# ---- block 1 ----
Figure 1. Metal layers overlaid (block 1).
Scale bar: 20 um. Two of the layers only.
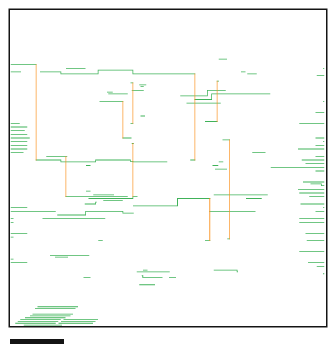

`config.mk`:
```
export PLATFORM = sky130hd
export DESIGN_NAME = mac_dot_sequencer_flat
export DESIGN_NICKNAME = d
export VERILOG_FILES = /design/src/rtl/mac_dot_sequencer_pkg.sv /design/src/rtl/mac_dot_sequencer_if.sv /design/src/rtl/mac_dot_sequencer_accumulator.sv /design/src/rtl/mac_dot_sequencer.sv /design/src/flat_wrapper.sv
export SDC_FILE = /design/constraint.sdc
export NUM_CORES = 1
export LEC_CHECK = 0
export CORE_MARGIN = 3
export CORE_UTILIZATION = 47
export DETAILED_ROUTE_END_ITERATION = 12
export HOLD_SLACK_MARGIN = 0.1
export PLACE_DENSITY = 0.78
export REMOVE_ABC_BUFFERS = 1
export SYNTH_ARGS = -nofsm -noshare
export SYNTH_HDL_FRONTEND = slang
export SYNTH_SLANG_ARGS = --single-unit
```
`constraint.sdc`:
```
create_clock -name clk -period 3.43 [get_ports clk]
set_clock_uncertainty 0.2 [all_clocks]
set_input_delay 0.686 -clock clk [delete_from_list [all_inputs] [get_ports clk]]
set_output_delay 0.686 -clock clk [all_outputs]
set_load 0.05 [all_outputs]
```
`src/rtl/mac_dot_sequencer_pkg.sv`:
```
// Shared types and constants for the MAC dot-product sequencer.
package mac_dot_sequencer_pkg;

    localparam int unsigned OPND_W  = 8;   // MAC operand width
    localparam int unsigned PROD_W  = 16;  // MAC product width
    localparam int unsigned MAC_LAT = 2;   // mac_en -> mac_done latency of the MAC

    typedef enum logic [1:0] {
        ST_IDLE   = 2'd0,
        ST_ISSUE  = 2'd1,
        ST_DRAIN  = 2'd2,
        ST_FINISH = 2'd3
    } seq_state_e;

endpackage

```
`src/rtl/mac_dot_sequencer_if.sv`:
```
// Job, operand-memory and MAC signals of the dot-product sequencer.
interface mac_dot_sequencer_if
    import mac_dot_sequencer_pkg::*;
#(
    parameter int unsigned ADDR_W = 8,
    parameter int unsigned LEN_W  = 8,
    parameter int unsigned ACC_W  = 24
);

    // job request / report
    logic              start;
    logic              abort;
    logic [LEN_W-1:0]  len;
    logic [ADDR_W-1:0] base_a;
    logic [ADDR_W-1:0] base_b;
    logic              busy;
    logic              done;
    logic [ACC_W-1:0]  result;
    logic              sat;

    // operand memories
    logic              rd_en;
    logic [ADDR_W-1:0] rd_addr_a;
    logic [ADDR_W-1:0] rd_addr_b;
    logic [OPND_W-1:0] rd_data_a;
    logic [OPND_W-1:0] rd_data_b;

    // MAC pipeline
    logic              mac_en;
    logic [OPND_W-1:0] mac_a;
    logic [OPND_W-1:0] mac_b;
    logic [PROD_W-1:0] mac_result;
    logic              mac_done;

    // sequencer side
    modport master (
        input  start, abort, len, base_a, base_b,
        output busy, done, result, sat,
        output rd_en, rd_addr_a, rd_addr_b,
        input  rd_data_a, rd_data_b,
        output mac_en, mac_a, mac_b,
        input  mac_result, mac_done
    );

    // layer controller, memories and MAC side
    modport slave (
        output start, abort, len, base_a, base_b,
        input  busy, done, result, sat,
        input  rd_en, rd_addr_a, rd_addr_b,
        output rd_data_a, rd_data_b,
        input  mac_en, mac_a, mac_b,
        output mac_result, mac_done
    );

endinterface

```
`src/rtl/mac_dot_sequencer_accumulator.sv`:
```
// Saturating ACC_W accumulator with sticky overflow flag.
module mac_sat_accumulator
    import mac_dot_sequencer_pkg::*;
#(
    parameter int unsigned ACC_W = 24
) (
    input  logic              clk,
    input  logic              rst,
    input  logic              clear,
    input  logic              en,
    input  logic [PROD_W-1:0] addend,
    output logic [ACC_W-1:0]  acc_next_c,
    output logic              sat_next_c
);

    localparam int unsigned SUM_W = ACC_W + 1;

    logic [ACC_W-1:0] acc;
    logic             sat;
    logic [SUM_W-1:0] sum_c;

    // next accumulator value: clear wins, otherwise clamp on carry-out
    always_comb begin
        sum_c      = SUM_W'(acc) + SUM_W'(addend);
        acc_next_c = acc;
        sat_next_c = sat;
        if (clear) begin
            acc_next_c = '0;
            sat_next_c = 1'b0;
        end else if (en) begin
            if (sum_c[ACC_W]) begin
                acc_next_c = '1;
                sat_next_c = 1'b1;
            end else begin
                acc_next_c = sum_c[ACC_W-1:0];
            end
        end
    end

    // accumulator and flag registers
    always_ff @(posedge clk) begin
        if (rst) begin
            acc <= '0;
            sat <= 1'b0;
        end else begin
            acc <= acc_next_c;
            sat <= sat_next_c;
        end
    end

endmodule

```
`src/rtl/mac_dot_sequencer.sv`:
```
// Sequences operand fetches into the MAC and accumulates one dot product per job.
module mac_dot_sequencer
    import mac_dot_sequencer_pkg::*;
#(
    parameter int unsigned ADDR_W = 8,
    parameter int unsigned LEN_W  = 8,
    parameter int unsigned ACC_W  = 24
) (
    input  logic                clk,
    input  logic                rst,
    mac_dot_sequencer_if.master bus
);

    seq_state_e        state;
    seq_state_e        state_next;

    logic [LEN_W-1:0]  len_q;
    logic [LEN_W-1:0]  len_next;
    logic [LEN_W-1:0]  len_m1_c;
    logic [LEN_W-1:0]  issue_cnt;
    logic [LEN_W-1:0]  issue_next;
    logic [LEN_W-1:0]  done_cnt;
    logic [LEN_W-1:0]  done_cnt_next;
    logic [ADDR_W-1:0] addr_a;
    logic [ADDR_W-1:0] addr_a_next;
    logic [ADDR_W-1:0] addr_b;
    logic [ADDR_W-1:0] addr_b_next;

    logic              rd_en_q;
    logic              rd_en_next;
    logic              mac_en_q;
    logic              mac_en_next;
    logic              busy_q;
    logic              busy_next;
    logic              done_q;
    logic              done_next;
    logic [ACC_W-1:0]  result_q;
    logic [ACC_W-1:0]  result_next;
    logic              sat_q;
    logic              sat_next;

    logic              mac_ok_c;
    logic              abort_hit_c;
    logic              acc_clear_c;
    logic              acc_en_c;
    logic [ACC_W-1:0]  acc_next_c;
    logic              acc_sat_next_c;

    // products count only while a job is running; abort drops them
    assign mac_ok_c    = bus.mac_done && ((state == ST_ISSUE) || (state == ST_DRAIN));
    assign abort_hit_c = bus.abort && (state != ST_IDLE);
    assign acc_clear_c = (state == ST_IDLE) && bus.start && !bus.abort;
    assign acc_en_c    = mac_ok_c && !abort_hit_c;
    assign len_m1_c    = len_q - LEN_W'(1);

    mac_sat_accumulator #(
        .ACC_W (ACC_W)
    ) u_acc (
        .clk        (clk),
        .rst        (rst),
        .clear      (acc_clear_c),
        .en         (acc_en_c),
        .addend     (bus.mac_result),
        .acc_next_c (acc_next_c),
        .sat_next_c (acc_sat_next_c)
    );

    // FSM state register
    always_ff @(posedge clk) begin
        if (rst) begin
            state <= ST_IDLE;
        end else begin
            state <= state_next;
        end
    end

    // next state, counters, addresses and registered outputs
    always_comb begin
        state_next    = state;
        len_next      = len_q;
        issue_next    = issue_cnt;
        done_cnt_next = done_cnt;
        addr_a_next   = addr_a;
        addr_b_next   = addr_b;
        done_next     = 1'b0;
        result_next   = result_q;
        sat_next      = sat_q;

        unique case (state)
            ST_IDLE: begin
                if (bus.start && !bus.abort) begin
                    len_next      = bus.len;
                    addr_a_next   = bus.base_a;
                    addr_b_next   = bus.base_b;
                    issue_next    = '0;
                    done_cnt_next = '0;
                    state_next    = (bus.len == '0) ? ST_FINISH : ST_ISSUE;
                end
            end
            ST_ISSUE: begin
                if (mac_ok_c) begin
                    done_cnt_next = done_cnt + LEN_W'(1);
                end
                if (issue_cnt == len_m1_c) begin
                    state_next = ST_DRAIN;
                end else begin
                    issue_next  = issue_cnt + LEN_W'(1);
                    addr_a_next = addr_a + ADDR_W'(1);
                    addr_b_next = addr_b + ADDR_W'(1);
                end
            end
            ST_DRAIN: begin
                if (mac_ok_c) begin
                    done_cnt_next = done_cnt + LEN_W'(1);
                end
                // leave as soon as the last product lands so done meets N+2+MAC_LAT
                if (done_cnt_next == len_q) begin
                    state_next = ST_FINISH;
                end
            end
            ST_FINISH: begin
                state_next = ST_IDLE;
            end
            default: begin
                state_next = ST_IDLE;
            end
        endcase

        if (abort_hit_c) begin
            state_next = ST_IDLE;
        end

        // result captured from the accumulator's incoming value on entry to FINISH
        if (state_next == ST_FINISH) begin
            done_next   = 1'b1;
            result_next = acc_next_c;
            sat_next    = acc_sat_next_c;
        end

        rd_en_next  = (state_next == ST_ISSUE);
        mac_en_next = rd_en_q && !abort_hit_c;
        busy_next   = (state_next == ST_ISSUE) || (state_next == ST_DRAIN);
    end

    // datapath and output registers
    always_ff @(posedge clk) begin
        if (rst) begin
            len_q     <= '0;
            issue_cnt <= '0;
            done_cnt  <= '0;
            addr_a    <= '0;
            addr_b    <= '0;
            rd_en_q   <= 1'b0;
            mac_en_q  <= 1'b0;
            busy_q    <= 1'b0;
            done_q    <= 1'b0;
            result_q  <= '0;
            sat_q     <= 1'b0;
        end else begin
            len_q     <= len_next;
            issue_cnt <= issue_next;
            done_cnt  <= done_cnt_next;
            addr_a    <= addr_a_next;
            addr_b    <= addr_b_next;
            rd_en_q   <= rd_en_next;
            mac_en_q  <= mac_en_next;
            busy_q    <= busy_next;
            done_q    <= done_next;
            result_q  <= result_next;
            sat_q     <= sat_next;
        end
    end

    assign bus.rd_en     = rd_en_q;
    assign bus.rd_addr_a = addr_a;
    assign bus.rd_addr_b = addr_b;
    assign bus.mac_en    = mac_en_q;
    assign bus.mac_a     = bus.rd_data_a;
    assign bus.mac_b     = bus.rd_data_b;
    assign bus.busy      = busy_q;
    assign bus.done      = done_q;
    assign bus.result    = result_q;
    assign bus.sat       = sat_q;

endmodule

```
`src/flat_wrapper.sv`:
```
// flat-port wrapper written by rule: the top's interface ports become plain ports
module mac_dot_sequencer_flat import mac_dot_sequencer_pkg::*;
#(
    parameter int unsigned ADDR_W = 8,
    parameter int unsigned LEN_W  = 8,
    parameter int unsigned ACC_W  = 24
)
  (clk, rst, bus_start, bus_abort, bus_len, bus_base_a, bus_base_b, bus_busy, bus_done, bus_result, bus_sat, bus_rd_en, bus_rd_addr_a, bus_rd_addr_b, bus_rd_data_a, bus_rd_data_b, bus_mac_en, bus_mac_a, bus_mac_b, bus_mac_result, bus_mac_done);
  mac_dot_sequencer_if #(.ADDR_W(ADDR_W), .LEN_W(LEN_W), .ACC_W(ACC_W)) bus_i ();
  input  logic clk;
  input  logic rst;
  input wire logic [$bits(bus_i.start)-1:0] bus_start;
  input wire logic [$bits(bus_i.abort)-1:0] bus_abort;
  input wire logic [$bits(bus_i.len)-1:0] bus_len;
  input wire logic [$bits(bus_i.base_a)-1:0] bus_base_a;
  input wire logic [$bits(bus_i.base_b)-1:0] bus_base_b;
  output wire logic [$bits(bus_i.busy)-1:0] bus_busy;
  output wire logic [$bits(bus_i.done)-1:0] bus_done;
  output wire logic [$bits(bus_i.result)-1:0] bus_result;
  output wire logic [$bits(bus_i.sat)-1:0] bus_sat;
  output wire logic [$bits(bus_i.rd_en)-1:0] bus_rd_en;
  output wire logic [$bits(bus_i.rd_addr_a)-1:0] bus_rd_addr_a;
  output wire logic [$bits(bus_i.rd_addr_b)-1:0] bus_rd_addr_b;
  input wire logic [$bits(bus_i.rd_data_a)-1:0] bus_rd_data_a;
  input wire logic [$bits(bus_i.rd_data_b)-1:0] bus_rd_data_b;
  output wire logic [$bits(bus_i.mac_en)-1:0] bus_mac_en;
  output wire logic [$bits(bus_i.mac_a)-1:0] bus_mac_a;
  output wire logic [$bits(bus_i.mac_b)-1:0] bus_mac_b;
  input wire logic [$bits(bus_i.mac_result)-1:0] bus_mac_result;
  input wire logic [$bits(bus_i.mac_done)-1:0] bus_mac_done;
  assign bus_i.start = bus_start;
  assign bus_i.abort = bus_abort;
  assign bus_i.len = bus_len;
  assign bus_i.base_a = bus_base_a;
  assign bus_i.base_b = bus_base_b;
  assign bus_busy = bus_i.busy;
  assign bus_done = bus_i.done;
  assign bus_result = bus_i.result;
  assign bus_sat = bus_i.sat;
  assign bus_rd_en = bus_i.rd_en;
  assign bus_rd_addr_a = bus_i.rd_addr_a;
  assign bus_rd_addr_b = bus_i.rd_addr_b;
  assign bus_i.rd_data_a = bus_rd_data_a;
  assign bus_i.rd_data_b = bus_rd_data_b;
  assign bus_mac_en = bus_i.mac_en;
  assign bus_mac_a = bus_i.mac_a;
  assign bus_mac_b = bus_i.mac_b;
  assign bus_i.mac_result = bus_mac_result;
  assign bus_i.mac_done = bus_mac_done;
  mac_dot_sequencer #(.ADDR_W(ADDR_W), .LEN_W(LEN_W), .ACC_W(ACC_W)) u_core (.clk(clk), .rst(rst), .bus(bus_i));
endmodule
```
# ---- block 2 ----
<file path="src/rtl/mipi_pkg.sv">
// Shared types and helpers for the MIPI RAW12 line packer.
// Pixel pairs are packed as byte0 = P0 MSBs, byte1 = P1 MSBs, byte2 = {P1 LSBs, P0 LSBs}.
package mipi_pkg;

    localparam int DEFAULT_LINE_PIXELS = 3072;
    localparam int DEFAULT_FIFO_DEPTH  = 16;
    localparam int FIFO_ENTRY_W        = 26;   // {tlast, tuser, data[23:0]}

    typedef enum logic [1:0] {
        S_WAIT_SOF = 2'd0,
        S_PIX0     = 2'd1,
        S_PIX1     = 2'd2
    } packer_state_t;

    function automatic logic [23:0] pack_raw12_pair(input logic [11:0] p0, input logic [11:0] p1);
        return {p1[3:0], p0[3:0], p1[11:4], p0[11:4]};
    endfunction

endpackage

</file>
<file path="src/rtl/mipi_pix_fifo.sv">
// Show-ahead output FIFO for packed words; head entry is valid whenever the FIFO is not empty.
// Synchronous clear empties it in one cycle; stored data is left as-is.
module mipi_pix_fifo
    import mipi_pkg::*;
#(
    parameter int DEPTH = DEFAULT_FIFO_DEPTH
) (
    input  logic                    clk,
    input  logic                    rst_n,
    input  logic                    clr,
    input  logic                    push,
    input  logic [FIFO_ENTRY_W-1:0] push_entry,
    input  logic                    pop,
    output logic [FIFO_ENTRY_W-1:0] head,
    output logic                    empty,
    output logic                    full
);

    localparam int AW = (DEPTH > 1) ? $clog2(DEPTH) : 1;
    localparam logic [AW:0] CNT_FULL = DEPTH[AW:0];

    logic [FIFO_ENTRY_W-1:0] mem [DEPTH];
    logic [AW-1:0]           wr_ptr;
    logic [AW-1:0]           rd_ptr;
    logic [AW:0]             count;
    logic                    wr_en;
    logic                    rd_en;

    assign empty = (count == '0);
    assign full  = (count == CNT_FULL);
    assign wr_en = push && !full;
    assign rd_en = pop && !empty;
    assign head  = mem[rd_ptr];

    always_ff @(posedge clk or negedge rst_n) begin
        if (!rst_n) begin
            wr_ptr <= '0;
            rd_ptr <= '0;
            count  <= '0;
        end else if (clr) begin
            wr_ptr <= '0;
            rd_ptr <= '0;
            count  <= '0;
        end else begin
            if (wr_en) wr_ptr <= wr_ptr + AW'(1);
            if (rd_en) rd_ptr <= rd_ptr + AW'(1);
            case ({wr_en, rd_en})
                2'b10:   count <= count + (AW+1)'(1);
                2'b01:   count <= count - (AW+1)'(1);
                default: count <= count;
            endcase
        end
    end

    always_ff @(posedge clk) begin
        if (wr_en) mem[wr_ptr] <= push_entry;
    end

endmodule

</file>
<file path="src/rtl/mipi_raw12_line_packer.sv">
// Packs RAW12 pixel pairs into 24-bit AXI-Stream words with line/frame markers.
// state      | meaning
// S_WAIT_SOF | dropping pixels until a start-of-frame pixel arrives
// S_PIX0     | no pixel held, next pixel becomes P0
// S_PIX1     | P0 held, next pixel completes the pair and writes a word
module mipi_raw12_line_packer
    import mipi_pkg::*;
#(
    parameter int LINE_PIXELS = DEFAULT_LINE_PIXELS,
    parameter int FIFO_DEPTH  = DEFAULT_FIFO_DEPTH
) (
    input  logic        dphy_clk_200M,
    input  logic        rst_n_200mhz,
    input  logic        read_frame_reset,
    input  logic        pix_valid,
    input  logic [15:0] pix_data,
    input  logic        pix_sof,
    output logic        pix_ready,
    output logic [23:0] axis_tdata_a,
    output logic [23:0] axis_tdata_b,
    output logic        axis_tvalid,
    input  logic        axis_tready,
    output logic        axis_tlast,
    output logic        axis_video_tuser,
    output logic [2:0]  axis_tstrb,
    output logic [2:0]  axis_tkeep,
    output logic [15:0] line_count,
    output logic        err_short_line,
    output logic        err_no_sof
);

    localparam int WORDS = LINE_PIXELS / 2;
    localparam int WCW   = (WORDS > 1) ? $clog2(WORDS) : 1;
    localparam logic [WCW-1:0] LAST_WORD = WCW'(WORDS - 1);

    packer_state_t           state_q, state_d;
    logic [11:0]             p0_q, p0_d;
    logic [WCW-1:0]          wcnt_q, wcnt_d;
    logic [15:0]             line_count_d;
    logic                    short_d, nosof_d;
    logic                    tuser_pend_q, tuser_pend_d;
    logic                    accept;
    logic [11:0]             sample;
    logic                    unused_pix_lsb;
    logic                    fifo_push;
    logic [FIFO_ENTRY_W-1:0] fifo_entry;
    logic [FIFO_ENTRY_W-1:0] fifo_head;
    logic                    fifo_empty, fifo_full;

    assign sample         = pix_data[15:4];
    assign unused_pix_lsb = ^pix_data[3:0];
    assign pix_ready      = !fifo_full && !read_frame_reset;
    assign accept         = pix_valid && pix_ready;

    always_ff @(posedge dphy_clk_200M or negedge rst_n_200mhz) begin
        if (!rst_n_200mhz) begin
            state_q        <= S_WAIT_SOF;
            p0_q           <= '0;
            wcnt_q         <= '0;
            line_count     <= '0;
            err_short_line <= 1'b0;
            err_no_sof     <= 1'b0;
            tuser_pend_q   <= 1'b0;
        end else if (read_frame_reset) begin
            state_q        <= S_WAIT_SOF;
            p0_q           <= '0;
            wcnt_q         <= '0;
            line_count     <= '0;
            err_short_line <= 1'b0;
            err_no_sof     <= 1'b0;
            tuser_pend_q   <= 1'b0;
        end else begin
            state_q        <= state_d;
            p0_q           <= p0_d;
            wcnt_q         <= wcnt_d;
            line_count     <= line_count_d;
            err_short_line <= short_d;
            err_no_sof     <= nosof_d;
            tuser_pend_q   <= tuser_pend_d;
        end
    end

    always_comb begin
        state_d      = state_q;
        p0_d         = p0_q;
        wcnt_d       = wcnt_q;
        line_count_d = line_count;
        short_d      = err_short_line;
        nosof_d      = err_no_sof;
        tuser_pend_d = tuser_pend_q;
        fifo_push    = 1'b0;
        fifo_entry   = {(wcnt_q == LAST_WORD), tuser_pend_q, pack_raw12_pair(p0_q, sample)};

        if (accept) begin
            if (pix_sof) begin
                // A new frame always restarts the line; a partial line in progress is an error.
                if (state_q == S_PIX1 || (state_q == S_PIX0 && wcnt_q != '0)) short_d = 1'b1;
                p0_d         = sample;
                wcnt_d       = '0;
                line_count_d = '0;
                tuser_pend_d = 1'b1;
                state_d      = S_PIX1;
            end else begin
                case (state_q)
                    S_WAIT_SOF: nosof_d = 1'b1;
                    S_PIX0: begin
                        p0_d    = sample;
                        state_d = S_PIX1;
                    end
                    S_PIX1: begin
                        fifo_push    = 1'b1;
                        tuser_pend_d = 1'b0;
                        state_d      = S_PIX0;
                        if (wcnt_q == LAST_WORD) begin
                            wcnt_d = '0;
                            if (line_count != 16'hFFFF) line_count_d = line_count + 16'd1;
                        end else begin
                            wcnt_d = wcnt_q + WCW'(1);
                        end
                    end
                    default: state_d = S_WAIT_SOF;
                endcase
            end
        end
    end

    mipi_pix_fifo #(
        .DEPTH (FIFO_DEPTH)
    ) u_fifo (
        .clk        (dphy_clk_200M),
        .rst_n      (rst_n_200mhz),
        .clr        (read_frame_reset),
        .push       (fifo_push),
        .push_entry (fifo_entry),
        .pop        (axis_tvalid && axis_tready),
        .head       (fifo_head),
        .empty      (fifo_empty),
        .full       (fifo_full)
    );

    assign axis_tvalid      = !fifo_empty;
    assign axis_tdata_a     = fifo_head[23:0];
    assign axis_tdata_b     = 24'h0;
    assign axis_video_tuser = axis_tvalid && fifo_head[24];
    assign axis_tlast       = axis_tvalid && fifo_head[25];
    assign axis_tstrb       = 3'b111;
    assign axis_tkeep       = 3'b111;

endmodule

</file>
<file path="config.mk">
export PLATFORM = sky130hd
export DESIGN_NAME = mipi_raw12_line_packer
export DESIGN_NICKNAME = d
export VERILOG_FILES = /design/src/rtl/mipi_pkg.sv /design/src/rtl/mipi_pix_fifo.sv /design/src/rtl/mipi_raw12_line_packer.sv
export SDC_FILE = /design/constraint.sdc
export NUM_CORES = 1
export LEC_CHECK = 0
export ABC_AREA = 1
export CAP_MARGIN = 0
export CORE_MARGIN = 1.5
export CORE_UTILIZATION = 45
export CTS_CLUSTER_DIAMETER = 30
export DETAILED_ROUTE_END_ITERATION = 12
export PLACE_DENSITY_LB_ADDON = 0.08
export SYNTH_ARGS = -nofsm -noshare
export SYNTH_HDL_FRONTEND = slang
export SYNTH_SLANG_ARGS = --single-unit
</file>
<file path="constraint.sdc">
create_clock -name dphy_clk_200M -period 7.95 [get_ports dphy_clk_200M]
set_input_delay 2.385 -clock dphy_clk_200M [delete_from_list [all_inputs] [get_ports dphy_clk_200M]]
set_output_delay 2.385 -clock dphy_clk_200M [all_outputs]
set_load 0.01 [all_outputs]
</file>
Figure 2. Clock wires, drivers and flops (block 2).
Scale bar: 50 um.
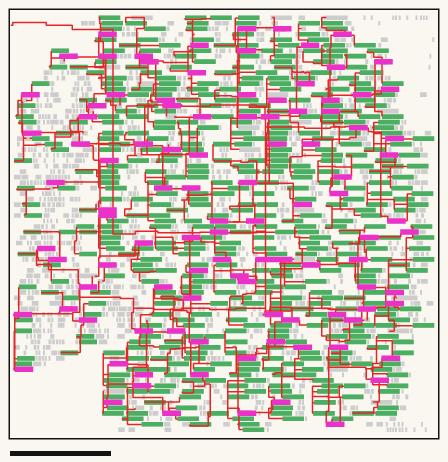
legend:
  red:
    item: clock wires
    length: 6420 um
  magenta:
    item: clock drivers
    count: 103
  green:
    item: flip-flops
    count: 473
routed clock nets: 104
final clock skew: 20.9 ps
P_clk: 4.38 mW

Figure 3. Metal layers overlaid (block 2).
Scale bar: 50 um. Two of the layers only.
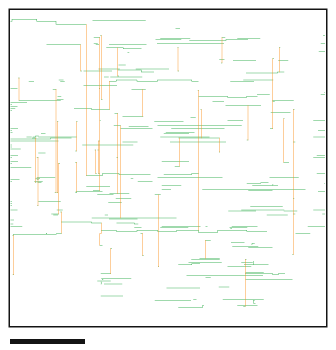
legend:
  green:
    layer: metal 3
    wire_length: 2790 um
  orange:
    layer: metal 4
    wire_length: 1310 um

==> CHANGELOG.md, block 2 <==
### Changed

- Status: finished clean
- Slew @ Worst Pin: 1250 ps
- Die width: 212 um
- Core ar.: 43100 um^2
- Number of enable flip-flop cells: 416
- Post-synthesis adder-cell area fraction: 0.637%
- Initial DRC Count: 877
- Synth Cell Area: 19600 um^2
- Top cell category: sequential cells
- Total gr overflow: 0
- Post-route cell area: 24400 um^2
- Synth top cell by count: edfxtp_1
- Critical Path End Type: primary output
- RR Startpoint: state_q[0]$_DFFE_PN0P_
- Maximum fanout along the worst path: 128
- GR Layer Usage met1: 30.9%
- Pin count of the biggest net entering global routing: 129
- Leakage: 8.50 nW
- Comb. cell area: 5100 um^2
- Sw power: 2.26 mW
- Fmax: 0.155 GHz
- Seq pwr: 2.91 mW
- Critical path data required time: 5570 ps
- Post-Layout Cell Count: 2345
Figure 4. Clock wires, drivers and flops (block 1).
Scale bar: 20 um.
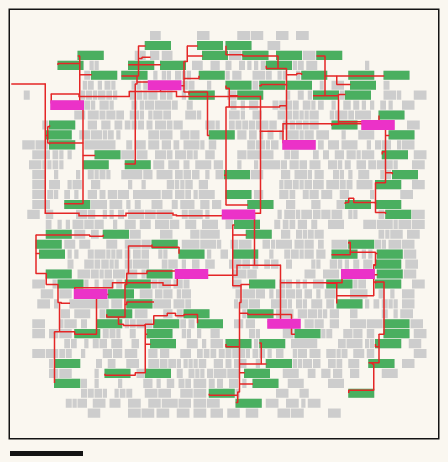
legend:
  red:
    item: clock wires
    length: 1200 um
  green:
    item: flip-flops
    count: 96
  magenta:
    item: clock drivers
    count: 9
flops lie: all over the die
routed clock nets: 10
clk latency of the worst-skew pair: 350 ps
P_clk: 1.06 mW
Clock Power Share: 35.3%

Figure 5. Clock wiring as the flow saved it (block 1).
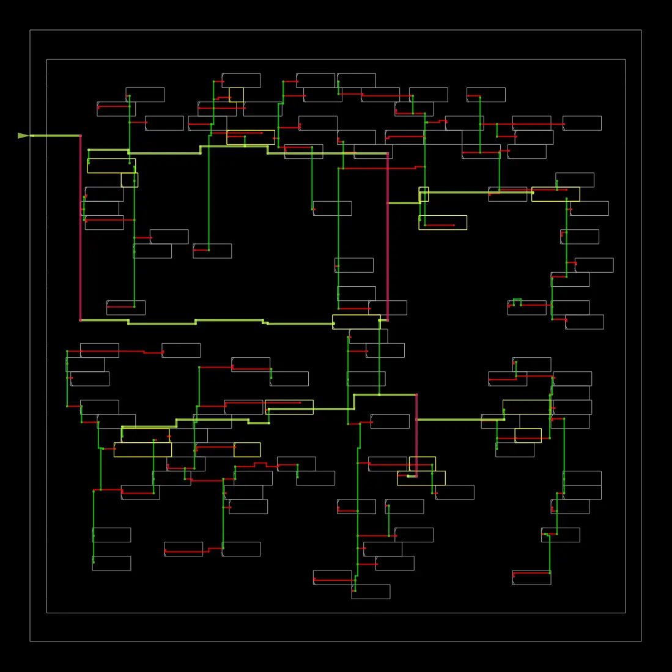
FF+latch count: 96
clkbuf count: 12

Notes on Figure 1 above:
legend:
  orange:
    layer: metal 4
    wire_length: 198 um
  green:
    layer: metal 3
    wire_length: 931 um
Routed WL: 15500 um
gr usage total: 23.4%
routed len/inst: 15.4 um

==> CHANGELOG.md, block 1 <==
### Changed

- I/O Buffers: 89
- P_comb: 0.729 mW
- Post-route cell area: 7400 um^2
- CP delay by family, top: simple AND/OR/NAND/NOR gates
- Post-Syn Instances: 740
- Maximum fanout along the worst path: 4
- Peak VDD IR: 0.322 mV
- Post-synthesis adder-cell area fraction: 6.59%
- Filler cells: 1063
- Top power group: registers
- Setup CP Type: reg -> reg
- Post-Layout Cell Count: 1011
- Top Layout Cells: dfxtp_1, nand2_1, clkdlybuf4s50_1
- Placed instance area: 7050 um^2
- Status: finished clean
- Comb. cell area: 3560 um^2
- Slew @ Worst Pin: 660 ps
- Die width: 117 um
- Leading cell type in the layout, fill and taps excluded: dfxtp_1

==> screenshots <==
Power grid.
(a)
Scale bar: 20 um. Pins as bars on the die edge. Tap cells in gray.
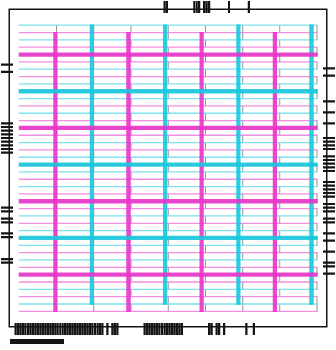
(b)
Scale bar: 50 um. Pins as bars on the die edge. Tap cells in gray.
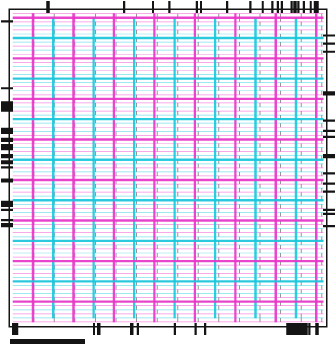
For block 1, see (a).
For block 2, see (b).


# ---- block 3 ----
`src/rtl/sar_pkg.sv`:
```
// -----------------------------------------------------------------------------
// sar_pkg
// Shared definitions for the SAR conversion path: sequencer state encoding and
// the default converter width. Also imported by the SAR register logic so both
// sides agree on the state codes and the bit count.
// -----------------------------------------------------------------------------
package sar_pkg;

  // Default number of SAR bits (bit trials per conversion).
  localparam int SAR_N_DEFAULT = 8;

  // Sequencer state codes.
  localparam logic [1:0] SAR_IDLE    = 2'd0;
  localparam logic [1:0] SAR_SAMPLE  = 2'd1;
  localparam logic [1:0] SAR_CONVERT = 2'd2;
  localparam logic [1:0] SAR_DONE    = 2'd3;

  typedef enum logic [1:0] {
    ST_IDLE    = SAR_IDLE,
    ST_SAMPLE  = SAR_SAMPLE,
    ST_CONVERT = SAR_CONVERT,
    ST_DONE    = SAR_DONE
  } sar_state_e;

endpackage : sar_pkg

```
`src/rtl/sar_clk_div.sv`:
```
// -----------------------------------------------------------------------------
// sar_clk_div
// Half-period tick generator for the SAR bit clock. The counter runs while
// en_i is high and wraps to zero on the cycle it equals ratio_i, so a tick
// marks the last cycle of every (ratio_i+1)-cycle half-period.
//
// Ports:
//   clk         system clock
//   rst_n       asynchronous active-low reset
//   clr_i       synchronous clear (priority over en_i)
//   en_i        count enable
//   ratio_i     half-period length minus one
//   tick_o      current cycle is the last of a half-period
//   tick_next_o the next cycle will be the last of a half-period; lets the
//               parent register its strobe so it lines up with tick_o
// -----------------------------------------------------------------------------
module sar_clk_div #(
  parameter int DIV_W = 4
) (
  input  logic             clk,
  input  logic             rst_n,
  input  logic             clr_i,
  input  logic             en_i,
  input  logic [DIV_W-1:0] ratio_i,
  output logic             tick_o,
  output logic             tick_next_o
);

  logic [DIV_W-1:0] cnt_q, cnt_d;

  always_comb begin
    tick_o = en_i && !clr_i && (cnt_q == ratio_i);
    cnt_d  = cnt_q;
    if (clr_i) begin
      cnt_d = '0;
    end else if (en_i) begin
      cnt_d = tick_o ? '0 : cnt_q + DIV_W'(1);
    end
    tick_next_o = (cnt_d == ratio_i);
  end

  always_ff @(posedge clk or negedge rst_n) begin
    if (!rst_n) cnt_q <= '0;
    else        cnt_q <= cnt_d;
  end

endmodule : sar_clk_div

```
`src/rtl/sar_conv_sequencer.sv`:
```
// -----------------------------------------------------------------------------
// sar_conv_sequencer
// Sequences one SAR conversion: a programmable sample window, N bit-trial
// periods on a divided bit clock, then a one-cycle done pulse. Supports
// single-shot and continuous modes, abort, and overrun flagging. Every output
// is a flop loaded from the next-state values, so outputs change on the same
// edge as the state and never glitch.
//
// Ports:
//   clk_in        system clock
//   rst_n         asynchronous active-low reset
//   start         conversion request (level, sampled in IDLE and DONE)
//   mode_cont     1 = back-to-back conversions
//   abort         return to IDLE at the next edge, no done pulse
//   div_ratio     bit-clock half-period = div_ratio+1 cycles
//   sample_cycles sample window = sample_cycles+1 cycles
//   busy          high in SAMPLE, CONVERT, DONE
//   sample_en     track/hold enable, high in SAMPLE
//   bit_clk       high in the first half of each bit period
//   bit_strobe    pulse on the last cycle of each bit period
//   bit_idx       current trial bit, N-1 down to 0
//   done          one-cycle conversion-complete pulse
//   overrun       one-cycle pulse after start seen in SAMPLE/CONVERT
// -----------------------------------------------------------------------------
module sar_conv_sequencer
  import sar_pkg::*;
#(
  parameter int N      = SAR_N_DEFAULT,
  parameter int DIV_W  = 4,
  parameter int SAMP_W = 4
) (
  input  logic                 clk_in,
  input  logic                 rst_n,
  input  logic                 start,
  input  logic                 mode_cont,
  input  logic                 abort,
  input  logic [DIV_W-1:0]     div_ratio,
  input  logic [SAMP_W-1:0]    sample_cycles,
  output logic                 busy,
  output logic                 sample_en,
  output logic                 bit_clk,
  output logic                 bit_strobe,
  output logic [$clog2(N)-1:0] bit_idx,
  output logic                 done,
  output logic                 overrun
);

  localparam int               IDX_W   = $clog2(N);
  localparam logic [IDX_W-1:0] IDX_MSB = IDX_W'(N - 1);

  sar_state_e        state_q, state_d;
  logic [DIV_W-1:0]  ratio_q, ratio_d;
  logic [SAMP_W-1:0] samp_len_q, samp_len_d;
  logic [SAMP_W-1:0] samp_cnt_q, samp_cnt_d;
  logic              half_q, half_d;       // 0 = first (high) half of bit period
  logic [IDX_W-1:0]  idx_q, idx_d;
  logic              overrun_d;

  logic busy_q, sample_en_q, bit_clk_q, bit_strobe_q, done_q, overrun_q;

  logic div_tick, div_tick_next;

  // Divider held clear outside CONVERT so every conversion starts at count 0.
  sar_clk_div #(.DIV_W(DIV_W)) u_clk_div (
    .clk         (clk_in),
    .rst_n       (rst_n),
    .clr_i       ((state_q != ST_CONVERT) || abort),
    .en_i        (state_q == ST_CONVERT),
    .ratio_i     (ratio_q),
    .tick_o      (div_tick),
    .tick_next_o (div_tick_next)
  );

  always_comb begin
    // NOTE: every variable gets a default before the case so no path leaves
    // one unassigned, which would otherwise infer a latch.
    state_d    = state_q;
    ratio_d    = ratio_q;
    samp_len_d = samp_len_q;
    samp_cnt_d = samp_cnt_q;
    half_d     = half_q;
    idx_d      = idx_q;
    overrun_d  = 1'b0;

    unique case (state_q)
      ST_IDLE: begin
        if (start) begin
          state_d    = ST_SAMPLE;
          ratio_d    = div_ratio;
          samp_len_d = sample_cycles;
          samp_cnt_d = '0;
        end
      end
      ST_SAMPLE: begin
        overrun_d = start;
        if (samp_cnt_q == samp_len_q) begin
          state_d = ST_CONVERT;
          half_d  = 1'b0;
          idx_d   = IDX_MSB;
        end else begin
          samp_cnt_d = samp_cnt_q + SAMP_W'(1);
        end
      end
      ST_CONVERT: begin
        overrun_d = start;
        if (div_tick) begin
          half_d = ~half_q;
          // End of the low half closes the bit; the last bit ends the conversion.
          if (half_q) begin
            if (idx_q == '0) state_d = ST_DONE;
            else             idx_d   = idx_q - IDX_W'(1);
          end
        end
      end
      ST_DONE: begin
        idx_d = IDX_MSB;
        if (mode_cont || start) begin
          state_d    = ST_SAMPLE;
          ratio_d    = div_ratio;
          samp_len_d = sample_cycles;
          samp_cnt_d = '0;
        end else begin
          state_d = ST_IDLE;
        end
      end
      default: state_d = ST_IDLE;
    endcase

    // Abort wins over every other request once a conversion is under way.
    if (abort && (state_q != ST_IDLE)) begin
      state_d    = ST_IDLE;
      samp_cnt_d = '0;
      half_d     = 1'b0;
      idx_d      = IDX_MSB;
      overrun_d  = 1'b0;
    end
  end

  always_ff @(posedge clk_in or negedge rst_n) begin
    if (!rst_n) begin
      state_q      <= ST_IDLE;
      ratio_q      <= '0;
      samp_len_q   <= '0;
      samp_cnt_q   <= '0;
      half_q       <= 1'b0;
      idx_q        <= IDX_MSB;
      busy_q       <= 1'b0;
      sample_en_q  <= 1'b0;
      bit_clk_q    <= 1'b0;
      bit_strobe_q <= 1'b0;
      done_q       <= 1'b0;
      overrun_q    <= 1'b0;
    end else begin
      // NOTE: non-blocking assignments so every flop samples pre-edge values.
      state_q      <= state_d;
      ratio_q      <= ratio_d;
      samp_len_q   <= samp_len_d;
      samp_cnt_q   <= samp_cnt_d;
      half_q       <= half_d;
      idx_q        <= idx_d;
      busy_q       <= (state_d != ST_IDLE);
      sample_en_q  <= (state_d == ST_SAMPLE);
      bit_clk_q    <= (state_d == ST_CONVERT) && !half_d;
      bit_strobe_q <= (state_d == ST_CONVERT) && half_d && div_tick_next;
      done_q       <= (state_d == ST_DONE);
      overrun_q    <= overrun_d;
    end
  end

  assign busy       = busy_q;
  assign sample_en  = sample_en_q;
  assign bit_clk    = bit_clk_q;
  assign bit_strobe = bit_strobe_q;
  assign bit_idx    = idx_q;
  assign done       = done_q;
  assign overrun    = overrun_q;

endmodule : sar_conv_sequencer

```
`config.mk`:
```
export PLATFORM = sky130hd
export DESIGN_NAME = sar_conv_sequencer
export DESIGN_NICKNAME = d
export VERILOG_FILES = /design/src/rtl/sar_pkg.sv /design/src/rtl/sar_clk_div.sv /design/src/rtl/sar_conv_sequencer.sv
export SDC_FILE = /design/constraint.sdc
export NUM_CORES = 1
export LEC_CHECK = 0
export CAP_MARGIN = 40
export CORE_MARGIN = 2
export CORE_UTILIZATION = 42
export DETAILED_ROUTE_END_ITERATION = 10
export PLACE_DENSITY = 0.63
export SETUP_SLACK_MARGIN = 0.2
export SLEW_MARGIN = 20
export SYNTH_ARGS = -nofsm -noshare
export SYNTH_HDL_FRONTEND = slang
export SYNTH_SLANG_ARGS = --single-unit
```
`constraint.sdc`:
```
create_clock -name clk_in -period 3.42 [get_ports clk_in]
set_input_delay 0.684 -clock clk_in [delete_from_list [all_inputs] [get_ports clk_in]]
set_output_delay 0.684 -clock clk_in [all_outputs]
set_load 0.02 [all_outputs]
```
# ---- block 4 ----
`src/rtl/count_display_scanner_pkg.sv`:
```
// Shared constants and helpers for the count display scanner.
package count_display_scanner_pkg;

  typedef logic [6:0] seg7_t;

  // Active-low {g,f,e,d,c,b,a} patterns
  localparam seg7_t SEG_BLANK = 7'h7F;
  localparam seg7_t SEG_0     = 7'h40;
  localparam seg7_t SEG_1     = 7'h79;
  localparam seg7_t SEG_2     = 7'h24;
  localparam seg7_t SEG_3     = 7'h30;
  localparam seg7_t SEG_4     = 7'h19;
  localparam seg7_t SEG_5     = 7'h12;
  localparam seg7_t SEG_6     = 7'h02;
  localparam seg7_t SEG_7     = 7'h78;
  localparam seg7_t SEG_8     = 7'h00;
  localparam seg7_t SEG_9     = 7'h10;
  localparam seg7_t SEG_A     = 7'h08;
  localparam seg7_t SEG_B     = 7'h03;
  localparam seg7_t SEG_C     = 7'h46;
  localparam seg7_t SEG_D     = 7'h21;
  localparam seg7_t SEG_E     = 7'h06;
  localparam seg7_t SEG_F     = 7'h0E;

  localparam int unsigned MIN_DIGITS = 2;
  localparam int unsigned MAX_DIGITS = 8;

  // Bits needed to hold 0..n-1, never less than one
  function automatic int unsigned clog2_min1(input int unsigned n);
    int unsigned w;
    w = 1;
    while ((32'd1 << w) < n) w = w + 1;
    return w;
  endfunction

  // Legal display width
  function automatic bit num_digits_ok(input int unsigned n);
    return (n >= MIN_DIGITS) && (n <= MAX_DIGITS);
  endfunction

endpackage

```
`src/rtl/count_display_scanner_hex_to_seg7.sv`:
```
// Combinational hex digit to active-low 7-segment decoder.
module hex_to_seg7
  import count_display_scanner_pkg::*;
(
  input  logic [3:0] hex,
  output seg7_t      seg_c
);

  // One pattern per nibble value
  always_comb begin
    seg_c = SEG_BLANK;
    case (hex)
      4'h0: seg_c = SEG_0;
      4'h1: seg_c = SEG_1;
      4'h2: seg_c = SEG_2;
      4'h3: seg_c = SEG_3;
      4'h4: seg_c = SEG_4;
      4'h5: seg_c = SEG_5;
      4'h6: seg_c = SEG_6;
      4'h7: seg_c = SEG_7;
      4'h8: seg_c = SEG_8;
      4'h9: seg_c = SEG_9;
      4'hA: seg_c = SEG_A;
      4'hB: seg_c = SEG_B;
      4'hC: seg_c = SEG_C;
      4'hD: seg_c = SEG_D;
      4'hE: seg_c = SEG_E;
      4'hF: seg_c = SEG_F;
      default: seg_c = SEG_BLANK;
    endcase
  end

endmodule

```
`src/rtl/count_display_scanner.sv`:
```
// Captures counter changes into a short history and scans it onto a
// common-anode 7-segment display, newest value in the rightmost digit.
module count_display_scanner
  import count_display_scanner_pkg::*;
#(
  parameter int unsigned NUM_DIGITS  = 4,
  parameter int unsigned REFRESH_DIV = 50000,
  parameter int unsigned CNT_W       = 4
) (
  input  logic                  clk,
  input  logic                  rst,
  input  logic [CNT_W-1:0]      cnt_in,
  input  logic                  clr,
  output logic [NUM_DIGITS-1:0] an,
  output logic [6:0]            seg,
  output logic                  dp,
  output logic                  new_val,
  output logic                  hist_full
);

  localparam int unsigned PRE_W = clog2_min1(REFRESH_DIV);
  localparam int unsigned IDX_W = clog2_min1(NUM_DIGITS);

  // Elaboration-time parameter checks
  if (!num_digits_ok(NUM_DIGITS)) begin : g_bad_digits
    $error("count_display_scanner: NUM_DIGITS out of range 2..8");
  end
  if (CNT_W != 4) begin : g_bad_cnt_w
    $error("count_display_scanner: CNT_W must be 4");
  end
  if (REFRESH_DIV < 1) begin : g_bad_div
    $error("count_display_scanner: REFRESH_DIV must be >= 1");
  end

  logic [CNT_W-1:0]      q1_q, q1_d;
  logic [CNT_W-1:0]      q2_q, q2_d;
  logic [CNT_W-1:0]      prev_q, prev_d;
  logic [CNT_W-1:0]      digit_q [NUM_DIGITS];
  logic [CNT_W-1:0]      digit_d [NUM_DIGITS];
  logic [NUM_DIGITS-1:0] valid_q, valid_d;
  logic [PRE_W-1:0]      pre_q, pre_d;
  logic [IDX_W-1:0]      idx_q, idx_d;
  logic [NUM_DIGITS-1:0] an_q, an_d;
  seg7_t                 seg_q, seg_d;
  logic                  dp_q, dp_d;
  logic                  new_val_q, new_val_d;
  logic                  hist_full_q, hist_full_d;

  logic [CNT_W-1:0]      sel_digit_c;
  seg7_t                 dec_seg_c;

  assign sel_digit_c = digit_q[idx_q];

  hex_to_seg7 u_dec (
    .hex   (sel_digit_c),
    .seg_c (dec_seg_c)
  );

  // Synchroniser, change detect and history shift; clr wins over a push
  always_comb begin
    q1_d      = cnt_in;
    q2_d      = q1_q;
    prev_d    = prev_q;
    valid_d   = valid_q;
    new_val_d = 1'b0;
    for (int i = 0; i < int'(NUM_DIGITS); i++) digit_d[i] = digit_q[i];

    if (clr) begin
      valid_d = '0;
      prev_d  = q2_q;
    end else if (q2_q != prev_q) begin
      prev_d     = q2_q;
      new_val_d  = 1'b1;
      digit_d[0] = q2_q;
      valid_d    = {valid_q[NUM_DIGITS-2:0], 1'b1};
      for (int i = 1; i < int'(NUM_DIGITS); i++) digit_d[i] = digit_q[i-1];
    end

    hist_full_d = &valid_d;
  end

  // Refresh prescaler and scan index
  always_comb begin
    pre_d = pre_q + PRE_W'(1);
    idx_d = idx_q;
    if (pre_q == PRE_W'(REFRESH_DIV - 1)) begin
      pre_d = '0;
      idx_d = (idx_q == IDX_W'(NUM_DIGITS - 1)) ? '0 : idx_q + IDX_W'(1);
    end
  end

  // Display drive for the currently selected digit
  always_comb begin
    for (int i = 0; i < int'(NUM_DIGITS); i++) an_d[i] = (IDX_W'(i) != idx_q);
    seg_d = valid_q[idx_q] ? dec_seg_c : SEG_BLANK;
    dp_d  = !((idx_q == '0) && valid_q[0]);
  end

  // State and output registers
  always_ff @(posedge clk or negedge rst) begin
    if (!rst) begin
      q1_q        <= '0;
      q2_q        <= '0;
      prev_q      <= '0;
      for (int i = 0; i < int'(NUM_DIGITS); i++) digit_q[i] <= '0;
      valid_q     <= '0;
      pre_q       <= '0;
      idx_q       <= '0;
      an_q        <= '1;
      seg_q       <= SEG_BLANK;
      dp_q        <= 1'b1;
      new_val_q   <= 1'b0;
      hist_full_q <= 1'b0;
    end else begin
      q1_q        <= q1_d;
      q2_q        <= q2_d;
      prev_q      <= prev_d;
      for (int i = 0; i < int'(NUM_DIGITS); i++) digit_q[i] <= digit_d[i];
      valid_q     <= valid_d;
      pre_q       <= pre_d;
      idx_q       <= idx_d;
      an_q        <= an_d;
      seg_q       <= seg_d;
      dp_q        <= dp_d;
      new_val_q   <= new_val_d;
      hist_full_q <= hist_full_d;
    end
  end

  assign an        = an_q;
  assign seg       = seg_q;
  assign dp        = dp_q;
  assign new_val   = new_val_q;
  assign hist_full = hist_full_q;

endmodule

```
`config.mk`:
```
export PLATFORM = sky130hd
export DESIGN_NAME = count_display_scanner
export DESIGN_NICKNAME = d
export VERILOG_FILES = /design/src/rtl/count_display_scanner_pkg.sv /design/src/rtl/count_display_scanner_hex_to_seg7.sv /design/src/rtl/count_display_scanner.sv
export SDC_FILE = /design/constraint.sdc
export NUM_CORES = 1
export LEC_CHECK = 0
export ABC_CLOCK_PERIOD_IN_PS = 2200
export CAP_MARGIN = 20
export CORE_MARGIN = 3
export CORE_UTILIZATION = 40
export CTS_BUF_LIST = sky130_fd_sc_hd__clkbuf_16
export CTS_CLUSTER_SIZE = 20
export DETAILED_ROUTE_END_ITERATION = 7
export GPL_ROUTABILITY_DRIVEN = 0
export MAX_ROUTING_LAYER = met4
export PLACE_DENSITY = 0.69
export REMOVE_ABC_BUFFERS = 1
export SLEW_MARGIN = 15
export SYNTH_ARGS = -nofsm -noshare
export SYNTH_HDL_FRONTEND = slang
export SYNTH_SLANG_ARGS = --single-unit
export TNS_END_PERCENT = 30
```
`constraint.sdc`:
```
create_clock -name clk -period 2.2 [get_ports clk]
set_clock_uncertainty 0.05 [all_clocks]
set_input_delay 0.22 -clock clk [delete_from_list [all_inputs] [get_ports clk]]
set_output_delay 0.22 -clock clk [all_outputs]
set_load 0.02 [all_outputs]
```
# ---- block 5 ----
--- config.mk ---
export PLATFORM = sky130hd
export DESIGN_NAME = cordic_sincos_iter_flat
export DESIGN_NICKNAME = d
export VERILOG_FILES = /design/src/rtl/cordic_sincos_iter_if.sv /design/src/rtl/cordic_sincos_iter.sv /design/src/flat_wrapper.sv
export SDC_FILE = /design/constraint.sdc
export NUM_CORES = 1
export LEC_CHECK = 0
export ABC_CLOCK_PERIOD_IN_PS = 27900
export CORE_ASPECT_RATIO = 1.25
export CORE_MARGIN = 4
export CORE_UTILIZATION = 26
export CTS_CLUSTER_DIAMETER = 30
export DETAILED_ROUTE_END_ITERATION = 8
export MAX_ROUTING_LAYER = met4
export PLACE_DENSITY = 0.49
export SKIP_LAST_GASP = 1
export SYNTH_ARGS = -nofsm -noshare
export SYNTH_HDL_FRONTEND = slang
export SYNTH_SLANG_ARGS = --single-unit
--- constraint.sdc ---
create_clock -name clock -period 27.9 [get_ports clock]
set_input_delay 8.37 -clock clock [delete_from_list [all_inputs] [get_ports clock]]
set_output_delay 8.37 -clock clock [all_outputs]
set_load 0.005 [all_outputs]
--- src/rtl/cordic_sincos_iter_if.sv ---
// cordic_sincos_iter_if: request (start/angle) and result (ready/done/cos/sin) bundle
interface cordic_sincos_iter_if #(parameter int WIDTH = 22);
    logic                    start;
    logic signed [WIDTH-1:0] angle;
    logic                    ready;
    logic                    done;
    logic signed [WIDTH-1:0] cos_out;
    logic signed [WIDTH-1:0] sin_out;
    modport master (output start, angle, input ready, done, cos_out, sin_out);
    modport slave (input start, angle, output ready, done, cos_out, sin_out);
endinterface

--- src/rtl/cordic_sincos_iter.sv ---
// cordic_sincos_iter: iterative rotation-mode CORDIC sine/cosine, UNROLL micro-iterations per clock
module cordic_sincos_iter #(
    parameter int WIDTH  = 22,
    parameter int ITERS  = 16,
    parameter int UNROLL = 4
) (
    input logic clock,
    input logic aclr_n,
    input logic clk_en,
    cordic_sincos_iter_if.slave bus
);
    localparam int  FRAC  = WIDTH - 3;
    localparam int  CW    = $clog2(ITERS + 1);
    localparam int  IW    = $clog2(ITERS);
    localparam real SCALE = real'(64'd1 << FRAC);
    localparam logic signed [WIDTH-1:0] PI_Q  = WIDTH'(longint'(3.14159265358979323846 * SCALE));
    localparam logic signed [WIDTH-1:0] HPI_Q = WIDTH'(longint'(1.57079632679489661923 * SCALE));
    localparam logic signed [WIDTH-1:0] K_Q   = WIDTH'(longint'(0.6072529350 * SCALE));

    if (ITERS % UNROLL != 0) begin : g_chk
        $error("ITERS must be a multiple of UNROLL");
    end

    // beyond the listed entries atan(2^-k) equals 2^-k to well below one LSB
    function automatic real atan_pow2(input int k);
        case (k)
            0:       return 0.7853981633974483;
            1:       return 0.4636476090008061;
            2:       return 0.24497866312686414;
            3:       return 0.12435499454676144;
            4:       return 0.06241880999595735;
            5:       return 0.031239833430268277;
            6:       return 0.015623728620476831;
            7:       return 0.007812341060101111;
            8:       return 0.0039062301319669718;
            9:       return 0.0019531225164788188;
            10:      return 0.0009765621895593195;
            11:      return 0.0004882812111948983;
            12:      return 0.00024414062014936177;
            13:      return 0.00012207031189367021;
            14:      return 0.00006103515617420877;
            15:      return 0.000030517578115526096;
            16:      return 0.000015258789061315762;
            17:      return 0.00000762939453110197;
            18:      return 0.000003814697265606496;
            19:      return 0.000001907348632810187;
            default: return 1.0 / real'(64'd1 << k);
        endcase
    endfunction

    logic signed [WIDTH-1:0] atan_tab [ITERS];
    for (genvar g = 0; g < ITERS; g++) begin : g_atan
        assign atan_tab[g] = WIDTH'(longint'(atan_pow2(g) * SCALE));
    end

    typedef enum logic [1:0] {IDLE, RUN, DONE} state_t;

    state_t                  state, state_n;
    logic [CW-1:0]           i, i_n, k;
    logic signed [WIDTH-1:0] x, y, z, x_n, y_n, z_n;
    logic signed [WIDTH-1:0] cos_q, sin_q, cos_n, sin_n;
    logic signed [WIDTH-1:0] ca, cx, cy, cz, tx, ty;
    logic                    neg, neg_n;

    always_comb begin
        ca = bus.angle > PI_Q ? PI_Q : bus.angle < -PI_Q ? -PI_Q : bus.angle;
        cx = x;
        cy = y;
        cz = z;
        k  = i;
        tx = '0;
        ty = '0;
        for (int u = 0; u < UNROLL; u++) begin
            k  = i + CW'(u);
            tx = cx >>> k;
            ty = cy >>> k;
            cx = cz[WIDTH-1] ? cx + ty : cx - ty;
            cy = cz[WIDTH-1] ? cy - tx : cy + tx;
            cz = cz[WIDTH-1] ? cz + atan_tab[IW'(k)] : cz - atan_tab[IW'(k)];
        end
        state_n = state;
        i_n     = i;
        x_n     = x;
        y_n     = y;
        z_n     = z;
        neg_n   = neg;
        cos_n   = cos_q;
        sin_n   = sin_q;
        if (state == IDLE && bus.start) begin
            state_n = RUN;
            i_n     = '0;
            x_n     = K_Q;
            y_n     = '0;
            neg_n   = ca > HPI_Q || ca < -HPI_Q;
            z_n     = ca > HPI_Q ? ca - PI_Q : ca < -HPI_Q ? ca + PI_Q : ca;
        end else if (state == RUN) begin
            i_n = i + CW'(UNROLL);
            x_n = cx;
            y_n = cy;
            z_n = cz;
            if (i == CW'(ITERS - UNROLL)) begin
                state_n = DONE;
                cos_n   = neg ? -cx : cx;
                sin_n   = neg ? -cy : cy;
            end
        end else if (state == DONE) begin
            state_n = IDLE;
        end
    end

    always_ff @(posedge clock or negedge aclr_n) begin
        if (!aclr_n) begin
            state <= IDLE;
            i     <= '0;
            x     <= '0;
            y     <= '0;
            z     <= '0;
            neg   <= 1'b0;
            cos_q <= '0;
            sin_q <= '0;
        end else if (clk_en) begin
            state <= state_n;
            i     <= i_n;
            x     <= x_n;
            y     <= y_n;
            z     <= z_n;
            neg   <= neg_n;
            cos_q <= cos_n;
            sin_q <= sin_n;
        end
    end

    assign bus.ready   = state == IDLE;
    assign bus.done    = state == DONE;
    assign bus.cos_out = cos_q;
    assign bus.sin_out = sin_q;
endmodule

--- src/flat_wrapper.sv ---
// flat-port wrapper written by rule: the top's interface ports become plain ports
module cordic_sincos_iter_flat 
#(
    parameter int WIDTH  = 22,
    parameter int ITERS  = 16,
    parameter int UNROLL = 4
)
  (clock, aclr_n, clk_en, bus_start, bus_angle, bus_ready, bus_done, bus_cos_out, bus_sin_out);
  cordic_sincos_iter_if #(.WIDTH(WIDTH)) bus_i ();
  input logic clock;
  input logic aclr_n;
  input logic clk_en;
  input wire logic [$bits(bus_i.start)-1:0] bus_start;
  input wire logic [$bits(bus_i.angle)-1:0] bus_angle;
  output wire logic [$bits(bus_i.ready)-1:0] bus_ready;
  output wire logic [$bits(bus_i.done)-1:0] bus_done;
  output wire logic [$bits(bus_i.cos_out)-1:0] bus_cos_out;
  output wire logic [$bits(bus_i.sin_out)-1:0] bus_sin_out;
  assign bus_i.start = bus_start;
  assign bus_i.angle = bus_angle;
  assign bus_ready = bus_i.ready;
  assign bus_done = bus_i.done;
  assign bus_cos_out = bus_i.cos_out;
  assign bus_sin_out = bus_i.sin_out;
  cordic_sincos_iter #(.WIDTH(WIDTH), .ITERS(ITERS), .UNROLL(UNROLL)) u_core (.clock(clock), .aclr_n(aclr_n), .clk_en(clk_en), .bus(bus_i));
endmodule

==> notes/layouts.md <==
Pictures saved along the way, in no particular order.

Cells colored by class.
picture 1
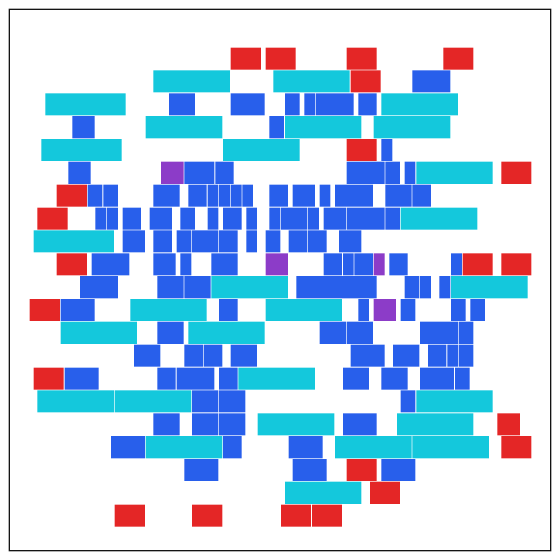
picture 2
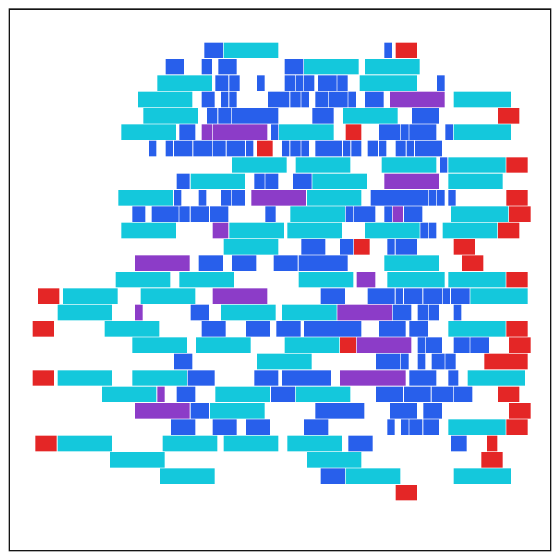
picture 3
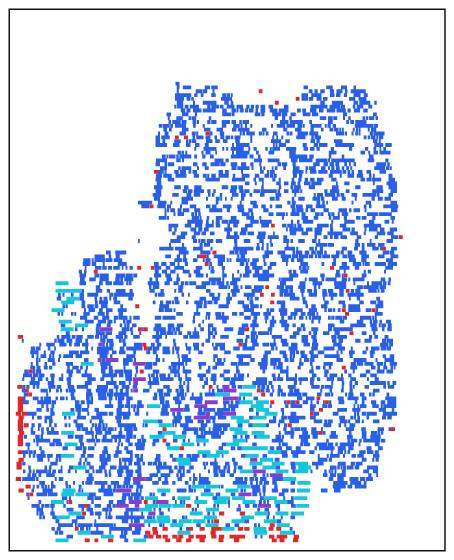
The one with the fewest cells is picture 1.
The one with the fewest sequential cells is picture 1.
| picture | from |
|---|---|
| picture 1 | block 3 |
| picture 3 | block 5 |
| picture 2 | block 4 |

Figure 6. Clock wiring as the flow saved it (block 5).
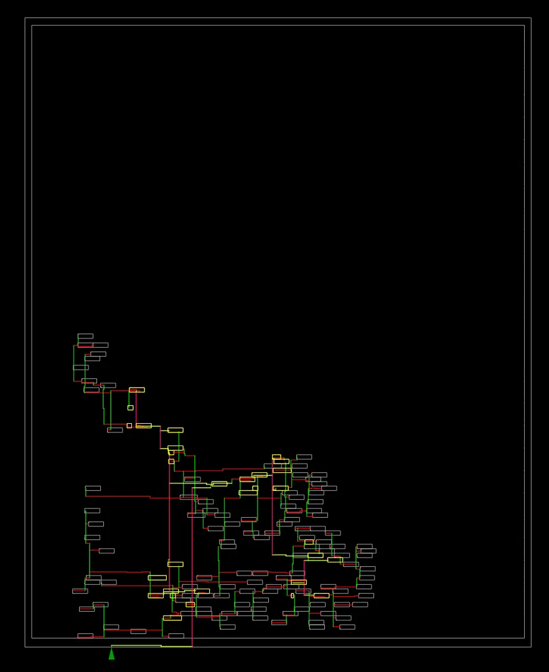
clkbuf count: 21

==> CHANGELOG.md, block 5 <==
### Changed

- Yosys warning count: 0
- Mi-comb count: 3602
- CP Depth: 93
- # rows: 137
- Post-synthesis cell type count: 131
- Synth Cell Area: 29200 um^2
- Synth cell count leaders: nand2_1, a21oi_1, nor2_1
- Logic inverters: 177
- Routed WL: 128000 um
- Global route hottest layer: met2
- Post-route cell area: 32000 um^2
- Rel. slew slack: 21.0%
- Die width: 308 um
- Fraction of layout cells with a size suffix above 1: 6.13%
- Inserted Diodes: 1
- Slowest CP cell: xor3_1
- Status: finished clean
- Mux area share: 4.01%
- Worst r2r path cells: 93
- Well tap count: 1459
- Total gr overflow: 0
- Met3 usage: 2.01%
- RR Startpoint: u_core.i[2]$_DFFE_PN0P_
- Xor/xnor share: 12.5%
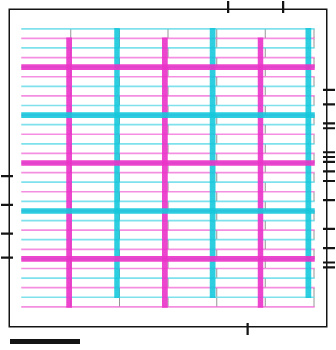
Figure 7: block 4, power grid.
Scale bar: 20 um. Pins as bars on the die edge. Tap cells in gray.
legend:
  cyan:
    net: VDD
  magenta:
    net: VSS
rows: 29
tap cells: 93
signal pins: 21
met5 straps: 5
met4 straps: 6

==> CHANGELOG.md, block 4 <==
### Changed

- Top cells, area: dfrtp_1, dfstp_2, mux2_2, ha_1, xnor2_1
- Chip area: 8040 um^2
- Met2 Wirelength: 1970 um
- Placed instance area: 3100 um^2
- Status: finished clean
- Synth cell count leaders: dfrtp_1, nor2_1, mux2_2
- Post-synthesis cell type count: 40
- Chip Area, Yosys: 2800 um^2
- Routed vias: 1648
- Max Slew Vio Count: 0
- Routing usage on met2: 20.3%
- # nets final: 260
- Setup Buffers After CTS: 0
- OpenROAD warning count: 33
- Critical path data required time: 2390 ps
- Total negative setup slack: 0 ps
- Top sig layer: met4
Figure 8. Clock wires, drivers and flops (block 3).
Scale bar: 20 um.
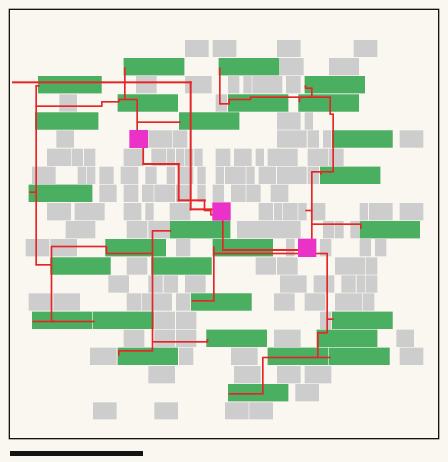
legend:
  magenta:
    item: clock drivers
    count: 3
  green:
    item: flip-flops
    count: 28
  red:
    item: clock wires
    length: 357 um
flops lie: all over the die
final clock skew: 11.0 ps

==> CHANGELOG.md, block 3 <==
### Changed

- Core Util, Final: 53.3%
- OpenROAD warning count: 30
- Via/cell ratio: 5.27
- CP Depth: 5
- Top sig layer: met4
- Logic inverters: 6
- Routed vias: 1112
- I/O Pins: 22
- Post-Syn Nets: 161
- Clkbuf count: 4
- Fmax: 0.447 GHz
- Crit path arrival time: 2470 ps
- Status: finished clean
- Max-capacitance violation count: 0
- Post-route cell area: 1820 um^2
- Maximum fanout along the worst path: 10
- Total gr overflow: 0
- Met3 usage: 4.40%
- CTS buffer count: 3

# ---- block 6 ----
Figure 9. Clock wires, drivers and flops (block 6).
Scale bar: 50 um.
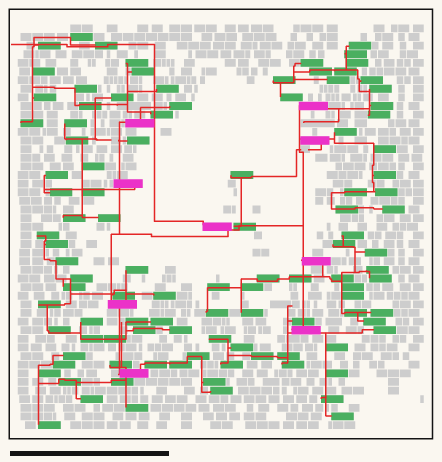

[config.mk]
export PLATFORM = sky130hd
export DESIGN_NAME = dmem_ctrl
export DESIGN_NICKNAME = d
export VERILOG_FILES = /design/src/rtl/dmem_ctrl.sv
export SDC_FILE = /design/constraint.sdc
export NUM_CORES = 1
export LEC_CHECK = 0
export CORE_AREA = 2 2 131 133
export CTS_CLUSTER_SIZE = 28
export DETAILED_ROUTE_END_ITERATION = 8
export DIE_AREA = 0 0 133 135
export HOLD_SLACK_MARGIN = 0.06
export MAX_ROUTING_LAYER = met4
export PLACE_DENSITY = 0.88
export SYNTH_ARGS = -nofsm -noshare
export SYNTH_HDL_FRONTEND = slang
export SYNTH_SLANG_ARGS = --single-unit
[constraint.sdc]
create_clock -name clk -period 10.7 [get_ports clk]
set_clock_uncertainty 0.1 [all_clocks]
set_input_delay 3.21 -clock clk [delete_from_list [all_inputs] [get_ports clk]]
set_output_delay 3.21 -clock clk [all_outputs]
set_load 0.03 [all_outputs]
[src/rtl/dmem_ctrl.sv]
// dmem_ctrl: two-port data memory controller, IDLE/ACCESS/RESP FSM, lane steering and load extension (DMEM_CTRL_RR_EN selects round-robin arbitration)
module dmem_ctrl (
    input  logic        clk,
    input  logic        reset,
    input  logic        p0_req,
    input  logic        p0_we,
    input  logic [31:0] p0_addr,
    input  logic [1:0]  p0_size,
    input  logic        p0_unsigned,
    input  logic [31:0] p0_wdata,
    output logic        p0_gnt,
    output logic        p0_rvalid,
    output logic [31:0] p0_rdata,
    output logic        p0_err,
    input  logic        p1_req,
    input  logic        p1_we,
    input  logic [31:0] p1_addr,
    input  logic [1:0]  p1_size,
    input  logic        p1_unsigned,
    input  logic [31:0] p1_wdata,
    output logic        p1_gnt,
    output logic        p1_rvalid,
    output logic [31:0] p1_rdata,
    output logic        p1_err,
    output logic        mem_we,
    output logic [31:0] mem_a,
    output logic [31:0] mem_wd,
    output logic [31:0] mem_wmask,
    input  logic [31:0] mem_rd
);
    typedef enum logic [1:0] {IDLE, ACCESS, RESP} state_t;
    state_t      state;
    logic        id_q, we_q, uns_q, rv_q, err_q;
    logic [1:0]  size_q;
    logic [31:0] addr_q, wdata_q, rdata_q;
    logic        idle, acc, g0, g1, illegal, rv;
    logic [31:0] lane, ext;

    assign idle = state == IDLE && !reset;
    assign acc  = state == ACCESS && !reset;
`ifdef DMEM_CTRL_RR_EN
    logic last_q;
    assign g0 = idle && p0_req && (!p1_req || last_q);
    assign g1 = idle && p1_req && (!p0_req || !last_q);
    // remember which port won most recently so ties alternate
    always_ff @(posedge clk) begin
        if (reset) last_q <= 1'b1;
        else if (g0 || g1) last_q <= g1;
    end
`else
    assign g0 = idle && p0_req;
    assign g1 = idle && p1_req && !p0_req;
`endif
    assign p0_gnt = g0;
    assign p1_gnt = g1;

    assign illegal = size_q == 2'b11 || (size_q == 2'b01 && addr_q[0]) ||
                     (size_q == 2'b10 && addr_q[1:0] != 2'b00);
    assign mem_we    = acc && we_q && !illegal;
    assign mem_a     = acc ? {addr_q[31:2], 2'b00} : 32'd0;
    assign mem_wmask = !mem_we ? 32'd0 :
                       size_q == 2'b00 ? 32'h0000_00FF << {addr_q[1:0], 3'b000} :
                       size_q == 2'b01 ? 32'h0000_FFFF << {addr_q[1], 4'b0000} : 32'hFFFF_FFFF;
    assign mem_wd    = !mem_we ? 32'd0 :
                       size_q == 2'b00 ? {4{wdata_q[7:0]}} :
                       size_q == 2'b01 ? {2{wdata_q[15:0]}} : wdata_q;

    // legal halves/words are aligned, so a byte-granular shift selects every lane
    assign lane = mem_rd >> {addr_q[1:0], 3'b000};
    assign ext  = size_q == 2'b00 ? {{24{lane[7] & ~uns_q}}, lane[7:0]} :
                  size_q == 2'b01 ? {{16{lane[15] & ~uns_q}}, lane[15:0]} : lane;

    assign rv        = rv_q && !reset;
    assign p0_rvalid = rv && !id_q;
    assign p1_rvalid = rv && id_q;
    assign p0_err    = p0_rvalid && err_q;
    assign p1_err    = p1_rvalid && err_q;
    assign p0_rdata  = p0_rvalid ? rdata_q : 32'd0;
    assign p1_rdata  = p1_rvalid ? rdata_q : 32'd0;

    // request latch, state sequencing and registered response
    always_ff @(posedge clk) begin
        if (reset) begin
            state   <= IDLE;
            id_q    <= 1'b0;
            we_q    <= 1'b0;
            uns_q   <= 1'b0;
            size_q  <= 2'b00;
            addr_q  <= 32'd0;
            wdata_q <= 32'd0;
            rv_q    <= 1'b0;
            err_q   <= 1'b0;
            rdata_q <= 32'd0;
        end else begin
            rv_q    <= 1'b0;
            err_q   <= 1'b0;
            rdata_q <= 32'd0;
            case (state)
                IDLE: if (g0 || g1) begin
                    state   <= ACCESS;
                    id_q    <= g1;
                    we_q    <= g1 ? p1_we : p0_we;
                    addr_q  <= g1 ? p1_addr : p0_addr;
                    size_q  <= g1 ? p1_size : p0_size;
                    uns_q   <= g1 ? p1_unsigned : p0_unsigned;
                    wdata_q <= g1 ? p1_wdata : p0_wdata;
                end
                ACCESS: begin
                    state   <= RESP;
                    rv_q    <= 1'b1;
                    err_q   <= illegal;
                    rdata_q <= (we_q || illegal) ? 32'd0 : ext;
                end
                default: state <= IDLE;
            endcase
        end
    end
endmodule

# ---- block 7 ----
**config.mk**
```make
export PLATFORM = sky130hd
export DESIGN_NAME = vector_capture
export DESIGN_NICKNAME = d
export VERILOG_FILES = /design/src/rtl/vector_pkg.sv /design/src/rtl/vector_capture_fifo.sv /design/src/rtl/vector_capture.sv
export SDC_FILE = /design/constraint.sdc
export NUM_CORES = 1
export LEC_CHECK = 0
export CORE_ASPECT_RATIO = 0.75
export CORE_MARGIN = 2
export CORE_UTILIZATION = 25
export DETAILED_ROUTE_END_ITERATION = 10
export PLACE_DENSITY = 0.38
export SLEW_MARGIN = 20
export SYNTH_ARGS = -nofsm -noshare
export SYNTH_HDL_FRONTEND = slang
export SYNTH_SLANG_ARGS = --single-unit
export TNS_END_PERCENT = 1
```
**constraint.sdc**
```tcl
create_clock -name clk -period 6 [get_ports clk]
set_clock_uncertainty 0.15 [all_clocks]
set_input_delay 1.8 -clock clk [delete_from_list [all_inputs] [get_ports clk]]
set_output_delay 1.8 -clock clk [all_outputs]
set_load 0.01 [all_outputs]
```
**src/rtl/vector_pkg.sv**
```systemverilog
// Shared types and constants for the vector capture monitor.
// Holds the segment entry layout, tracker states and default sizing.
package vector_pkg;

    localparam int VEC_W          = 8;
    localparam int DEFAULT_DEPTH  = 8;
    localparam int DEFAULT_HOLD_W = 16;

    typedef struct packed {
        logic [VEC_W-1:0]          value;
        logic [DEFAULT_HOLD_W-1:0] hold;
    } seg_entry_t;

    // BASE: no reference value yet; TRACK: cur_val/hold describe a live segment.
    typedef enum logic {
        ST_BASE  = 1'b0,
        ST_TRACK = 1'b1
    } track_state_t;

    function automatic logic vec_parity(input logic [VEC_W-1:0] v);
        return ^v;
    endfunction

endpackage

```
**src/rtl/vector_capture_fifo.sv**
```systemverilog
// Synchronous FIFO of segment entries with registered read and a one-cycle
// rd_valid pulse; empty/full are registered from the post-edge occupancy.
module vector_capture_fifo
    import vector_pkg::*;
#(
    parameter int  DEPTH   = DEFAULT_DEPTH,
    parameter type entry_t = seg_entry_t
) (
    input  logic   clk,
    input  logic   rst,
    input  logic   push,
    input  entry_t push_data,
    input  logic   pop,
    output entry_t rd_data,
    output logic   rd_valid,
    output logic   empty,
    output logic   full
);

    localparam int AW    = $clog2(DEPTH);
    localparam int CNT_W = AW + 1;

    logic [AW-1:0]    wr_ptr;
    logic [AW-1:0]    rd_ptr;
    logic [CNT_W-1:0] count;
    logic [CNT_W-1:0] count_next;
    logic             push_ok;
    logic             pop_ok;
    entry_t           mem [DEPTH];

    // A pop frees a slot in the same edge, so a full FIFO can still take a push.
    assign pop_ok  = pop && !empty;
    assign push_ok = push && (!full || pop_ok);

    always_comb begin
        count_next = count;
        if (push_ok && !pop_ok) begin
            count_next = count + CNT_W'(1);
        end else if (!push_ok && pop_ok) begin
            count_next = count - CNT_W'(1);
        end
    end

    // NOTE: sequential state is assigned with <= so every register samples pre-edge values.
    always_ff @(posedge clk) begin
        if (rst) begin
            wr_ptr   <= '0;
            rd_ptr   <= '0;
            count    <= '0;
            empty    <= 1'b1;
            full     <= 1'b0;
            rd_valid <= 1'b0;
            rd_data  <= '0;
        end else begin
            rd_valid <= pop_ok;
            if (pop_ok) begin
                rd_data <= mem[rd_ptr];
                rd_ptr  <= rd_ptr + AW'(1);
            end
            if (push_ok) begin
                wr_ptr <= wr_ptr + AW'(1);
            end
            count <= count_next;
            empty <= (count_next == '0);
            full  <= (count_next == CNT_W'(DEPTH));
        end
    end

    // NOTE: storage has no reset; pointers and count define which entries are live.
    always_ff @(posedge clk) begin
        if (push_ok && !rst) begin
            mem[wr_ptr] <= push_data;
        end
    end

endmodule

```
**src/rtl/vector_capture.sv**
```systemverilog
// Segment capture monitor: records each stable run of data_in as {value, hold}
// into a FIFO. Define VECTOR_CAPTURE_PARITY_EN to add the rd_parity output.
module vector_capture
    import vector_pkg::*;
#(
    parameter int DEPTH  = DEFAULT_DEPTH,
    parameter int HOLD_W = DEFAULT_HOLD_W
) (
    input  logic              clk,
    input  logic              rst,
    input  logic [VEC_W-1:0]  data_in,
    input  logic              flush,
    input  logic              rd_en,
    output logic [VEC_W-1:0]  rd_value,
    output logic [HOLD_W-1:0] rd_hold,
    output logic              rd_valid,
    output logic              empty,
    output logic              full,
    output logic              overflow,
    output logic [7:0]        seg_cnt
`ifdef VECTOR_CAPTURE_PARITY_EN
    ,
    output logic              rd_parity
`endif
);

    localparam logic [HOLD_W-1:0] HOLD_MAX = {HOLD_W{1'b1}};

    typedef struct packed {
`ifdef VECTOR_CAPTURE_PARITY_EN
        logic              parity;
`endif
        logic [VEC_W-1:0]  value;
        logic [HOLD_W-1:0] hold;
    } entry_t;

    track_state_t      state;
    track_state_t      state_next;
    logic [VEC_W-1:0]  cur_val;
    logic [HOLD_W-1:0] hold;
    logic              load;
    logic              count_up;
    logic              push;
    entry_t            push_data;
    entry_t            rd_data;

    // NOTE: every signal written here gets a default first, so no latch is inferred.
    always_comb begin
        state_next = state;
        load       = 1'b0;
        count_up   = 1'b0;
        push       = 1'b0;
        case (state)
            ST_BASE: begin
                load       = 1'b1;
                state_next = ST_TRACK;
            end
            ST_TRACK: begin
                if ((data_in != cur_val) || flush) begin
                    push = 1'b1;
                    load = 1'b1;
                end else begin
                    count_up = 1'b1;
                end
            end
            default: state_next = ST_BASE;
        endcase
    end

    always_ff @(posedge clk) begin
        if (rst) begin
            state <= ST_BASE;
        end else begin
            state <= state_next;
        end
    end

    always_ff @(posedge clk) begin
        if (rst) begin
            cur_val <= '0;
            hold    <= '0;
        end else if (load) begin
            cur_val <= data_in;
            hold    <= HOLD_W'(1);
        end else if (count_up && (hold != HOLD_MAX)) begin
            hold <= hold + HOLD_W'(1);
        end
    end

    always_comb begin
        push_data       = '0;
        push_data.value = cur_val;
        push_data.hold  = hold;
`ifdef VECTOR_CAPTURE_PARITY_EN
        push_data.parity = vec_parity(cur_val);
`endif
    end

    // A dropped push still counts as a segment; only the entry is lost.
    always_ff @(posedge clk) begin
        if (rst) begin
            overflow <= 1'b0;
            seg_cnt  <= '0;
        end else if (push) begin
            seg_cnt <= seg_cnt + 8'd1;
            if (full && !rd_en) begin
                overflow <= 1'b1;
            end
        end
    end

    vector_capture_fifo #(
        .DEPTH   (DEPTH),
        .entry_t (entry_t)
    ) u_fifo (
        .clk       (clk),
        .rst       (rst),
        .push      (push),
        .push_data (push_data),
        .pop       (rd_en),
        .rd_data   (rd_data),
        .rd_valid  (rd_valid),
        .empty     (empty),
        .full      (full)
    );

    assign rd_value = rd_data.value;
    assign rd_hold  = rd_data.hold;
`ifdef VECTOR_CAPTURE_PARITY_EN
    assign rd_parity = rd_data.parity;
`endif

endmodule

```
# ---- block 8 ----
$ cat src/rtl/riscv_crypto_fu_ssha_pkg.sv
// Op codes and bit helpers shared by the SHA-2 sigma/sum functional unit.
package riscv_crypto_fu_ssha_pkg;

  localparam logic [3:0] SSHA_OP_SHA256_SIG0  = 4'd0;
  localparam logic [3:0] SSHA_OP_SHA256_SIG1  = 4'd1;
  localparam logic [3:0] SSHA_OP_SHA256_SUM0  = 4'd2;
  localparam logic [3:0] SSHA_OP_SHA256_SUM1  = 4'd3;
  localparam logic [3:0] SSHA_OP_SHA512_SUM0R = 4'd4;
  localparam logic [3:0] SSHA_OP_SHA512_SUM1R = 4'd5;
  localparam logic [3:0] SSHA_OP_SHA512_SIG0L = 4'd6;
  localparam logic [3:0] SSHA_OP_SHA512_SIG0H = 4'd7;
  localparam logic [3:0] SSHA_OP_SHA512_SIG1L = 4'd8;
  localparam logic [3:0] SSHA_OP_SHA512_SIG1H = 4'd9;
  localparam logic [3:0] SSHA_OP_SHA512_SIG0  = 4'd10;
  localparam logic [3:0] SSHA_OP_SHA512_SIG1  = 4'd11;
  localparam logic [3:0] SSHA_OP_SHA512_SUM0  = 4'd12;
  localparam logic [3:0] SSHA_OP_SHA512_SUM1  = 4'd13;

  function automatic logic [31:0] ror32(input logic [31:0] x, input int unsigned n);
    return (x >> n) | (x << (32 - n));
  endfunction

  function automatic logic [63:0] ror64(input logic [63:0] x, input int unsigned n);
    return (x >> n) | (x << (64 - n));
  endfunction

  function automatic logic [31:0] shr32(input logic [31:0] x, input int unsigned n);
    return x >> n;
  endfunction

  function automatic logic [63:0] shr64(input logic [63:0] x, input int unsigned n);
    return x >> n;
  endfunction

  function automatic logic [63:0] sext32(input logic [31:0] x);
    return {{32{x[31]}}, x};
  endfunction

endpackage

$ cat src/rtl/riscv_crypto_fu_ssha_stage.sv
// One valid/ready register slice of the sigma/sum result pipeline.
module riscv_crypto_fu_ssha_stage
  import riscv_crypto_fu_ssha_pkg::*;
#(
  parameter int W = 64
) (
  input  logic         g_clk,
  input  logic         g_resetn,
  input  logic         flush,
  input  logic         take,
  input  logic         up_valid,
  input  logic [W-1:0] up_rd,
  input  logic         up_err,
  output logic         valid,
  output logic [W-1:0] rd,
  output logic         err
);

  // Payload only moves on a real transfer; an empty slice keeps stale data.
  always_ff @(posedge g_clk or negedge g_resetn) begin
    if (!g_resetn) begin
      valid <= 1'b0;
      rd    <= '0;
      err   <= 1'b0;
    end else if (flush) begin
      valid <= 1'b0;
    end else if (take) begin
      valid <= up_valid;
      if (up_valid) begin
        rd  <= up_rd;
        err <= up_err;
      end
    end
  end

endmodule

$ cat src/rtl/riscv_crypto_fu_ssha_pipe.sv
// Pipelined SHA-256/SHA-512 sigma/sum unit: inline combinational compute
// feeding PIPE_STAGES valid/ready register slices.
module riscv_crypto_fu_ssha_pipe
  import riscv_crypto_fu_ssha_pkg::*;
#(
  parameter int XLEN        = 64,
  parameter int PIPE_STAGES = 1
) (
  input  logic            g_clk,
  input  logic            g_resetn,
  input  logic            flush,
  input  logic            in_valid,
  output logic            in_ready,
  input  logic [3:0]      op,
  input  logic [XLEN-1:0] rs1,
  input  logic [XLEN-1:0] rs2,
  output logic            out_valid,
  input  logic            out_ready,
  output logic [XLEN-1:0] rd,
  output logic            out_err
);

  logic [31:0] a32, b32;
  logic [63:0] a64, res64;
  logic        cerr;
  logic        unused_bits;

  assign a32         = rs1[31:0];
  assign b32         = rs2[31:0];
  assign a64         = 64'(rs1);
  assign unused_bits = ^{rs2, res64};

  always_comb begin
    res64 = '0;
    cerr  = 1'b0;
    case (op)
      SSHA_OP_SHA256_SIG0:  res64 = sext32(ror32(a32, 7) ^ ror32(a32, 18) ^ shr32(a32, 3));
      SSHA_OP_SHA256_SIG1:  res64 = sext32(ror32(a32, 17) ^ ror32(a32, 19) ^ shr32(a32, 10));
      SSHA_OP_SHA256_SUM0:  res64 = sext32(ror32(a32, 2) ^ ror32(a32, 13) ^ ror32(a32, 22));
      SSHA_OP_SHA256_SUM1:  res64 = sext32(ror32(a32, 6) ^ ror32(a32, 11) ^ ror32(a32, 25));
      SSHA_OP_SHA512_SUM0R: res64 = {32'h0, (a32 << 25) ^ (a32 << 30) ^ (a32 >> 28) ^
                                            (b32 >> 7) ^ (b32 >> 2) ^ (b32 << 4)};
      SSHA_OP_SHA512_SUM1R: res64 = {32'h0, (a32 << 23) ^ (a32 >> 14) ^ (a32 >> 18) ^
                                            (b32 >> 9) ^ (b32 << 18) ^ (b32 << 14)};
      SSHA_OP_SHA512_SIG0L: res64 = {32'h0, (a32 >> 1) ^ (a32 >> 7) ^ (a32 >> 8) ^
                                            (b32 << 31) ^ (b32 << 25) ^ (b32 << 24)};
      SSHA_OP_SHA512_SIG0H: res64 = {32'h0, (a32 >> 1) ^ (a32 >> 7) ^ (a32 >> 8) ^
                                            (b32 << 31) ^ (b32 << 24)};
      SSHA_OP_SHA512_SIG1L: res64 = {32'h0, (a32 << 3) ^ (a32 >> 6) ^ (a32 >> 19) ^
                                            (b32 >> 29) ^ (b32 << 26) ^ (b32 << 13)};
      SSHA_OP_SHA512_SIG1H: res64 = {32'h0, (a32 << 3) ^ (a32 >> 6) ^ (a32 >> 19) ^
                                            (b32 >> 29) ^ (b32 << 13)};
      SSHA_OP_SHA512_SIG0:  res64 = ror64(a64, 1) ^ ror64(a64, 8) ^ shr64(a64, 7);
      SSHA_OP_SHA512_SIG1:  res64 = ror64(a64, 19) ^ ror64(a64, 61) ^ shr64(a64, 6);
      SSHA_OP_SHA512_SUM0:  res64 = ror64(a64, 28) ^ ror64(a64, 34) ^ ror64(a64, 39);
      SSHA_OP_SHA512_SUM1:  res64 = ror64(a64, 14) ^ ror64(a64, 18) ^ ror64(a64, 41);
      default:              cerr  = 1'b1;
    endcase
    // Split forms exist only on RV32, full 64-bit forms only on RV64.
    if ((op inside {[SSHA_OP_SHA512_SUM0R:SSHA_OP_SHA512_SIG1H]} && XLEN != 32) ||
        (op inside {[SSHA_OP_SHA512_SIG0:SSHA_OP_SHA512_SUM1]} && XLEN != 64))
      cerr = 1'b1;
    if (cerr) res64 = '0;
  end

  logic [PIPE_STAGES:0]   v, e;
  logic [XLEN-1:0]        d [PIPE_STAGES+1];
  logic [PIPE_STAGES-1:0] take;
  logic                   chain;

  assign v[0] = in_valid;
  assign e[0] = cerr;
  assign d[0] = res64[XLEN-1:0];

  // Ready ripples back from the consumer: a slice can take when empty or draining.
  always_comb begin
    chain = out_ready;
    take  = '0;
    for (int k = PIPE_STAGES - 1; k >= 0; k--) begin
      chain   = !v[k+1] | chain;
      take[k] = chain;
    end
  end

  for (genvar k = 0; k < PIPE_STAGES; k++) begin : g_stage
    riscv_crypto_fu_ssha_stage #(.W(XLEN)) u_stage (
      .g_clk    (g_clk),
      .g_resetn (g_resetn),
      .flush    (flush),
      .take     (take[k]),
      .up_valid (v[k]),
      .up_rd    (d[k]),
      .up_err   (e[k]),
      .valid    (v[k+1]),
      .rd       (d[k+1]),
      .err      (e[k+1])
    );
  end

  assign in_ready  = take[0];
  assign out_valid = v[PIPE_STAGES];
  assign rd        = d[PIPE_STAGES];
  assign out_err   = e[PIPE_STAGES];

endmodule

$ cat config.mk
export PLATFORM = sky130hd
export DESIGN_NAME = riscv_crypto_fu_ssha_pipe
export DESIGN_NICKNAME = d
export VERILOG_FILES = /design/src/rtl/riscv_crypto_fu_ssha_pkg.sv /design/src/rtl/riscv_crypto_fu_ssha_stage.sv /design/src/rtl/riscv_crypto_fu_ssha_pipe.sv
export SDC_FILE = /design/constraint.sdc
export NUM_CORES = 1
export LEC_CHECK = 0
export CORE_MARGIN = 5
export CORE_UTILIZATION = 55
export DETAILED_ROUTE_END_ITERATION = 8
export PLACE_DENSITY = 0.83
export SETUP_SLACK_MARGIN = 0.02
export SLEW_MARGIN = 15
export SYNTH_ARGS = -nofsm -noshare
export SYNTH_HDL_FRONTEND = slang
export SYNTH_SLANG_ARGS = --single-unit
$ cat constraint.sdc
create_clock -name g_clk -period 2.62 [get_ports g_clk]
set_input_delay 0.262 -clock g_clk [delete_from_list [all_inputs] [get_ports g_clk]]
set_output_delay 0.262 -clock g_clk [all_outputs]
set_load 0.02 [all_outputs]
# ---- block 9 ----
## src/rtl/fifo_rd_port.sv

```systemverilog
`default_nettype none
// ============================================================================
// Module   : fifo_rd_port
// Brief    : FIFO read side: RAM read sequencing into a 2-entry output buffer
// Revision : 1.0
// ============================================================================
module fifo_rd_port #(
    parameter int DW = 8,
    parameter int AW = 4
) (
    input  logic          clk,
    input  logic          rst_n,
    input  logic [AW:0]   wr_ptr,
    output logic [AW:0]   rd_ptr,
    output logic          ram_ren,
    output logic [AW-1:0] ram_raddr,
    input  logic [DW-1:0] ram_rdata,
    input  logic          flush,
    output logic [DW-1:0] dout,
    output logic          dout_valid,
    input  logic          dout_ready,
    output logic          empty,
    output logic [AW+1:0] count,
    output logic          ovf_err
);

    localparam logic [AW:0] c_DEPTH = {1'b1, {AW{1'b0}}};

    typedef enum logic [1:0] {
        ST_EMPTY = 2'd0,
        ST_ONE   = 2'd1,
        ST_TWO   = 2'd2
    } buf_state_t;

    buf_state_t    state_q, state_d;
    logic [AW:0]   rd_ptr_q, rd_ptr_d;
    logic          infl_q, infl_d;
    logic [DW-1:0] head_q, head_d;
    logic [DW-1:0] tail_q, tail_d;
    logic          ovf_q, ovf_d;

    logic [AW:0]   w_pending;
    logic [1:0]    w_occ;
    logic [2:0]    w_slots;
    logic          w_pop;
    logic          w_cap;
    logic          w_ren;

    always_comb begin
        w_occ = 2'd0;
        case (state_q)
            ST_ONE:  w_occ = 2'd1;
            ST_TWO:  w_occ = 2'd2;
            default: w_occ = 2'd0;
        endcase
    end

    assign w_pending = wr_ptr - rd_ptr_q;
    assign w_pop     = (state_q != ST_EMPTY) && dout_ready;
    // Buffer slots still claimed at the coming edge; pop is only possible when occ >= 1.
    assign w_slots   = {1'b0, w_occ} + {2'b00, infl_q} - {2'b00, w_pop};
    assign w_ren     = rst_n && (w_pending != '0) && !flush && (w_slots < 3'd2);
    assign w_cap     = infl_q && !flush;

    always_comb begin
        state_d  = state_q;
        head_d   = head_q;
        tail_d   = tail_q;
        infl_d   = w_ren;
        rd_ptr_d = w_ren ? rd_ptr_q + 1'b1 : rd_ptr_q;
        ovf_d    = ovf_q || (w_pending > c_DEPTH);

        case (state_q)
            ST_EMPTY: begin
                if (w_cap) begin
                    head_d  = ram_rdata;
                    state_d = ST_ONE;
                end
            end
            ST_ONE: begin
                if (w_cap && w_pop) begin
                    head_d = ram_rdata;
                end else if (w_cap) begin
                    tail_d  = ram_rdata;
                    state_d = ST_TWO;
                end else if (w_pop) begin
                    state_d = ST_EMPTY;
                end
            end
            ST_TWO: begin
                if (w_pop) begin
                    head_d = tail_q;
                    if (w_cap) begin
                        tail_d = ram_rdata;
                    end else begin
                        state_d = ST_ONE;
                    end
                end
            end
            default: state_d = ST_EMPTY;
        endcase

        // Flush overrides everything except the sticky overflow flag.
        if (flush) begin
            state_d  = ST_EMPTY;
            infl_d   = 1'b0;
            rd_ptr_d = wr_ptr;
        end
    end

    always_ff @(posedge clk or negedge rst_n) begin
        if (!rst_n) begin
            state_q  <= ST_EMPTY;
            rd_ptr_q <= '0;
            infl_q   <= 1'b0;
            head_q   <= '0;
            tail_q   <= '0;
            ovf_q    <= 1'b0;
        end else begin
            state_q  <= state_d;
            rd_ptr_q <= rd_ptr_d;
            infl_q   <= infl_d;
            head_q   <= head_d;
            tail_q   <= tail_d;
            ovf_q    <= ovf_d;
        end
    end

    assign rd_ptr     = rd_ptr_q;
    assign ram_ren    = w_ren;
    assign ram_raddr  = rd_ptr_q[AW-1:0];
    assign dout       = head_q;
    assign dout_valid = (state_q != ST_EMPTY);
    assign ovf_err    = ovf_q;
    assign count      = {1'b0, w_pending} + {{AW{1'b0}}, w_occ} + {{(AW+1){1'b0}}, infl_q};
    assign empty      = (count == '0);

endmodule
`default_nettype wire

```

## config.mk

```make
export PLATFORM = sky130hd
export DESIGN_NAME = fifo_rd_port
export DESIGN_NICKNAME = d
export VERILOG_FILES = /design/src/rtl/fifo_rd_port.sv
export SDC_FILE = /design/constraint.sdc
export NUM_CORES = 1
export LEC_CHECK = 0
export CAP_MARGIN = 20
export CELL_PAD_IN_SITES_DETAIL_PLACEMENT = 1
export CELL_PAD_IN_SITES_GLOBAL_PLACEMENT = 1
export CORE_ASPECT_RATIO = 1.25
export CORE_UTILIZATION = 39
export DETAILED_ROUTE_END_ITERATION = 10
export GPL_TIMING_DRIVEN = 0
export PLACE_DENSITY_LB_ADDON = 0.3
export SYNTH_ARGS = -nofsm -noshare
export SYNTH_HDL_FRONTEND = slang
export SYNTH_SLANG_ARGS = --single-unit
export TNS_END_PERCENT = 20
```

## constraint.sdc

```tcl
create_clock -name clk -period 6.3 [get_ports clk]
set_input_delay 1.89 -clock clk [delete_from_list [all_inputs] [get_ports clk]]
set_output_delay 1.89 -clock clk [all_outputs]
set_load 0.005 [all_outputs]
```

Figure 10. Metal layers overlaid (block 6).
Scale bar: 50 um. Two of the layers only.
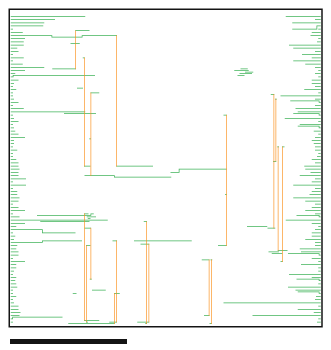
legend:
  orange:
    layer: metal 4
    wire_length: 662 um
  green:
    layer: metal 3
    wire_length: 1430 um
Routed WL: 21400 um
routed vias: 6110
routed len/inst: 17.6 um
gr usage total: 24.2%

Figure 11. Cells colored by class (block 6).
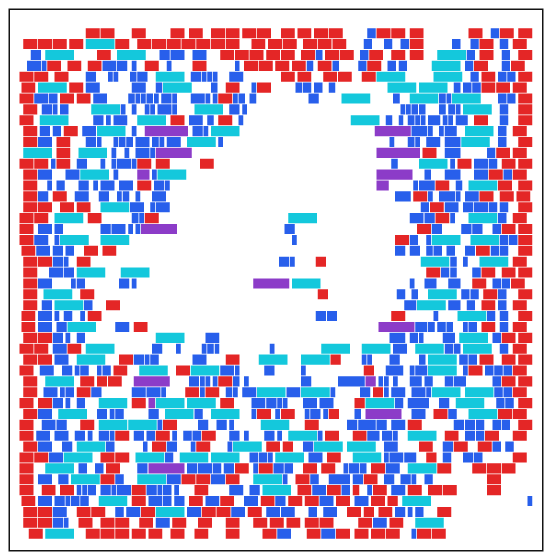
legend:
  blue:
    class: combinational and other logic
    cells: 530
    share_of_their_area: 37%
  purple:
    class: clock drivers and dummy loads
    cells: 15
    share_of_their_area: 3.4%
  cyan:
    class: sequential cells
    cells: 105
    share_of_their_area: 22%
  red:
    class: remaining buffers and delay cells
    cells: 348
    share_of_their_area: 37%
sequential share of cell area: 21.8%
post-route cell area: 9640 um^2

Notes on Figure 9 above:
legend:
  green:
    item: flip-flops
    count: 105
  red:
    item: clock wires
    length: 1390 um
  magenta:
    item: clock drivers
    count: 9
routed clock nets: 10
clk latency of the worst-skew pair: 340 ps
P_clk: 0.361 mW

==> CHANGELOG.md, block 6 <==
### Changed

- Setup CP Type: in -> out
- Final hold violation count: 0
- Top power group: registers
- Rel. slew slack: 34.5%
- Worst setup margin: 2200 ps
- # DRC: 0
- OpenROAD warning count: 26
- CTS root buf: clkbuf_16
- Synth top cell by count: and2_1
- Top sig layer: met4
- Pin count of the biggest net entering global routing: 91
- Post-synthesis adder-cell area fraction: 0%
- Top Registers: addr_q: 32 flops, rdata_q: 32 flops, wdata_q: 32 flops
- Comb/total area: 36.0%
- Status: finished clean
- Mux area share: 17.5%
- Logic inverters: 4
- Hpwl dp: 16400 um
- # setup viols final: 0
- Synth Flop Type: dfxtp_1
- # rows: 47
- Hold Crit Class: reg -> reg
- Maximum fanout along the worst path: 29
- Chip area: 18000 um^2
- Post-CTS Hold Buffers: 0
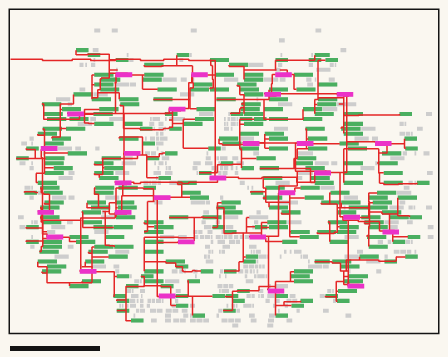
Figure 12: block 7, clock wires, drivers and flops.
Scale bar: 50 um.
legend:
  red:
    item: clock wires
    length: 3620 um
  magenta:
    item: clock drivers
    count: 28
  green:
    item: flip-flops
    count: 263
routed clock nets: 29

Figure 13. Metal layers overlaid (block 7).
Scale bar: 50 um. Two of the layers only.
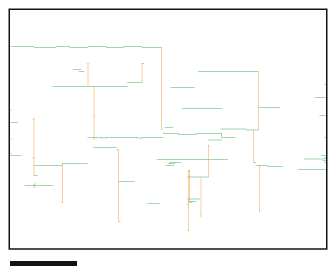
legend:
  green:
    layer: metal 3
    wire_length: 783 um
  orange:
    layer: metal 4
    wire_length: 481 um

==> CHANGELOG.md, block 7 <==
### Changed

- FF+latch count: 263
- Die width: 237 um
- Maximum fanout along the worst path: 19
- Fraction of layout cells with a size suffix above 1: 21.2%
- Yosys warning count: 0
- Initial DRC Count: 283
- GR Layer Usage met1: 15.8%
- Top Layout Cells: edfxtp_1, dfxtp_1, nor2_1
- Mi-comb count: 295
- CTS tree: done
- I/O Buffers: 47
- # rows: 63
- Status: finished clean
- Post-CTS Hold Buffers: 0
- CP delay by family, top: simple AND/OR/NAND/NOR gates
- Clock Power Share: 41.9%
- Dominant kind of combinational cell: multiplexers
- RR Startpoint: cur_val[6]$_SDFFE_PP0P_
- Slew @ Worst Pin: 867 ps
- Comb pwr share: 10.5%
- Logic inverters: 9
- Aoi/oai-family share of the synthesized area: 3.15%
- Sequential share of cell area: 58.4%
- Top cell category: sequential cells
- Critical path data required time: 6100 ps
- Ys async rst share: 0%
- Synth Cell Area: 10200 um^2
- ClkCell Share: 8.16%
- Cell count after placement: 1153
- Final hold violation count: 0
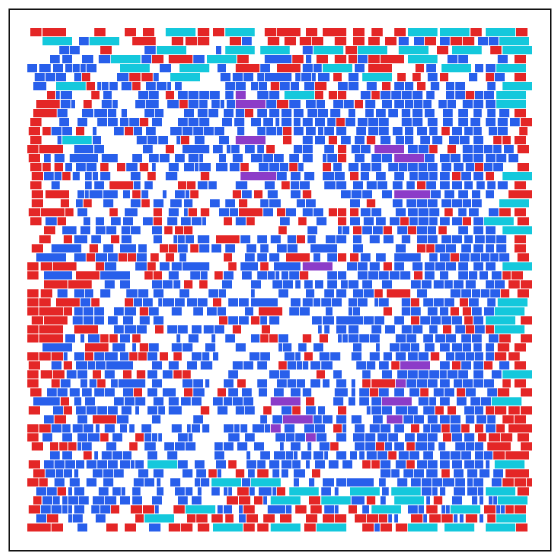
Figure 14: block 8, cells colored by class.
legend:
  purple:
    class: clock drivers and dummy loads
    cells: 16
    share_of_their_area: 2.0%
  red:
    class: remaining buffers and delay cells
    cells: 453
    share_of_their_area: 26%
  cyan:
    class: sequential cells
    cells: 66
    share_of_their_area: 9.9%
  blue:
    class: combinational and other logic
    cells: 1242
    share_of_their_area: 62%
sequential share of cell area: 9.70%
# rows: 56
Core ar.: 23300 um^2
Core Util, Final: 73.2%
post-route cell area: 17000 um^2

==> CHANGELOG.md, block 8 <==
### Changed

- Status: complete, but fails checks
- Failing checks: DRC
- # DRC: 2
- Top Layout Cells: xnor2_1, buf_4, clkdlybuf4s50_1
- CTS root buf: clkbuf_16
- Hpwl dp: 54100 um
- Peak VDD IR: 0.279 mV
- Comb/total area: 60.3%
- Vias in the first global route: 14600
- Pin count of the biggest net entering global routing: 36
- # setup viols final: 0
- Logic inverters: 14
- CTS tree: done
- Setup Buffers After CTS: 0
- Worst path most repeated cell: buf_4
- Chip area: 26600 um^2
- CP delay by family, top: AND-OR/OR-AND gates
- Max reg flops: 64
- Met3 usage: 25.7%
- ClkCell Share: 1.96%
- Dominant kind of combinational cell: XOR/XNOR gates
- Ys async rst share: 100%
- Routed len/inst: 34.8 um
- CP max stage delay: 800 ps
- Total gr overflow: 0
- Setup crit end: g_stage[0].u_stage.rd[3]$_DFFE_PN0P_
- CTS buffer count: 9
- RR Startpoint: g_stage[0].u_stage.valid$_DFFE_PN0P_
- Slew @ Worst Pin: 1000 ps
- Switching part of the total: 43.8%
Figure 15. Clock wires, drivers and flops (block 9).
Scale bar: 20 um.
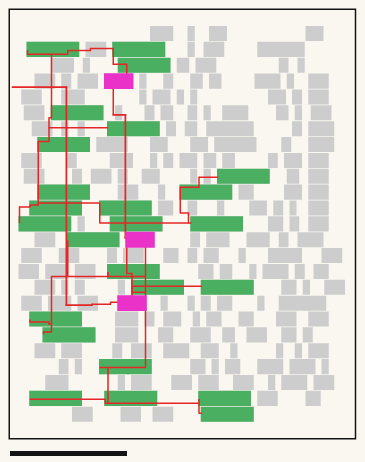
legend:
  magenta:
    item: clock drivers
    count: 3
  green:
    item: flip-flops
    count: 25
  red:
    item: clock wires
    length: 336 um
routed clock nets: 4

==> CHANGELOG.md, block 9 <==
### Changed

- Status: finished clean
- Post-Layout Cell Count: 263
- Crit path arrival time: 4350 ps
- Max-area cell share: 39.3%
- Hold EP: ovf_err$_DFF_PN0_
- Total gr overflow: 0
- Met2 Wirelength: 2120 um
- P_comb: 0.242 mW
- Leakage: 0.959 nW
- Max-capacitance violation count: 0
- Die extent in y: 73.4 um
- Cell Pwr Density: 260 nW/um^2
- Simple share: 15.9%
- Clkbuf count: 3
- Leading cell type in the layout, fill and taps excluded: clkdlybuf4s50_1
- Synth top cell by count: dfrtp_1
- Maximum fanout along the worst path: 3
- Rel. slew slack: 67.7%
- Well tap count: 54
- Sequential share of cell area: 28.9%

# ---- block 10 ----
$ cat src/rtl/char_mover_tiled.sv
// Tile-based sprite mover: a tick divider starts a step attempt that tries the
// queued turn first, then the current direction, against a wall tilemap.
//
// state   | meaning
// IDLE    | waiting for a qualifying tick
// EVAL_Q  | test the queued direction; take it if passable
// EVAL_C  | test the current direction unless the queue was taken
// COMMIT  | load the selected target into x/y
module char_mover_tiled #(
  parameter int WIDTH    = 640,
  parameter int HEIGHT   = 480,
  parameter int TILE     = 20,
  parameter int SPEED    = 5,
  parameter int BX0      = 80,
  parameter int BX1      = 560,
  parameter int BY0      = 60,
  parameter int BY1      = 420,
  parameter int STEP_DIV = 1,
  parameter int WRAP_X   = 0,
  parameter int START_X  = 80,
  parameter int START_Y  = 60,
  localparam int COLS    = WIDTH / TILE,
  localparam int ROWS    = HEIGHT / TILE,
  localparam int XW      = $clog2(WIDTH),
  localparam int YW      = $clog2(HEIGHT)
) (
  input  logic                 clk_i,
  input  logic                 reset_i,
  input  logic                 tick_i,
  input  logic                 w_i,
  input  logic                 a_i,
  input  logic                 s_i,
  input  logic                 d_i,
  input  logic [COLS*ROWS-1:0] tilemap_i,
  output logic [XW-1:0]        x_o,
  output logic [YW-1:0]        y_o,
  output logic [1:0]           dir_o,
  output logic                 moving_o,
  output logic                 blocked_o,
  output logic                 step_done_o
);

  localparam int MW    = $clog2(COLS * ROWS);
  localparam int DW    = (STEP_DIV > 1) ? $clog2(STEP_DIV) : 1;
  localparam int XMAX  = BX1 - TILE;
  localparam int YMAX  = BY1 - TILE;
  localparam int TM1   = TILE - 1;
  localparam int DLAST = STEP_DIV - 1;

  localparam logic signed [XW:0] SPX    = SPEED[XW:0];
  localparam logic signed [XW:0] BX0_S  = BX0[XW:0];
  localparam logic signed [XW:0] XMAX_S = XMAX[XW:0];
  localparam logic signed [YW:0] SPY    = SPEED[YW:0];
  localparam logic signed [YW:0] BY0_S  = BY0[YW:0];
  localparam logic signed [YW:0] YMAX_S = YMAX[YW:0];
  localparam logic [XW-1:0] TILE_X   = TILE[XW-1:0];
  localparam logic [XW-1:0] TM1_X    = TM1[XW-1:0];
  localparam logic [YW-1:0] TILE_Y   = TILE[YW-1:0];
  localparam logic [YW-1:0] TM1_Y    = TM1[YW-1:0];
  localparam logic [XW-1:0] START_XV = START_X[XW-1:0];
  localparam logic [YW-1:0] START_YV = START_Y[YW-1:0];
  localparam logic [DW-1:0] DIV_LAST = DLAST[DW-1:0];

  typedef enum logic [1:0] {S_IDLE, S_EVAL_Q, S_EVAL_C, S_COMMIT} state_t;

  state_t          state_q, state_d;
  logic [XW-1:0]   x_q, x_d, sel_x_q, sel_x_d;
  logic [YW-1:0]   y_q, y_d, sel_y_q, sel_y_d;
  logic [1:0]      dir_q, dir_d, qdir_q, qdir_d;
  logic            cur_valid_q, cur_valid_d, qv_q, qv_d, take_q, take_d;
  logic            moving_q, moving_d, blocked_q, blocked_d, step_done_q, step_done_d;
  logic [DW-1:0]   div_q, div_d;

  logic [1:0]        eval_dir;
  logic signed [XW:0] tx_raw;
  logic signed [YW:0] ty_raw;
  logic [XW-1:0]     tx, cl, cr;
  logic [YW-1:0]     ty, rt, rb;
  logic              wall, pass, tick_attempt;

  function automatic logic [MW-1:0] tidx(input logic [XW-1:0] c, input logic [YW-1:0] r);
    return MW'(r) * MW'(COLS) + MW'(c);
  endfunction

  // One shared target/collision unit; EVAL_Q looks at the queue, EVAL_C at dir.
  always_comb begin
    eval_dir = (state_q == S_EVAL_Q) ? qdir_q : dir_q;
    tx_raw   = $signed({1'b0, x_q});
    ty_raw   = $signed({1'b0, y_q});
    case (eval_dir)
      2'd0:    ty_raw = ty_raw - SPY;
      2'd1:    ty_raw = ty_raw + SPY;
      2'd2:    tx_raw = tx_raw - SPX;
      default: tx_raw = tx_raw + SPX;
    endcase
    if (tx_raw < BX0_S)       tx_raw = (WRAP_X != 0) ? XMAX_S : BX0_S;
    else if (tx_raw > XMAX_S) tx_raw = (WRAP_X != 0) ? BX0_S : XMAX_S;
    if (ty_raw < BY0_S)       ty_raw = BY0_S;
    else if (ty_raw > YMAX_S) ty_raw = YMAX_S;
    tx   = tx_raw[XW-1:0];
    ty   = ty_raw[YW-1:0];
    cl   = tx / TILE_X;
    cr   = (tx + TM1_X) / TILE_X;
    rt   = ty / TILE_Y;
    rb   = (ty + TM1_Y) / TILE_Y;
    wall = tilemap_i[tidx(cl, rt)] | tilemap_i[tidx(cr, rt)] |
           tilemap_i[tidx(cl, rb)] | tilemap_i[tidx(cr, rb)];
    pass = ((tx != x_q) || (ty != y_q)) && !wall;
  end

  always_comb begin
    state_d      = state_q;
    x_d          = x_q;
    y_d          = y_q;
    sel_x_d      = sel_x_q;
    sel_y_d      = sel_y_q;
    dir_d        = dir_q;
    qdir_d       = qdir_q;
    cur_valid_d  = cur_valid_q;
    qv_d         = qv_q;
    take_d       = take_q;
    moving_d     = moving_q;
    blocked_d    = 1'b0;
    step_done_d  = 1'b0;
    div_d        = div_q;
    tick_attempt = 1'b0;

    if (tick_i) begin
      if (div_q == DIV_LAST) begin
        div_d        = '0;
        tick_attempt = 1'b1;
      end else begin
        div_d = div_q + DW'(1);
      end
    end

    // A taken queue still walks through EVAL_C so commit latency is fixed.
    case (state_q)
      S_IDLE: if (tick_attempt) state_d = S_EVAL_Q;
      S_EVAL_Q: begin
        state_d = S_EVAL_C;
        take_d  = 1'b0;
        if (qv_q && pass) begin
          dir_d       = qdir_q;
          cur_valid_d = 1'b1;
          qv_d        = 1'b0;
          sel_x_d     = tx;
          sel_y_d     = ty;
          take_d      = 1'b1;
        end
      end
      S_EVAL_C: begin
        if (take_q) begin
          state_d = S_COMMIT;
        end else if (cur_valid_q && pass) begin
          sel_x_d = tx;
          sel_y_d = ty;
          state_d = S_COMMIT;
        end else begin
          blocked_d = 1'b1;
          moving_d  = 1'b0;
          state_d   = S_IDLE;
        end
      end
      default: begin
        x_d         = sel_x_q;
        y_d         = sel_y_q;
        moving_d    = 1'b1;
        step_done_d = 1'b1;
        state_d     = S_IDLE;
      end
    endcase

    // A fresh key press outranks the queue clear from EVAL_Q.
    if (!w_i)      begin qv_d = 1'b1; qdir_d = 2'd0; end
    else if (!s_i) begin qv_d = 1'b1; qdir_d = 2'd1; end
    else if (!a_i) begin qv_d = 1'b1; qdir_d = 2'd2; end
    else if (!d_i) begin qv_d = 1'b1; qdir_d = 2'd3; end
  end

  always_ff @(posedge clk_i) begin
    if (reset_i) begin
      state_q     <= S_IDLE;
      x_q         <= START_XV;
      y_q         <= START_YV;
      sel_x_q     <= START_XV;
      sel_y_q     <= START_YV;
      dir_q       <= 2'd0;
      qdir_q      <= 2'd0;
      cur_valid_q <= 1'b0;
      qv_q        <= 1'b0;
      take_q      <= 1'b0;
      moving_q    <= 1'b0;
      blocked_q   <= 1'b0;
      step_done_q <= 1'b0;
      div_q       <= '0;
    end else begin
      state_q     <= state_d;
      x_q         <= x_d;
      y_q         <= y_d;
      sel_x_q     <= sel_x_d;
      sel_y_q     <= sel_y_d;
      dir_q       <= dir_d;
      qdir_q      <= qdir_d;
      cur_valid_q <= cur_valid_d;
      qv_q        <= qv_d;
      take_q      <= take_d;
      moving_q    <= moving_d;
      blocked_q   <= blocked_d;
      step_done_q <= step_done_d;
      div_q       <= div_d;
    end
  end

  assign x_o         = x_q;
  assign y_o         = y_q;
  assign dir_o       = dir_q;
  assign moving_o    = moving_q;
  assign blocked_o   = blocked_q;
  assign step_done_o = step_done_q;

endmodule

$ cat config.mk
export PLATFORM = sky130hd
export DESIGN_NAME = char_mover_tiled
export DESIGN_NICKNAME = d
export VERILOG_FILES = /design/src/rtl/char_mover_tiled.sv
export SDC_FILE = /design/constraint.sdc
export NUM_CORES = 1
export LEC_CHECK = 0
export ABC_AREA = 1
export CORE_AREA = 2 2 311 313
export CTS_BUF_LIST = sky130_fd_sc_hd__clkbuf_4
export CTS_CLUSTER_DIAMETER = 40
export DETAILED_ROUTE_END_ITERATION = 10
export DIE_AREA = 0 0 313 315
export PLACE_DENSITY = 0.45
export SLEW_MARGIN = 20
export SYNTH_ARGS = -nofsm -noshare
export SYNTH_HDL_FRONTEND = slang
export SYNTH_SLANG_ARGS = --single-unit
$ cat constraint.sdc
create_clock -name clk_i -period 13.2 [get_ports clk_i]
set_clock_uncertainty 0.1 [all_clocks]
set_input_delay 3.96 -clock clk_i [delete_from_list [all_inputs] [get_ports clk_i]]
set_output_delay 3.96 -clock clk_i [all_outputs]
set_load 0.01 [all_outputs]
# ---- block 11 ----
File: src/rtl/p405s_dcu_bist_pkg.sv
// Shared types for the DCU tag SRAM March C- BIST: element/op/state enums and
// the per-element direction and op table.
package p405s_dcu_bist_pkg;

  typedef enum logic [2:0] {M0 = 3'd0, M1, M2, M3, M4, M5} marchElem_t;
  typedef enum logic [1:0] {OP_W0, OP_W1, OP_R0, OP_R1} marchOp_t;
  typedef enum logic [1:0] {ST_IDLE, ST_RUN, ST_DRAIN, ST_DONE} bistState_t;

  localparam marchElem_t LAST_ELEM = M5;

  // M3..M5 walk the address space downwards, the rest upwards
  function automatic logic elemIsDown(input marchElem_t e);
    return (e == M3) || (e == M4) || (e == M5);
  endfunction

  function automatic logic elemHasTwoOps(input marchElem_t e);
    return (e == M1) || (e == M2) || (e == M3) || (e == M4);
  endfunction

  function automatic marchOp_t elemOp(input marchElem_t e, input logic opIdx);
    marchOp_t op;
    case (e)
      M0:      op = OP_W0;
      M1, M3:  op = opIdx ? OP_W1 : OP_R0;
      M2, M4:  op = opIdx ? OP_W0 : OP_R1;
      default: op = OP_R0;
    endcase
    return op;
  endfunction

  function automatic logic opIsRead(input marchOp_t op);
    return (op == OP_R0) || (op == OP_R1);
  endfunction

  function automatic logic opIsOnes(input marchOp_t op);
    return (op == OP_W1) || (op == OP_R1);
  endfunction

endpackage

File: src/rtl/p405s_dcu_bist_cmp.sv
// Read-compare stage: holds the expected word for one cycle while the SRAM
// produces Q, then flags a miscompare and latches the first failure only.
module p405s_dcu_bist_cmp
  import p405s_dcu_bist_pkg::*;
#(
  parameter int ADDR_W = 8,
  parameter int DATA_W = 48
) (
  input  logic              cclk,
  input  logic              reset,
  input  logic              clear,
  input  logic              rdValid,
  input  logic [DATA_W-1:0] rdExp,
  input  logic [ADDR_W-1:0] rdAddr,
  input  marchElem_t        rdElem,
  input  logic [DATA_W-1:0] rdData,
  output logic              miss,
  output logic              fail,
  output logic [ADDR_W-1:0] failAddr,
  output logic [2:0]        failElem,
  output logic [DATA_W-1:0] failBits
);

  logic              pendValid;
  logic [DATA_W-1:0] pendExp;
  logic [ADDR_W-1:0] pendAddr;
  marchElem_t        pendElem;
  logic [DATA_W-1:0] diff;

  assign diff = rdData ^ pendExp;
  assign miss = pendValid && (diff != '0);

  always_ff @(posedge cclk) begin
    if (reset || clear) begin
      pendValid <= 1'b0;
      pendExp   <= '0;
      pendAddr  <= '0;
      pendElem  <= M0;
    end else begin
      pendValid <= rdValid;
      pendExp   <= rdExp;
      pendAddr  <= rdAddr;
      pendElem  <= rdElem;
    end
  end

  // Later miscompares never overwrite the first capture
  always_ff @(posedge cclk) begin
    if (reset || clear) begin
      fail     <= 1'b0;
      failAddr <= '0;
      failElem <= '0;
      failBits <= '0;
    end else if (miss && !fail) begin
      fail     <= 1'b1;
      failAddr <= pendAddr;
      failElem <= pendElem;
      failBits <= diff;
    end
  end

endmodule

File: src/rtl/p405s_dcu_tagsram_bist_ctl.sv
// March C- BIST controller for the DCU tag SRAM: sequences one op per cycle
// onto the registered SRAM BIST port and reports first-failure information.
module p405s_dcu_tagsram_bist_ctl
  import p405s_dcu_bist_pkg::*;
#(
  parameter int              ADDR_W       = 8,
  parameter int              DATA_W       = 48,
  parameter int              DEPTH        = 256,
  parameter logic [DATA_W-1:0] BG_PATTERN = '0,
  parameter bit              STOP_ON_FAIL = 1'b1
) (
  input  logic              cclk,
  input  logic              reset,
  input  logic              bist_start,
  output logic              bist_mode,
  output logic              bist_ce_n,
  output logic              bist_we_n,
  output logic [ADDR_W-1:0] bist_addr,
  output logic [DATA_W-1:0] bist_wr_data,
  input  logic [DATA_W-1:0] bist_rd_data,
  output logic              bist_busy,
  output logic              bist_done,
  output logic              bist_fail,
  output logic [ADDR_W-1:0] bist_fail_addr,
  output logic [2:0]        bist_fail_elem,
  output logic [DATA_W-1:0] bist_fail_bits
);

  localparam logic [ADDR_W-1:0] ADDR_LAST = ADDR_W'(DEPTH - 1);

  bistState_t        state, stateNext;
  marchElem_t        elem, nElem, issueElem;
  logic              opIdx, nOpIdx, issueOpIdx;
  logic [ADDR_W-1:0] addrReg, nAddr, issueAddr;
  logic              runLast, issue, cmpMiss, abort, startAccept;
  marchOp_t          issueOp;
  logic [DATA_W-1:0] issueData, wrDataReg, rdExpReg;
  logic              ceNReg, weNReg;

  assign startAccept = bist_start && ((state == ST_IDLE) || (state == ST_DONE));
  assign abort       = STOP_ON_FAIL && cmpMiss;

  always_ff @(posedge cclk) begin
    if (reset) state <= ST_IDLE;
    else       state <= stateNext;
  end

  always_comb begin
    stateNext = state;
    case (state)
      ST_IDLE, ST_DONE: if (bist_start) stateNext = ST_RUN;
      ST_RUN:           if (abort || runLast) stateNext = ST_DRAIN;
      ST_DRAIN:         stateNext = ST_DONE;
      default:          stateNext = ST_IDLE;
    endcase
  end

  always_comb begin
    bist_mode = 1'b0;
    bist_busy = 1'b0;
    bist_done = 1'b0;
    case (state)
      ST_RUN, ST_DRAIN: begin
        bist_mode = 1'b1;
        bist_busy = 1'b1;
      end
      ST_DONE: bist_done = 1'b1;
      default: ;
    endcase
  end

  // Successor of the op currently on the pins; runLast marks the final M5 read
  always_comb begin
    nElem   = elem;
    nOpIdx  = opIdx;
    nAddr   = addrReg;
    runLast = 1'b0;
    if (elemHasTwoOps(elem) && !opIdx) begin
      nOpIdx = 1'b1;
    end else begin
      nOpIdx = 1'b0;
      if (elemIsDown(elem) ? (addrReg != '0) : (addrReg != ADDR_LAST)) begin
        nAddr = elemIsDown(elem) ? addrReg - ADDR_W'(1) : addrReg + ADDR_W'(1);
      end else if (elem == LAST_ELEM) begin
        runLast = 1'b1;
      end else begin
        nElem = marchElem_t'(3'(elem) + 3'd1);
        nAddr = elemIsDown(nElem) ? ADDR_LAST : '0;
      end
    end
  end

  always_comb begin
    issue      = 1'b0;
    issueElem  = M0;
    issueOpIdx = 1'b0;
    issueAddr  = '0;
    if (startAccept) begin
      issue = 1'b1;
    end else if ((state == ST_RUN) && !abort && !runLast) begin
      issue      = 1'b1;
      issueElem  = nElem;
      issueOpIdx = nOpIdx;
      issueAddr  = nAddr;
    end
  end

  assign issueOp   = elemOp(issueElem, issueOpIdx);
  assign issueData = opIsOnes(issueOp) ? ~BG_PATTERN : BG_PATTERN;

  // Write data only moves on writes so the pins hold the last written word
  always_ff @(posedge cclk) begin
    if (reset) begin
      ceNReg    <= 1'b1;
      weNReg    <= 1'b1;
      addrReg   <= '0;
      wrDataReg <= '0;
      rdExpReg  <= '0;
      elem      <= M0;
      opIdx     <= 1'b0;
    end else if (issue) begin
      ceNReg  <= 1'b0;
      weNReg  <= opIsRead(issueOp);
      addrReg <= issueAddr;
      elem    <= issueElem;
      opIdx   <= issueOpIdx;
      if (opIsRead(issueOp)) rdExpReg  <= issueData;
      else                   wrDataReg <= issueData;
    end else begin
      ceNReg <= 1'b1;
      weNReg <= 1'b1;
    end
  end

  assign bist_ce_n    = ceNReg;
  assign bist_we_n    = weNReg;
  assign bist_addr    = addrReg;
  assign bist_wr_data = wrDataReg;

  p405s_dcu_bist_cmp #(
    .ADDR_W(ADDR_W),
    .DATA_W(DATA_W)
  ) cmp (
    .cclk     (cclk),
    .reset    (reset),
    .clear    (startAccept),
    .rdValid  (~ceNReg & weNReg),
    .rdExp    (rdExpReg),
    .rdAddr   (addrReg),
    .rdElem   (elem),
    .rdData   (bist_rd_data),
    .miss     (cmpMiss),
    .fail     (bist_fail),
    .failAddr (bist_fail_addr),
    .failElem (bist_fail_elem),
    .failBits (bist_fail_bits)
  );

endmodule

File: config.mk
export PLATFORM = sky130hd
export DESIGN_NAME = p405s_dcu_tagsram_bist_ctl
export DESIGN_NICKNAME = d
export VERILOG_FILES = /design/src/rtl/p405s_dcu_bist_pkg.sv /design/src/rtl/p405s_dcu_bist_cmp.sv /design/src/rtl/p405s_dcu_tagsram_bist_ctl.sv
export SDC_FILE = /design/constraint.sdc
export NUM_CORES = 1
export LEC_CHECK = 0
export ABC_AREA = 1
export CAP_MARGIN = 25
export CORE_UTILIZATION = 45
export DETAILED_ROUTE_END_ITERATION = 10
export PLACE_DENSITY_LB_ADDON = 0.15
export SKIP_LAST_GASP = 1
export SLEW_MARGIN = 20
export SYNTH_ARGS = -nofsm -noshare
export SYNTH_HDL_FRONTEND = slang
export SYNTH_SLANG_ARGS = --single-unit
File: constraint.sdc
create_clock -name cclk -period 3.9 [get_ports cclk]
set_clock_uncertainty 0.2 [all_clocks]
set_input_delay 0.78 -clock cclk [delete_from_list [all_inputs] [get_ports cclk]]
set_output_delay 0.78 -clock cclk [all_outputs]
set_load 0.005 [all_outputs]
Figure 16. Clock wiring as the flow saved it (block 10).
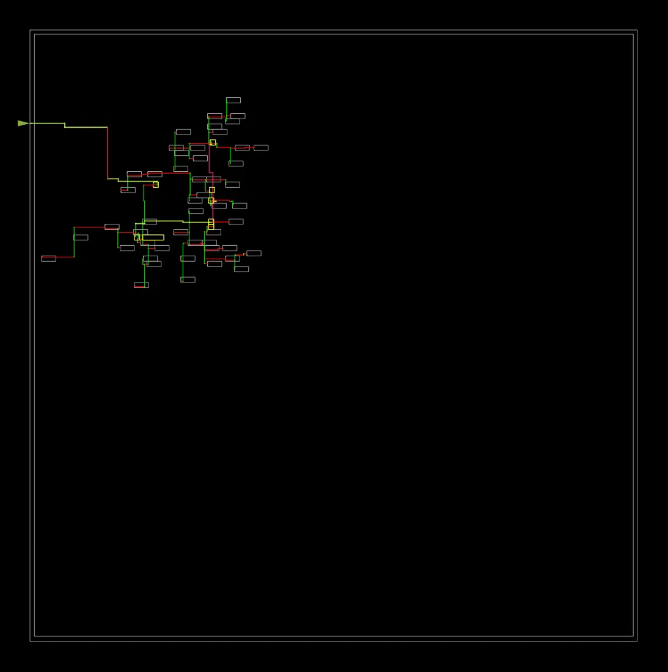
clk latency of the worst-skew pair: 390 ps
total clock sinks: 50

Figure 17. Metal layers overlaid (block 10).
Scale bar: 100 um. Two of the layers only.
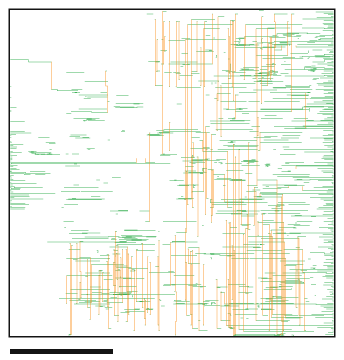
legend:
  orange:
    layer: metal 4
    wire_length: 8840 um
  green:
    layer: metal 3
    wire_length: 12000 um

==> CHANGELOG.md, block 10 <==
### Changed

- Status: finished clean
- Comb/total area: 56.0%
- Number of enable flip-flop cells: 0
- CTS buffer count: 5
- Core ar.: 95700 um^2
- Antenna viol nets, final: 0
- Total negative setup slack: 0 ps
- Top sig layer: met5
- Reg-to-reg endpoint: sel_y_q[7]$_SDFFE_PP0P_
- Post-Syn Area per Cell: 4.85 um^2
- Worst slack, placed: 1590 ps
- Routed WL: 163000 um
- Final period util: 89.0%
- Met3 usage: 5.10%
- Max Slew Vio Count: 0
- Xor/xnor share: 1.20%
- Cell count after placement: 6287
- Critical path data required time: 13440 ps
- Routed vias: 34000
Figure 18. Metal layers overlaid (block 11).
Scale bar: 20 um. Two of the layers only.
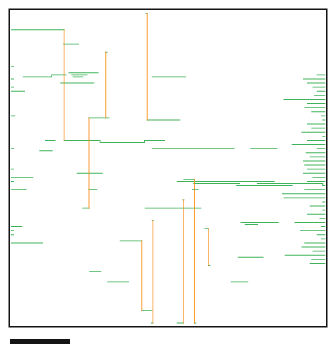
legend:
  green:
    layer: metal 3
    wire_length: 645 um
  orange:
    layer: metal 4
    wire_length: 282 um
gr usage total: 22.2%
routed len/inst: 12.8 um
Routed WL: 12000 um
routed vias: 4499

==> CHANGELOG.md, block 11 <==
### Changed

- Status: finished clean
- Xor/xnor share: 2.76%
- CTS root buf: clkbuf_8
- Hold Crit Depth: 2
- Post-Syn Area per Cell: 6.93 um^2
- # Cells Yosys: 686
- Fraction of layout cells with a size suffix above 1: 4.11%
- Hold WS: 245 ps
- Seq cells post-synth: 91
- Crit path arrival time: 3320 ps
- Mi-comb count: 443
- Slew @ Worst Pin: 639 ps


==> layout pictures side by side <==
Clock wires, drivers and flops.
panel A
Scale bar: 50 um.
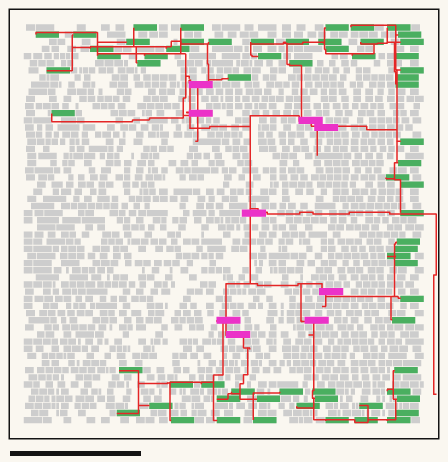
panel B
Scale bar: 100 um.
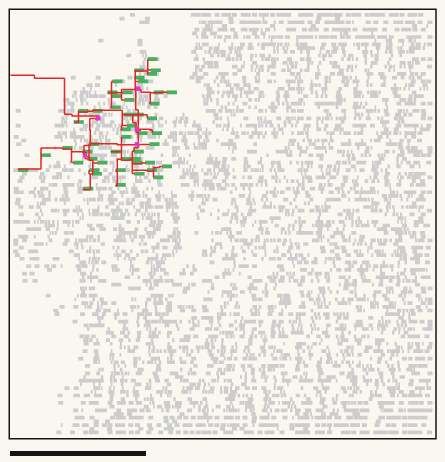
panel C
Scale bar: 20 um.
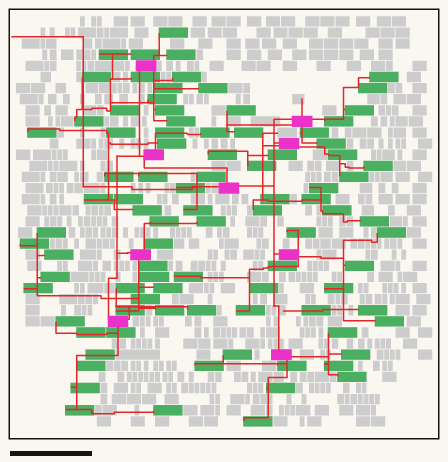
panel D
Scale bar: 20 um.
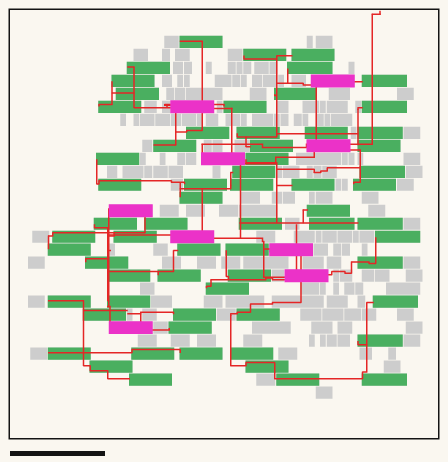
panel E
Scale bar: 100 um.
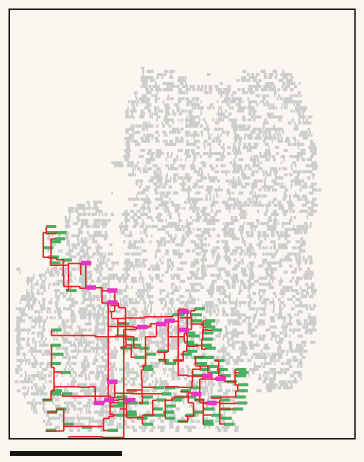
block 11 -> panel C
block 5 -> panel E
block 8 -> panel A
block 10 -> panel B
block 4 -> panel D

Key to panel E:
legend:
  green:
    item: flip-flops
    count: 116
  magenta:
    item: clock drivers
    count: 17
  red:
    item: clock wires
    length: 2310 um
routed clock nets: 18


==> gallery <==
Power grid.
shot_01.png
Scale bar: 20 um. Pins as bars on the die edge. Tap cells in gray.
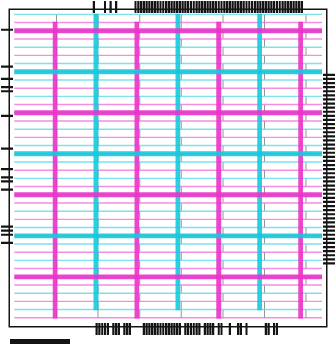
shot_02.png
Scale bar: 20 um. Pins as bars on the die edge. Tap cells in gray.
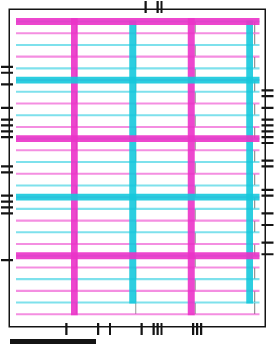
shot_03.png
Scale bar: 100 um. Pins as bars on the die edge. Tap cells in gray.
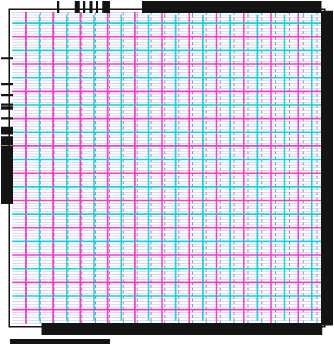
shot_04.png
Scale bar: 50 um. Pins as bars on the die edge. Tap cells in gray.
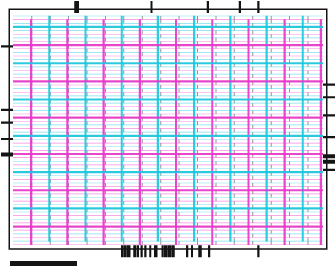
shot_05.png
Scale bar: 50 um. Pins as bars on the die edge. Tap cells in gray.
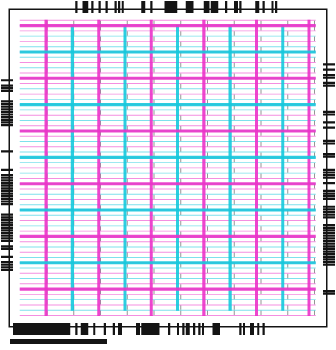
shot_06.png
Scale bar: 100 um. Pins as bars on the die edge. Tap cells in gray.
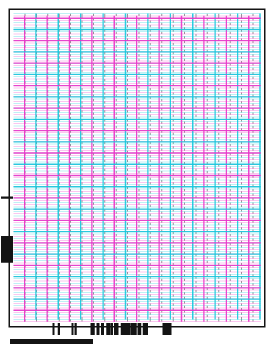
block 7 -> shot_04.png
block 10 -> shot_03.png
block 9 -> shot_02.png
block 11 -> shot_01.png
block 8 -> shot_05.png
block 5 -> shot_06.png
The one with the largest die is shot_06.png.

Key to shot_06.png:
legend:
  magenta:
    net: VSS
  cyan:
    net: VDD
rows: 137
met4 straps: 22

Power figures rest on the tool's default switching activity, not on a simulated workload.
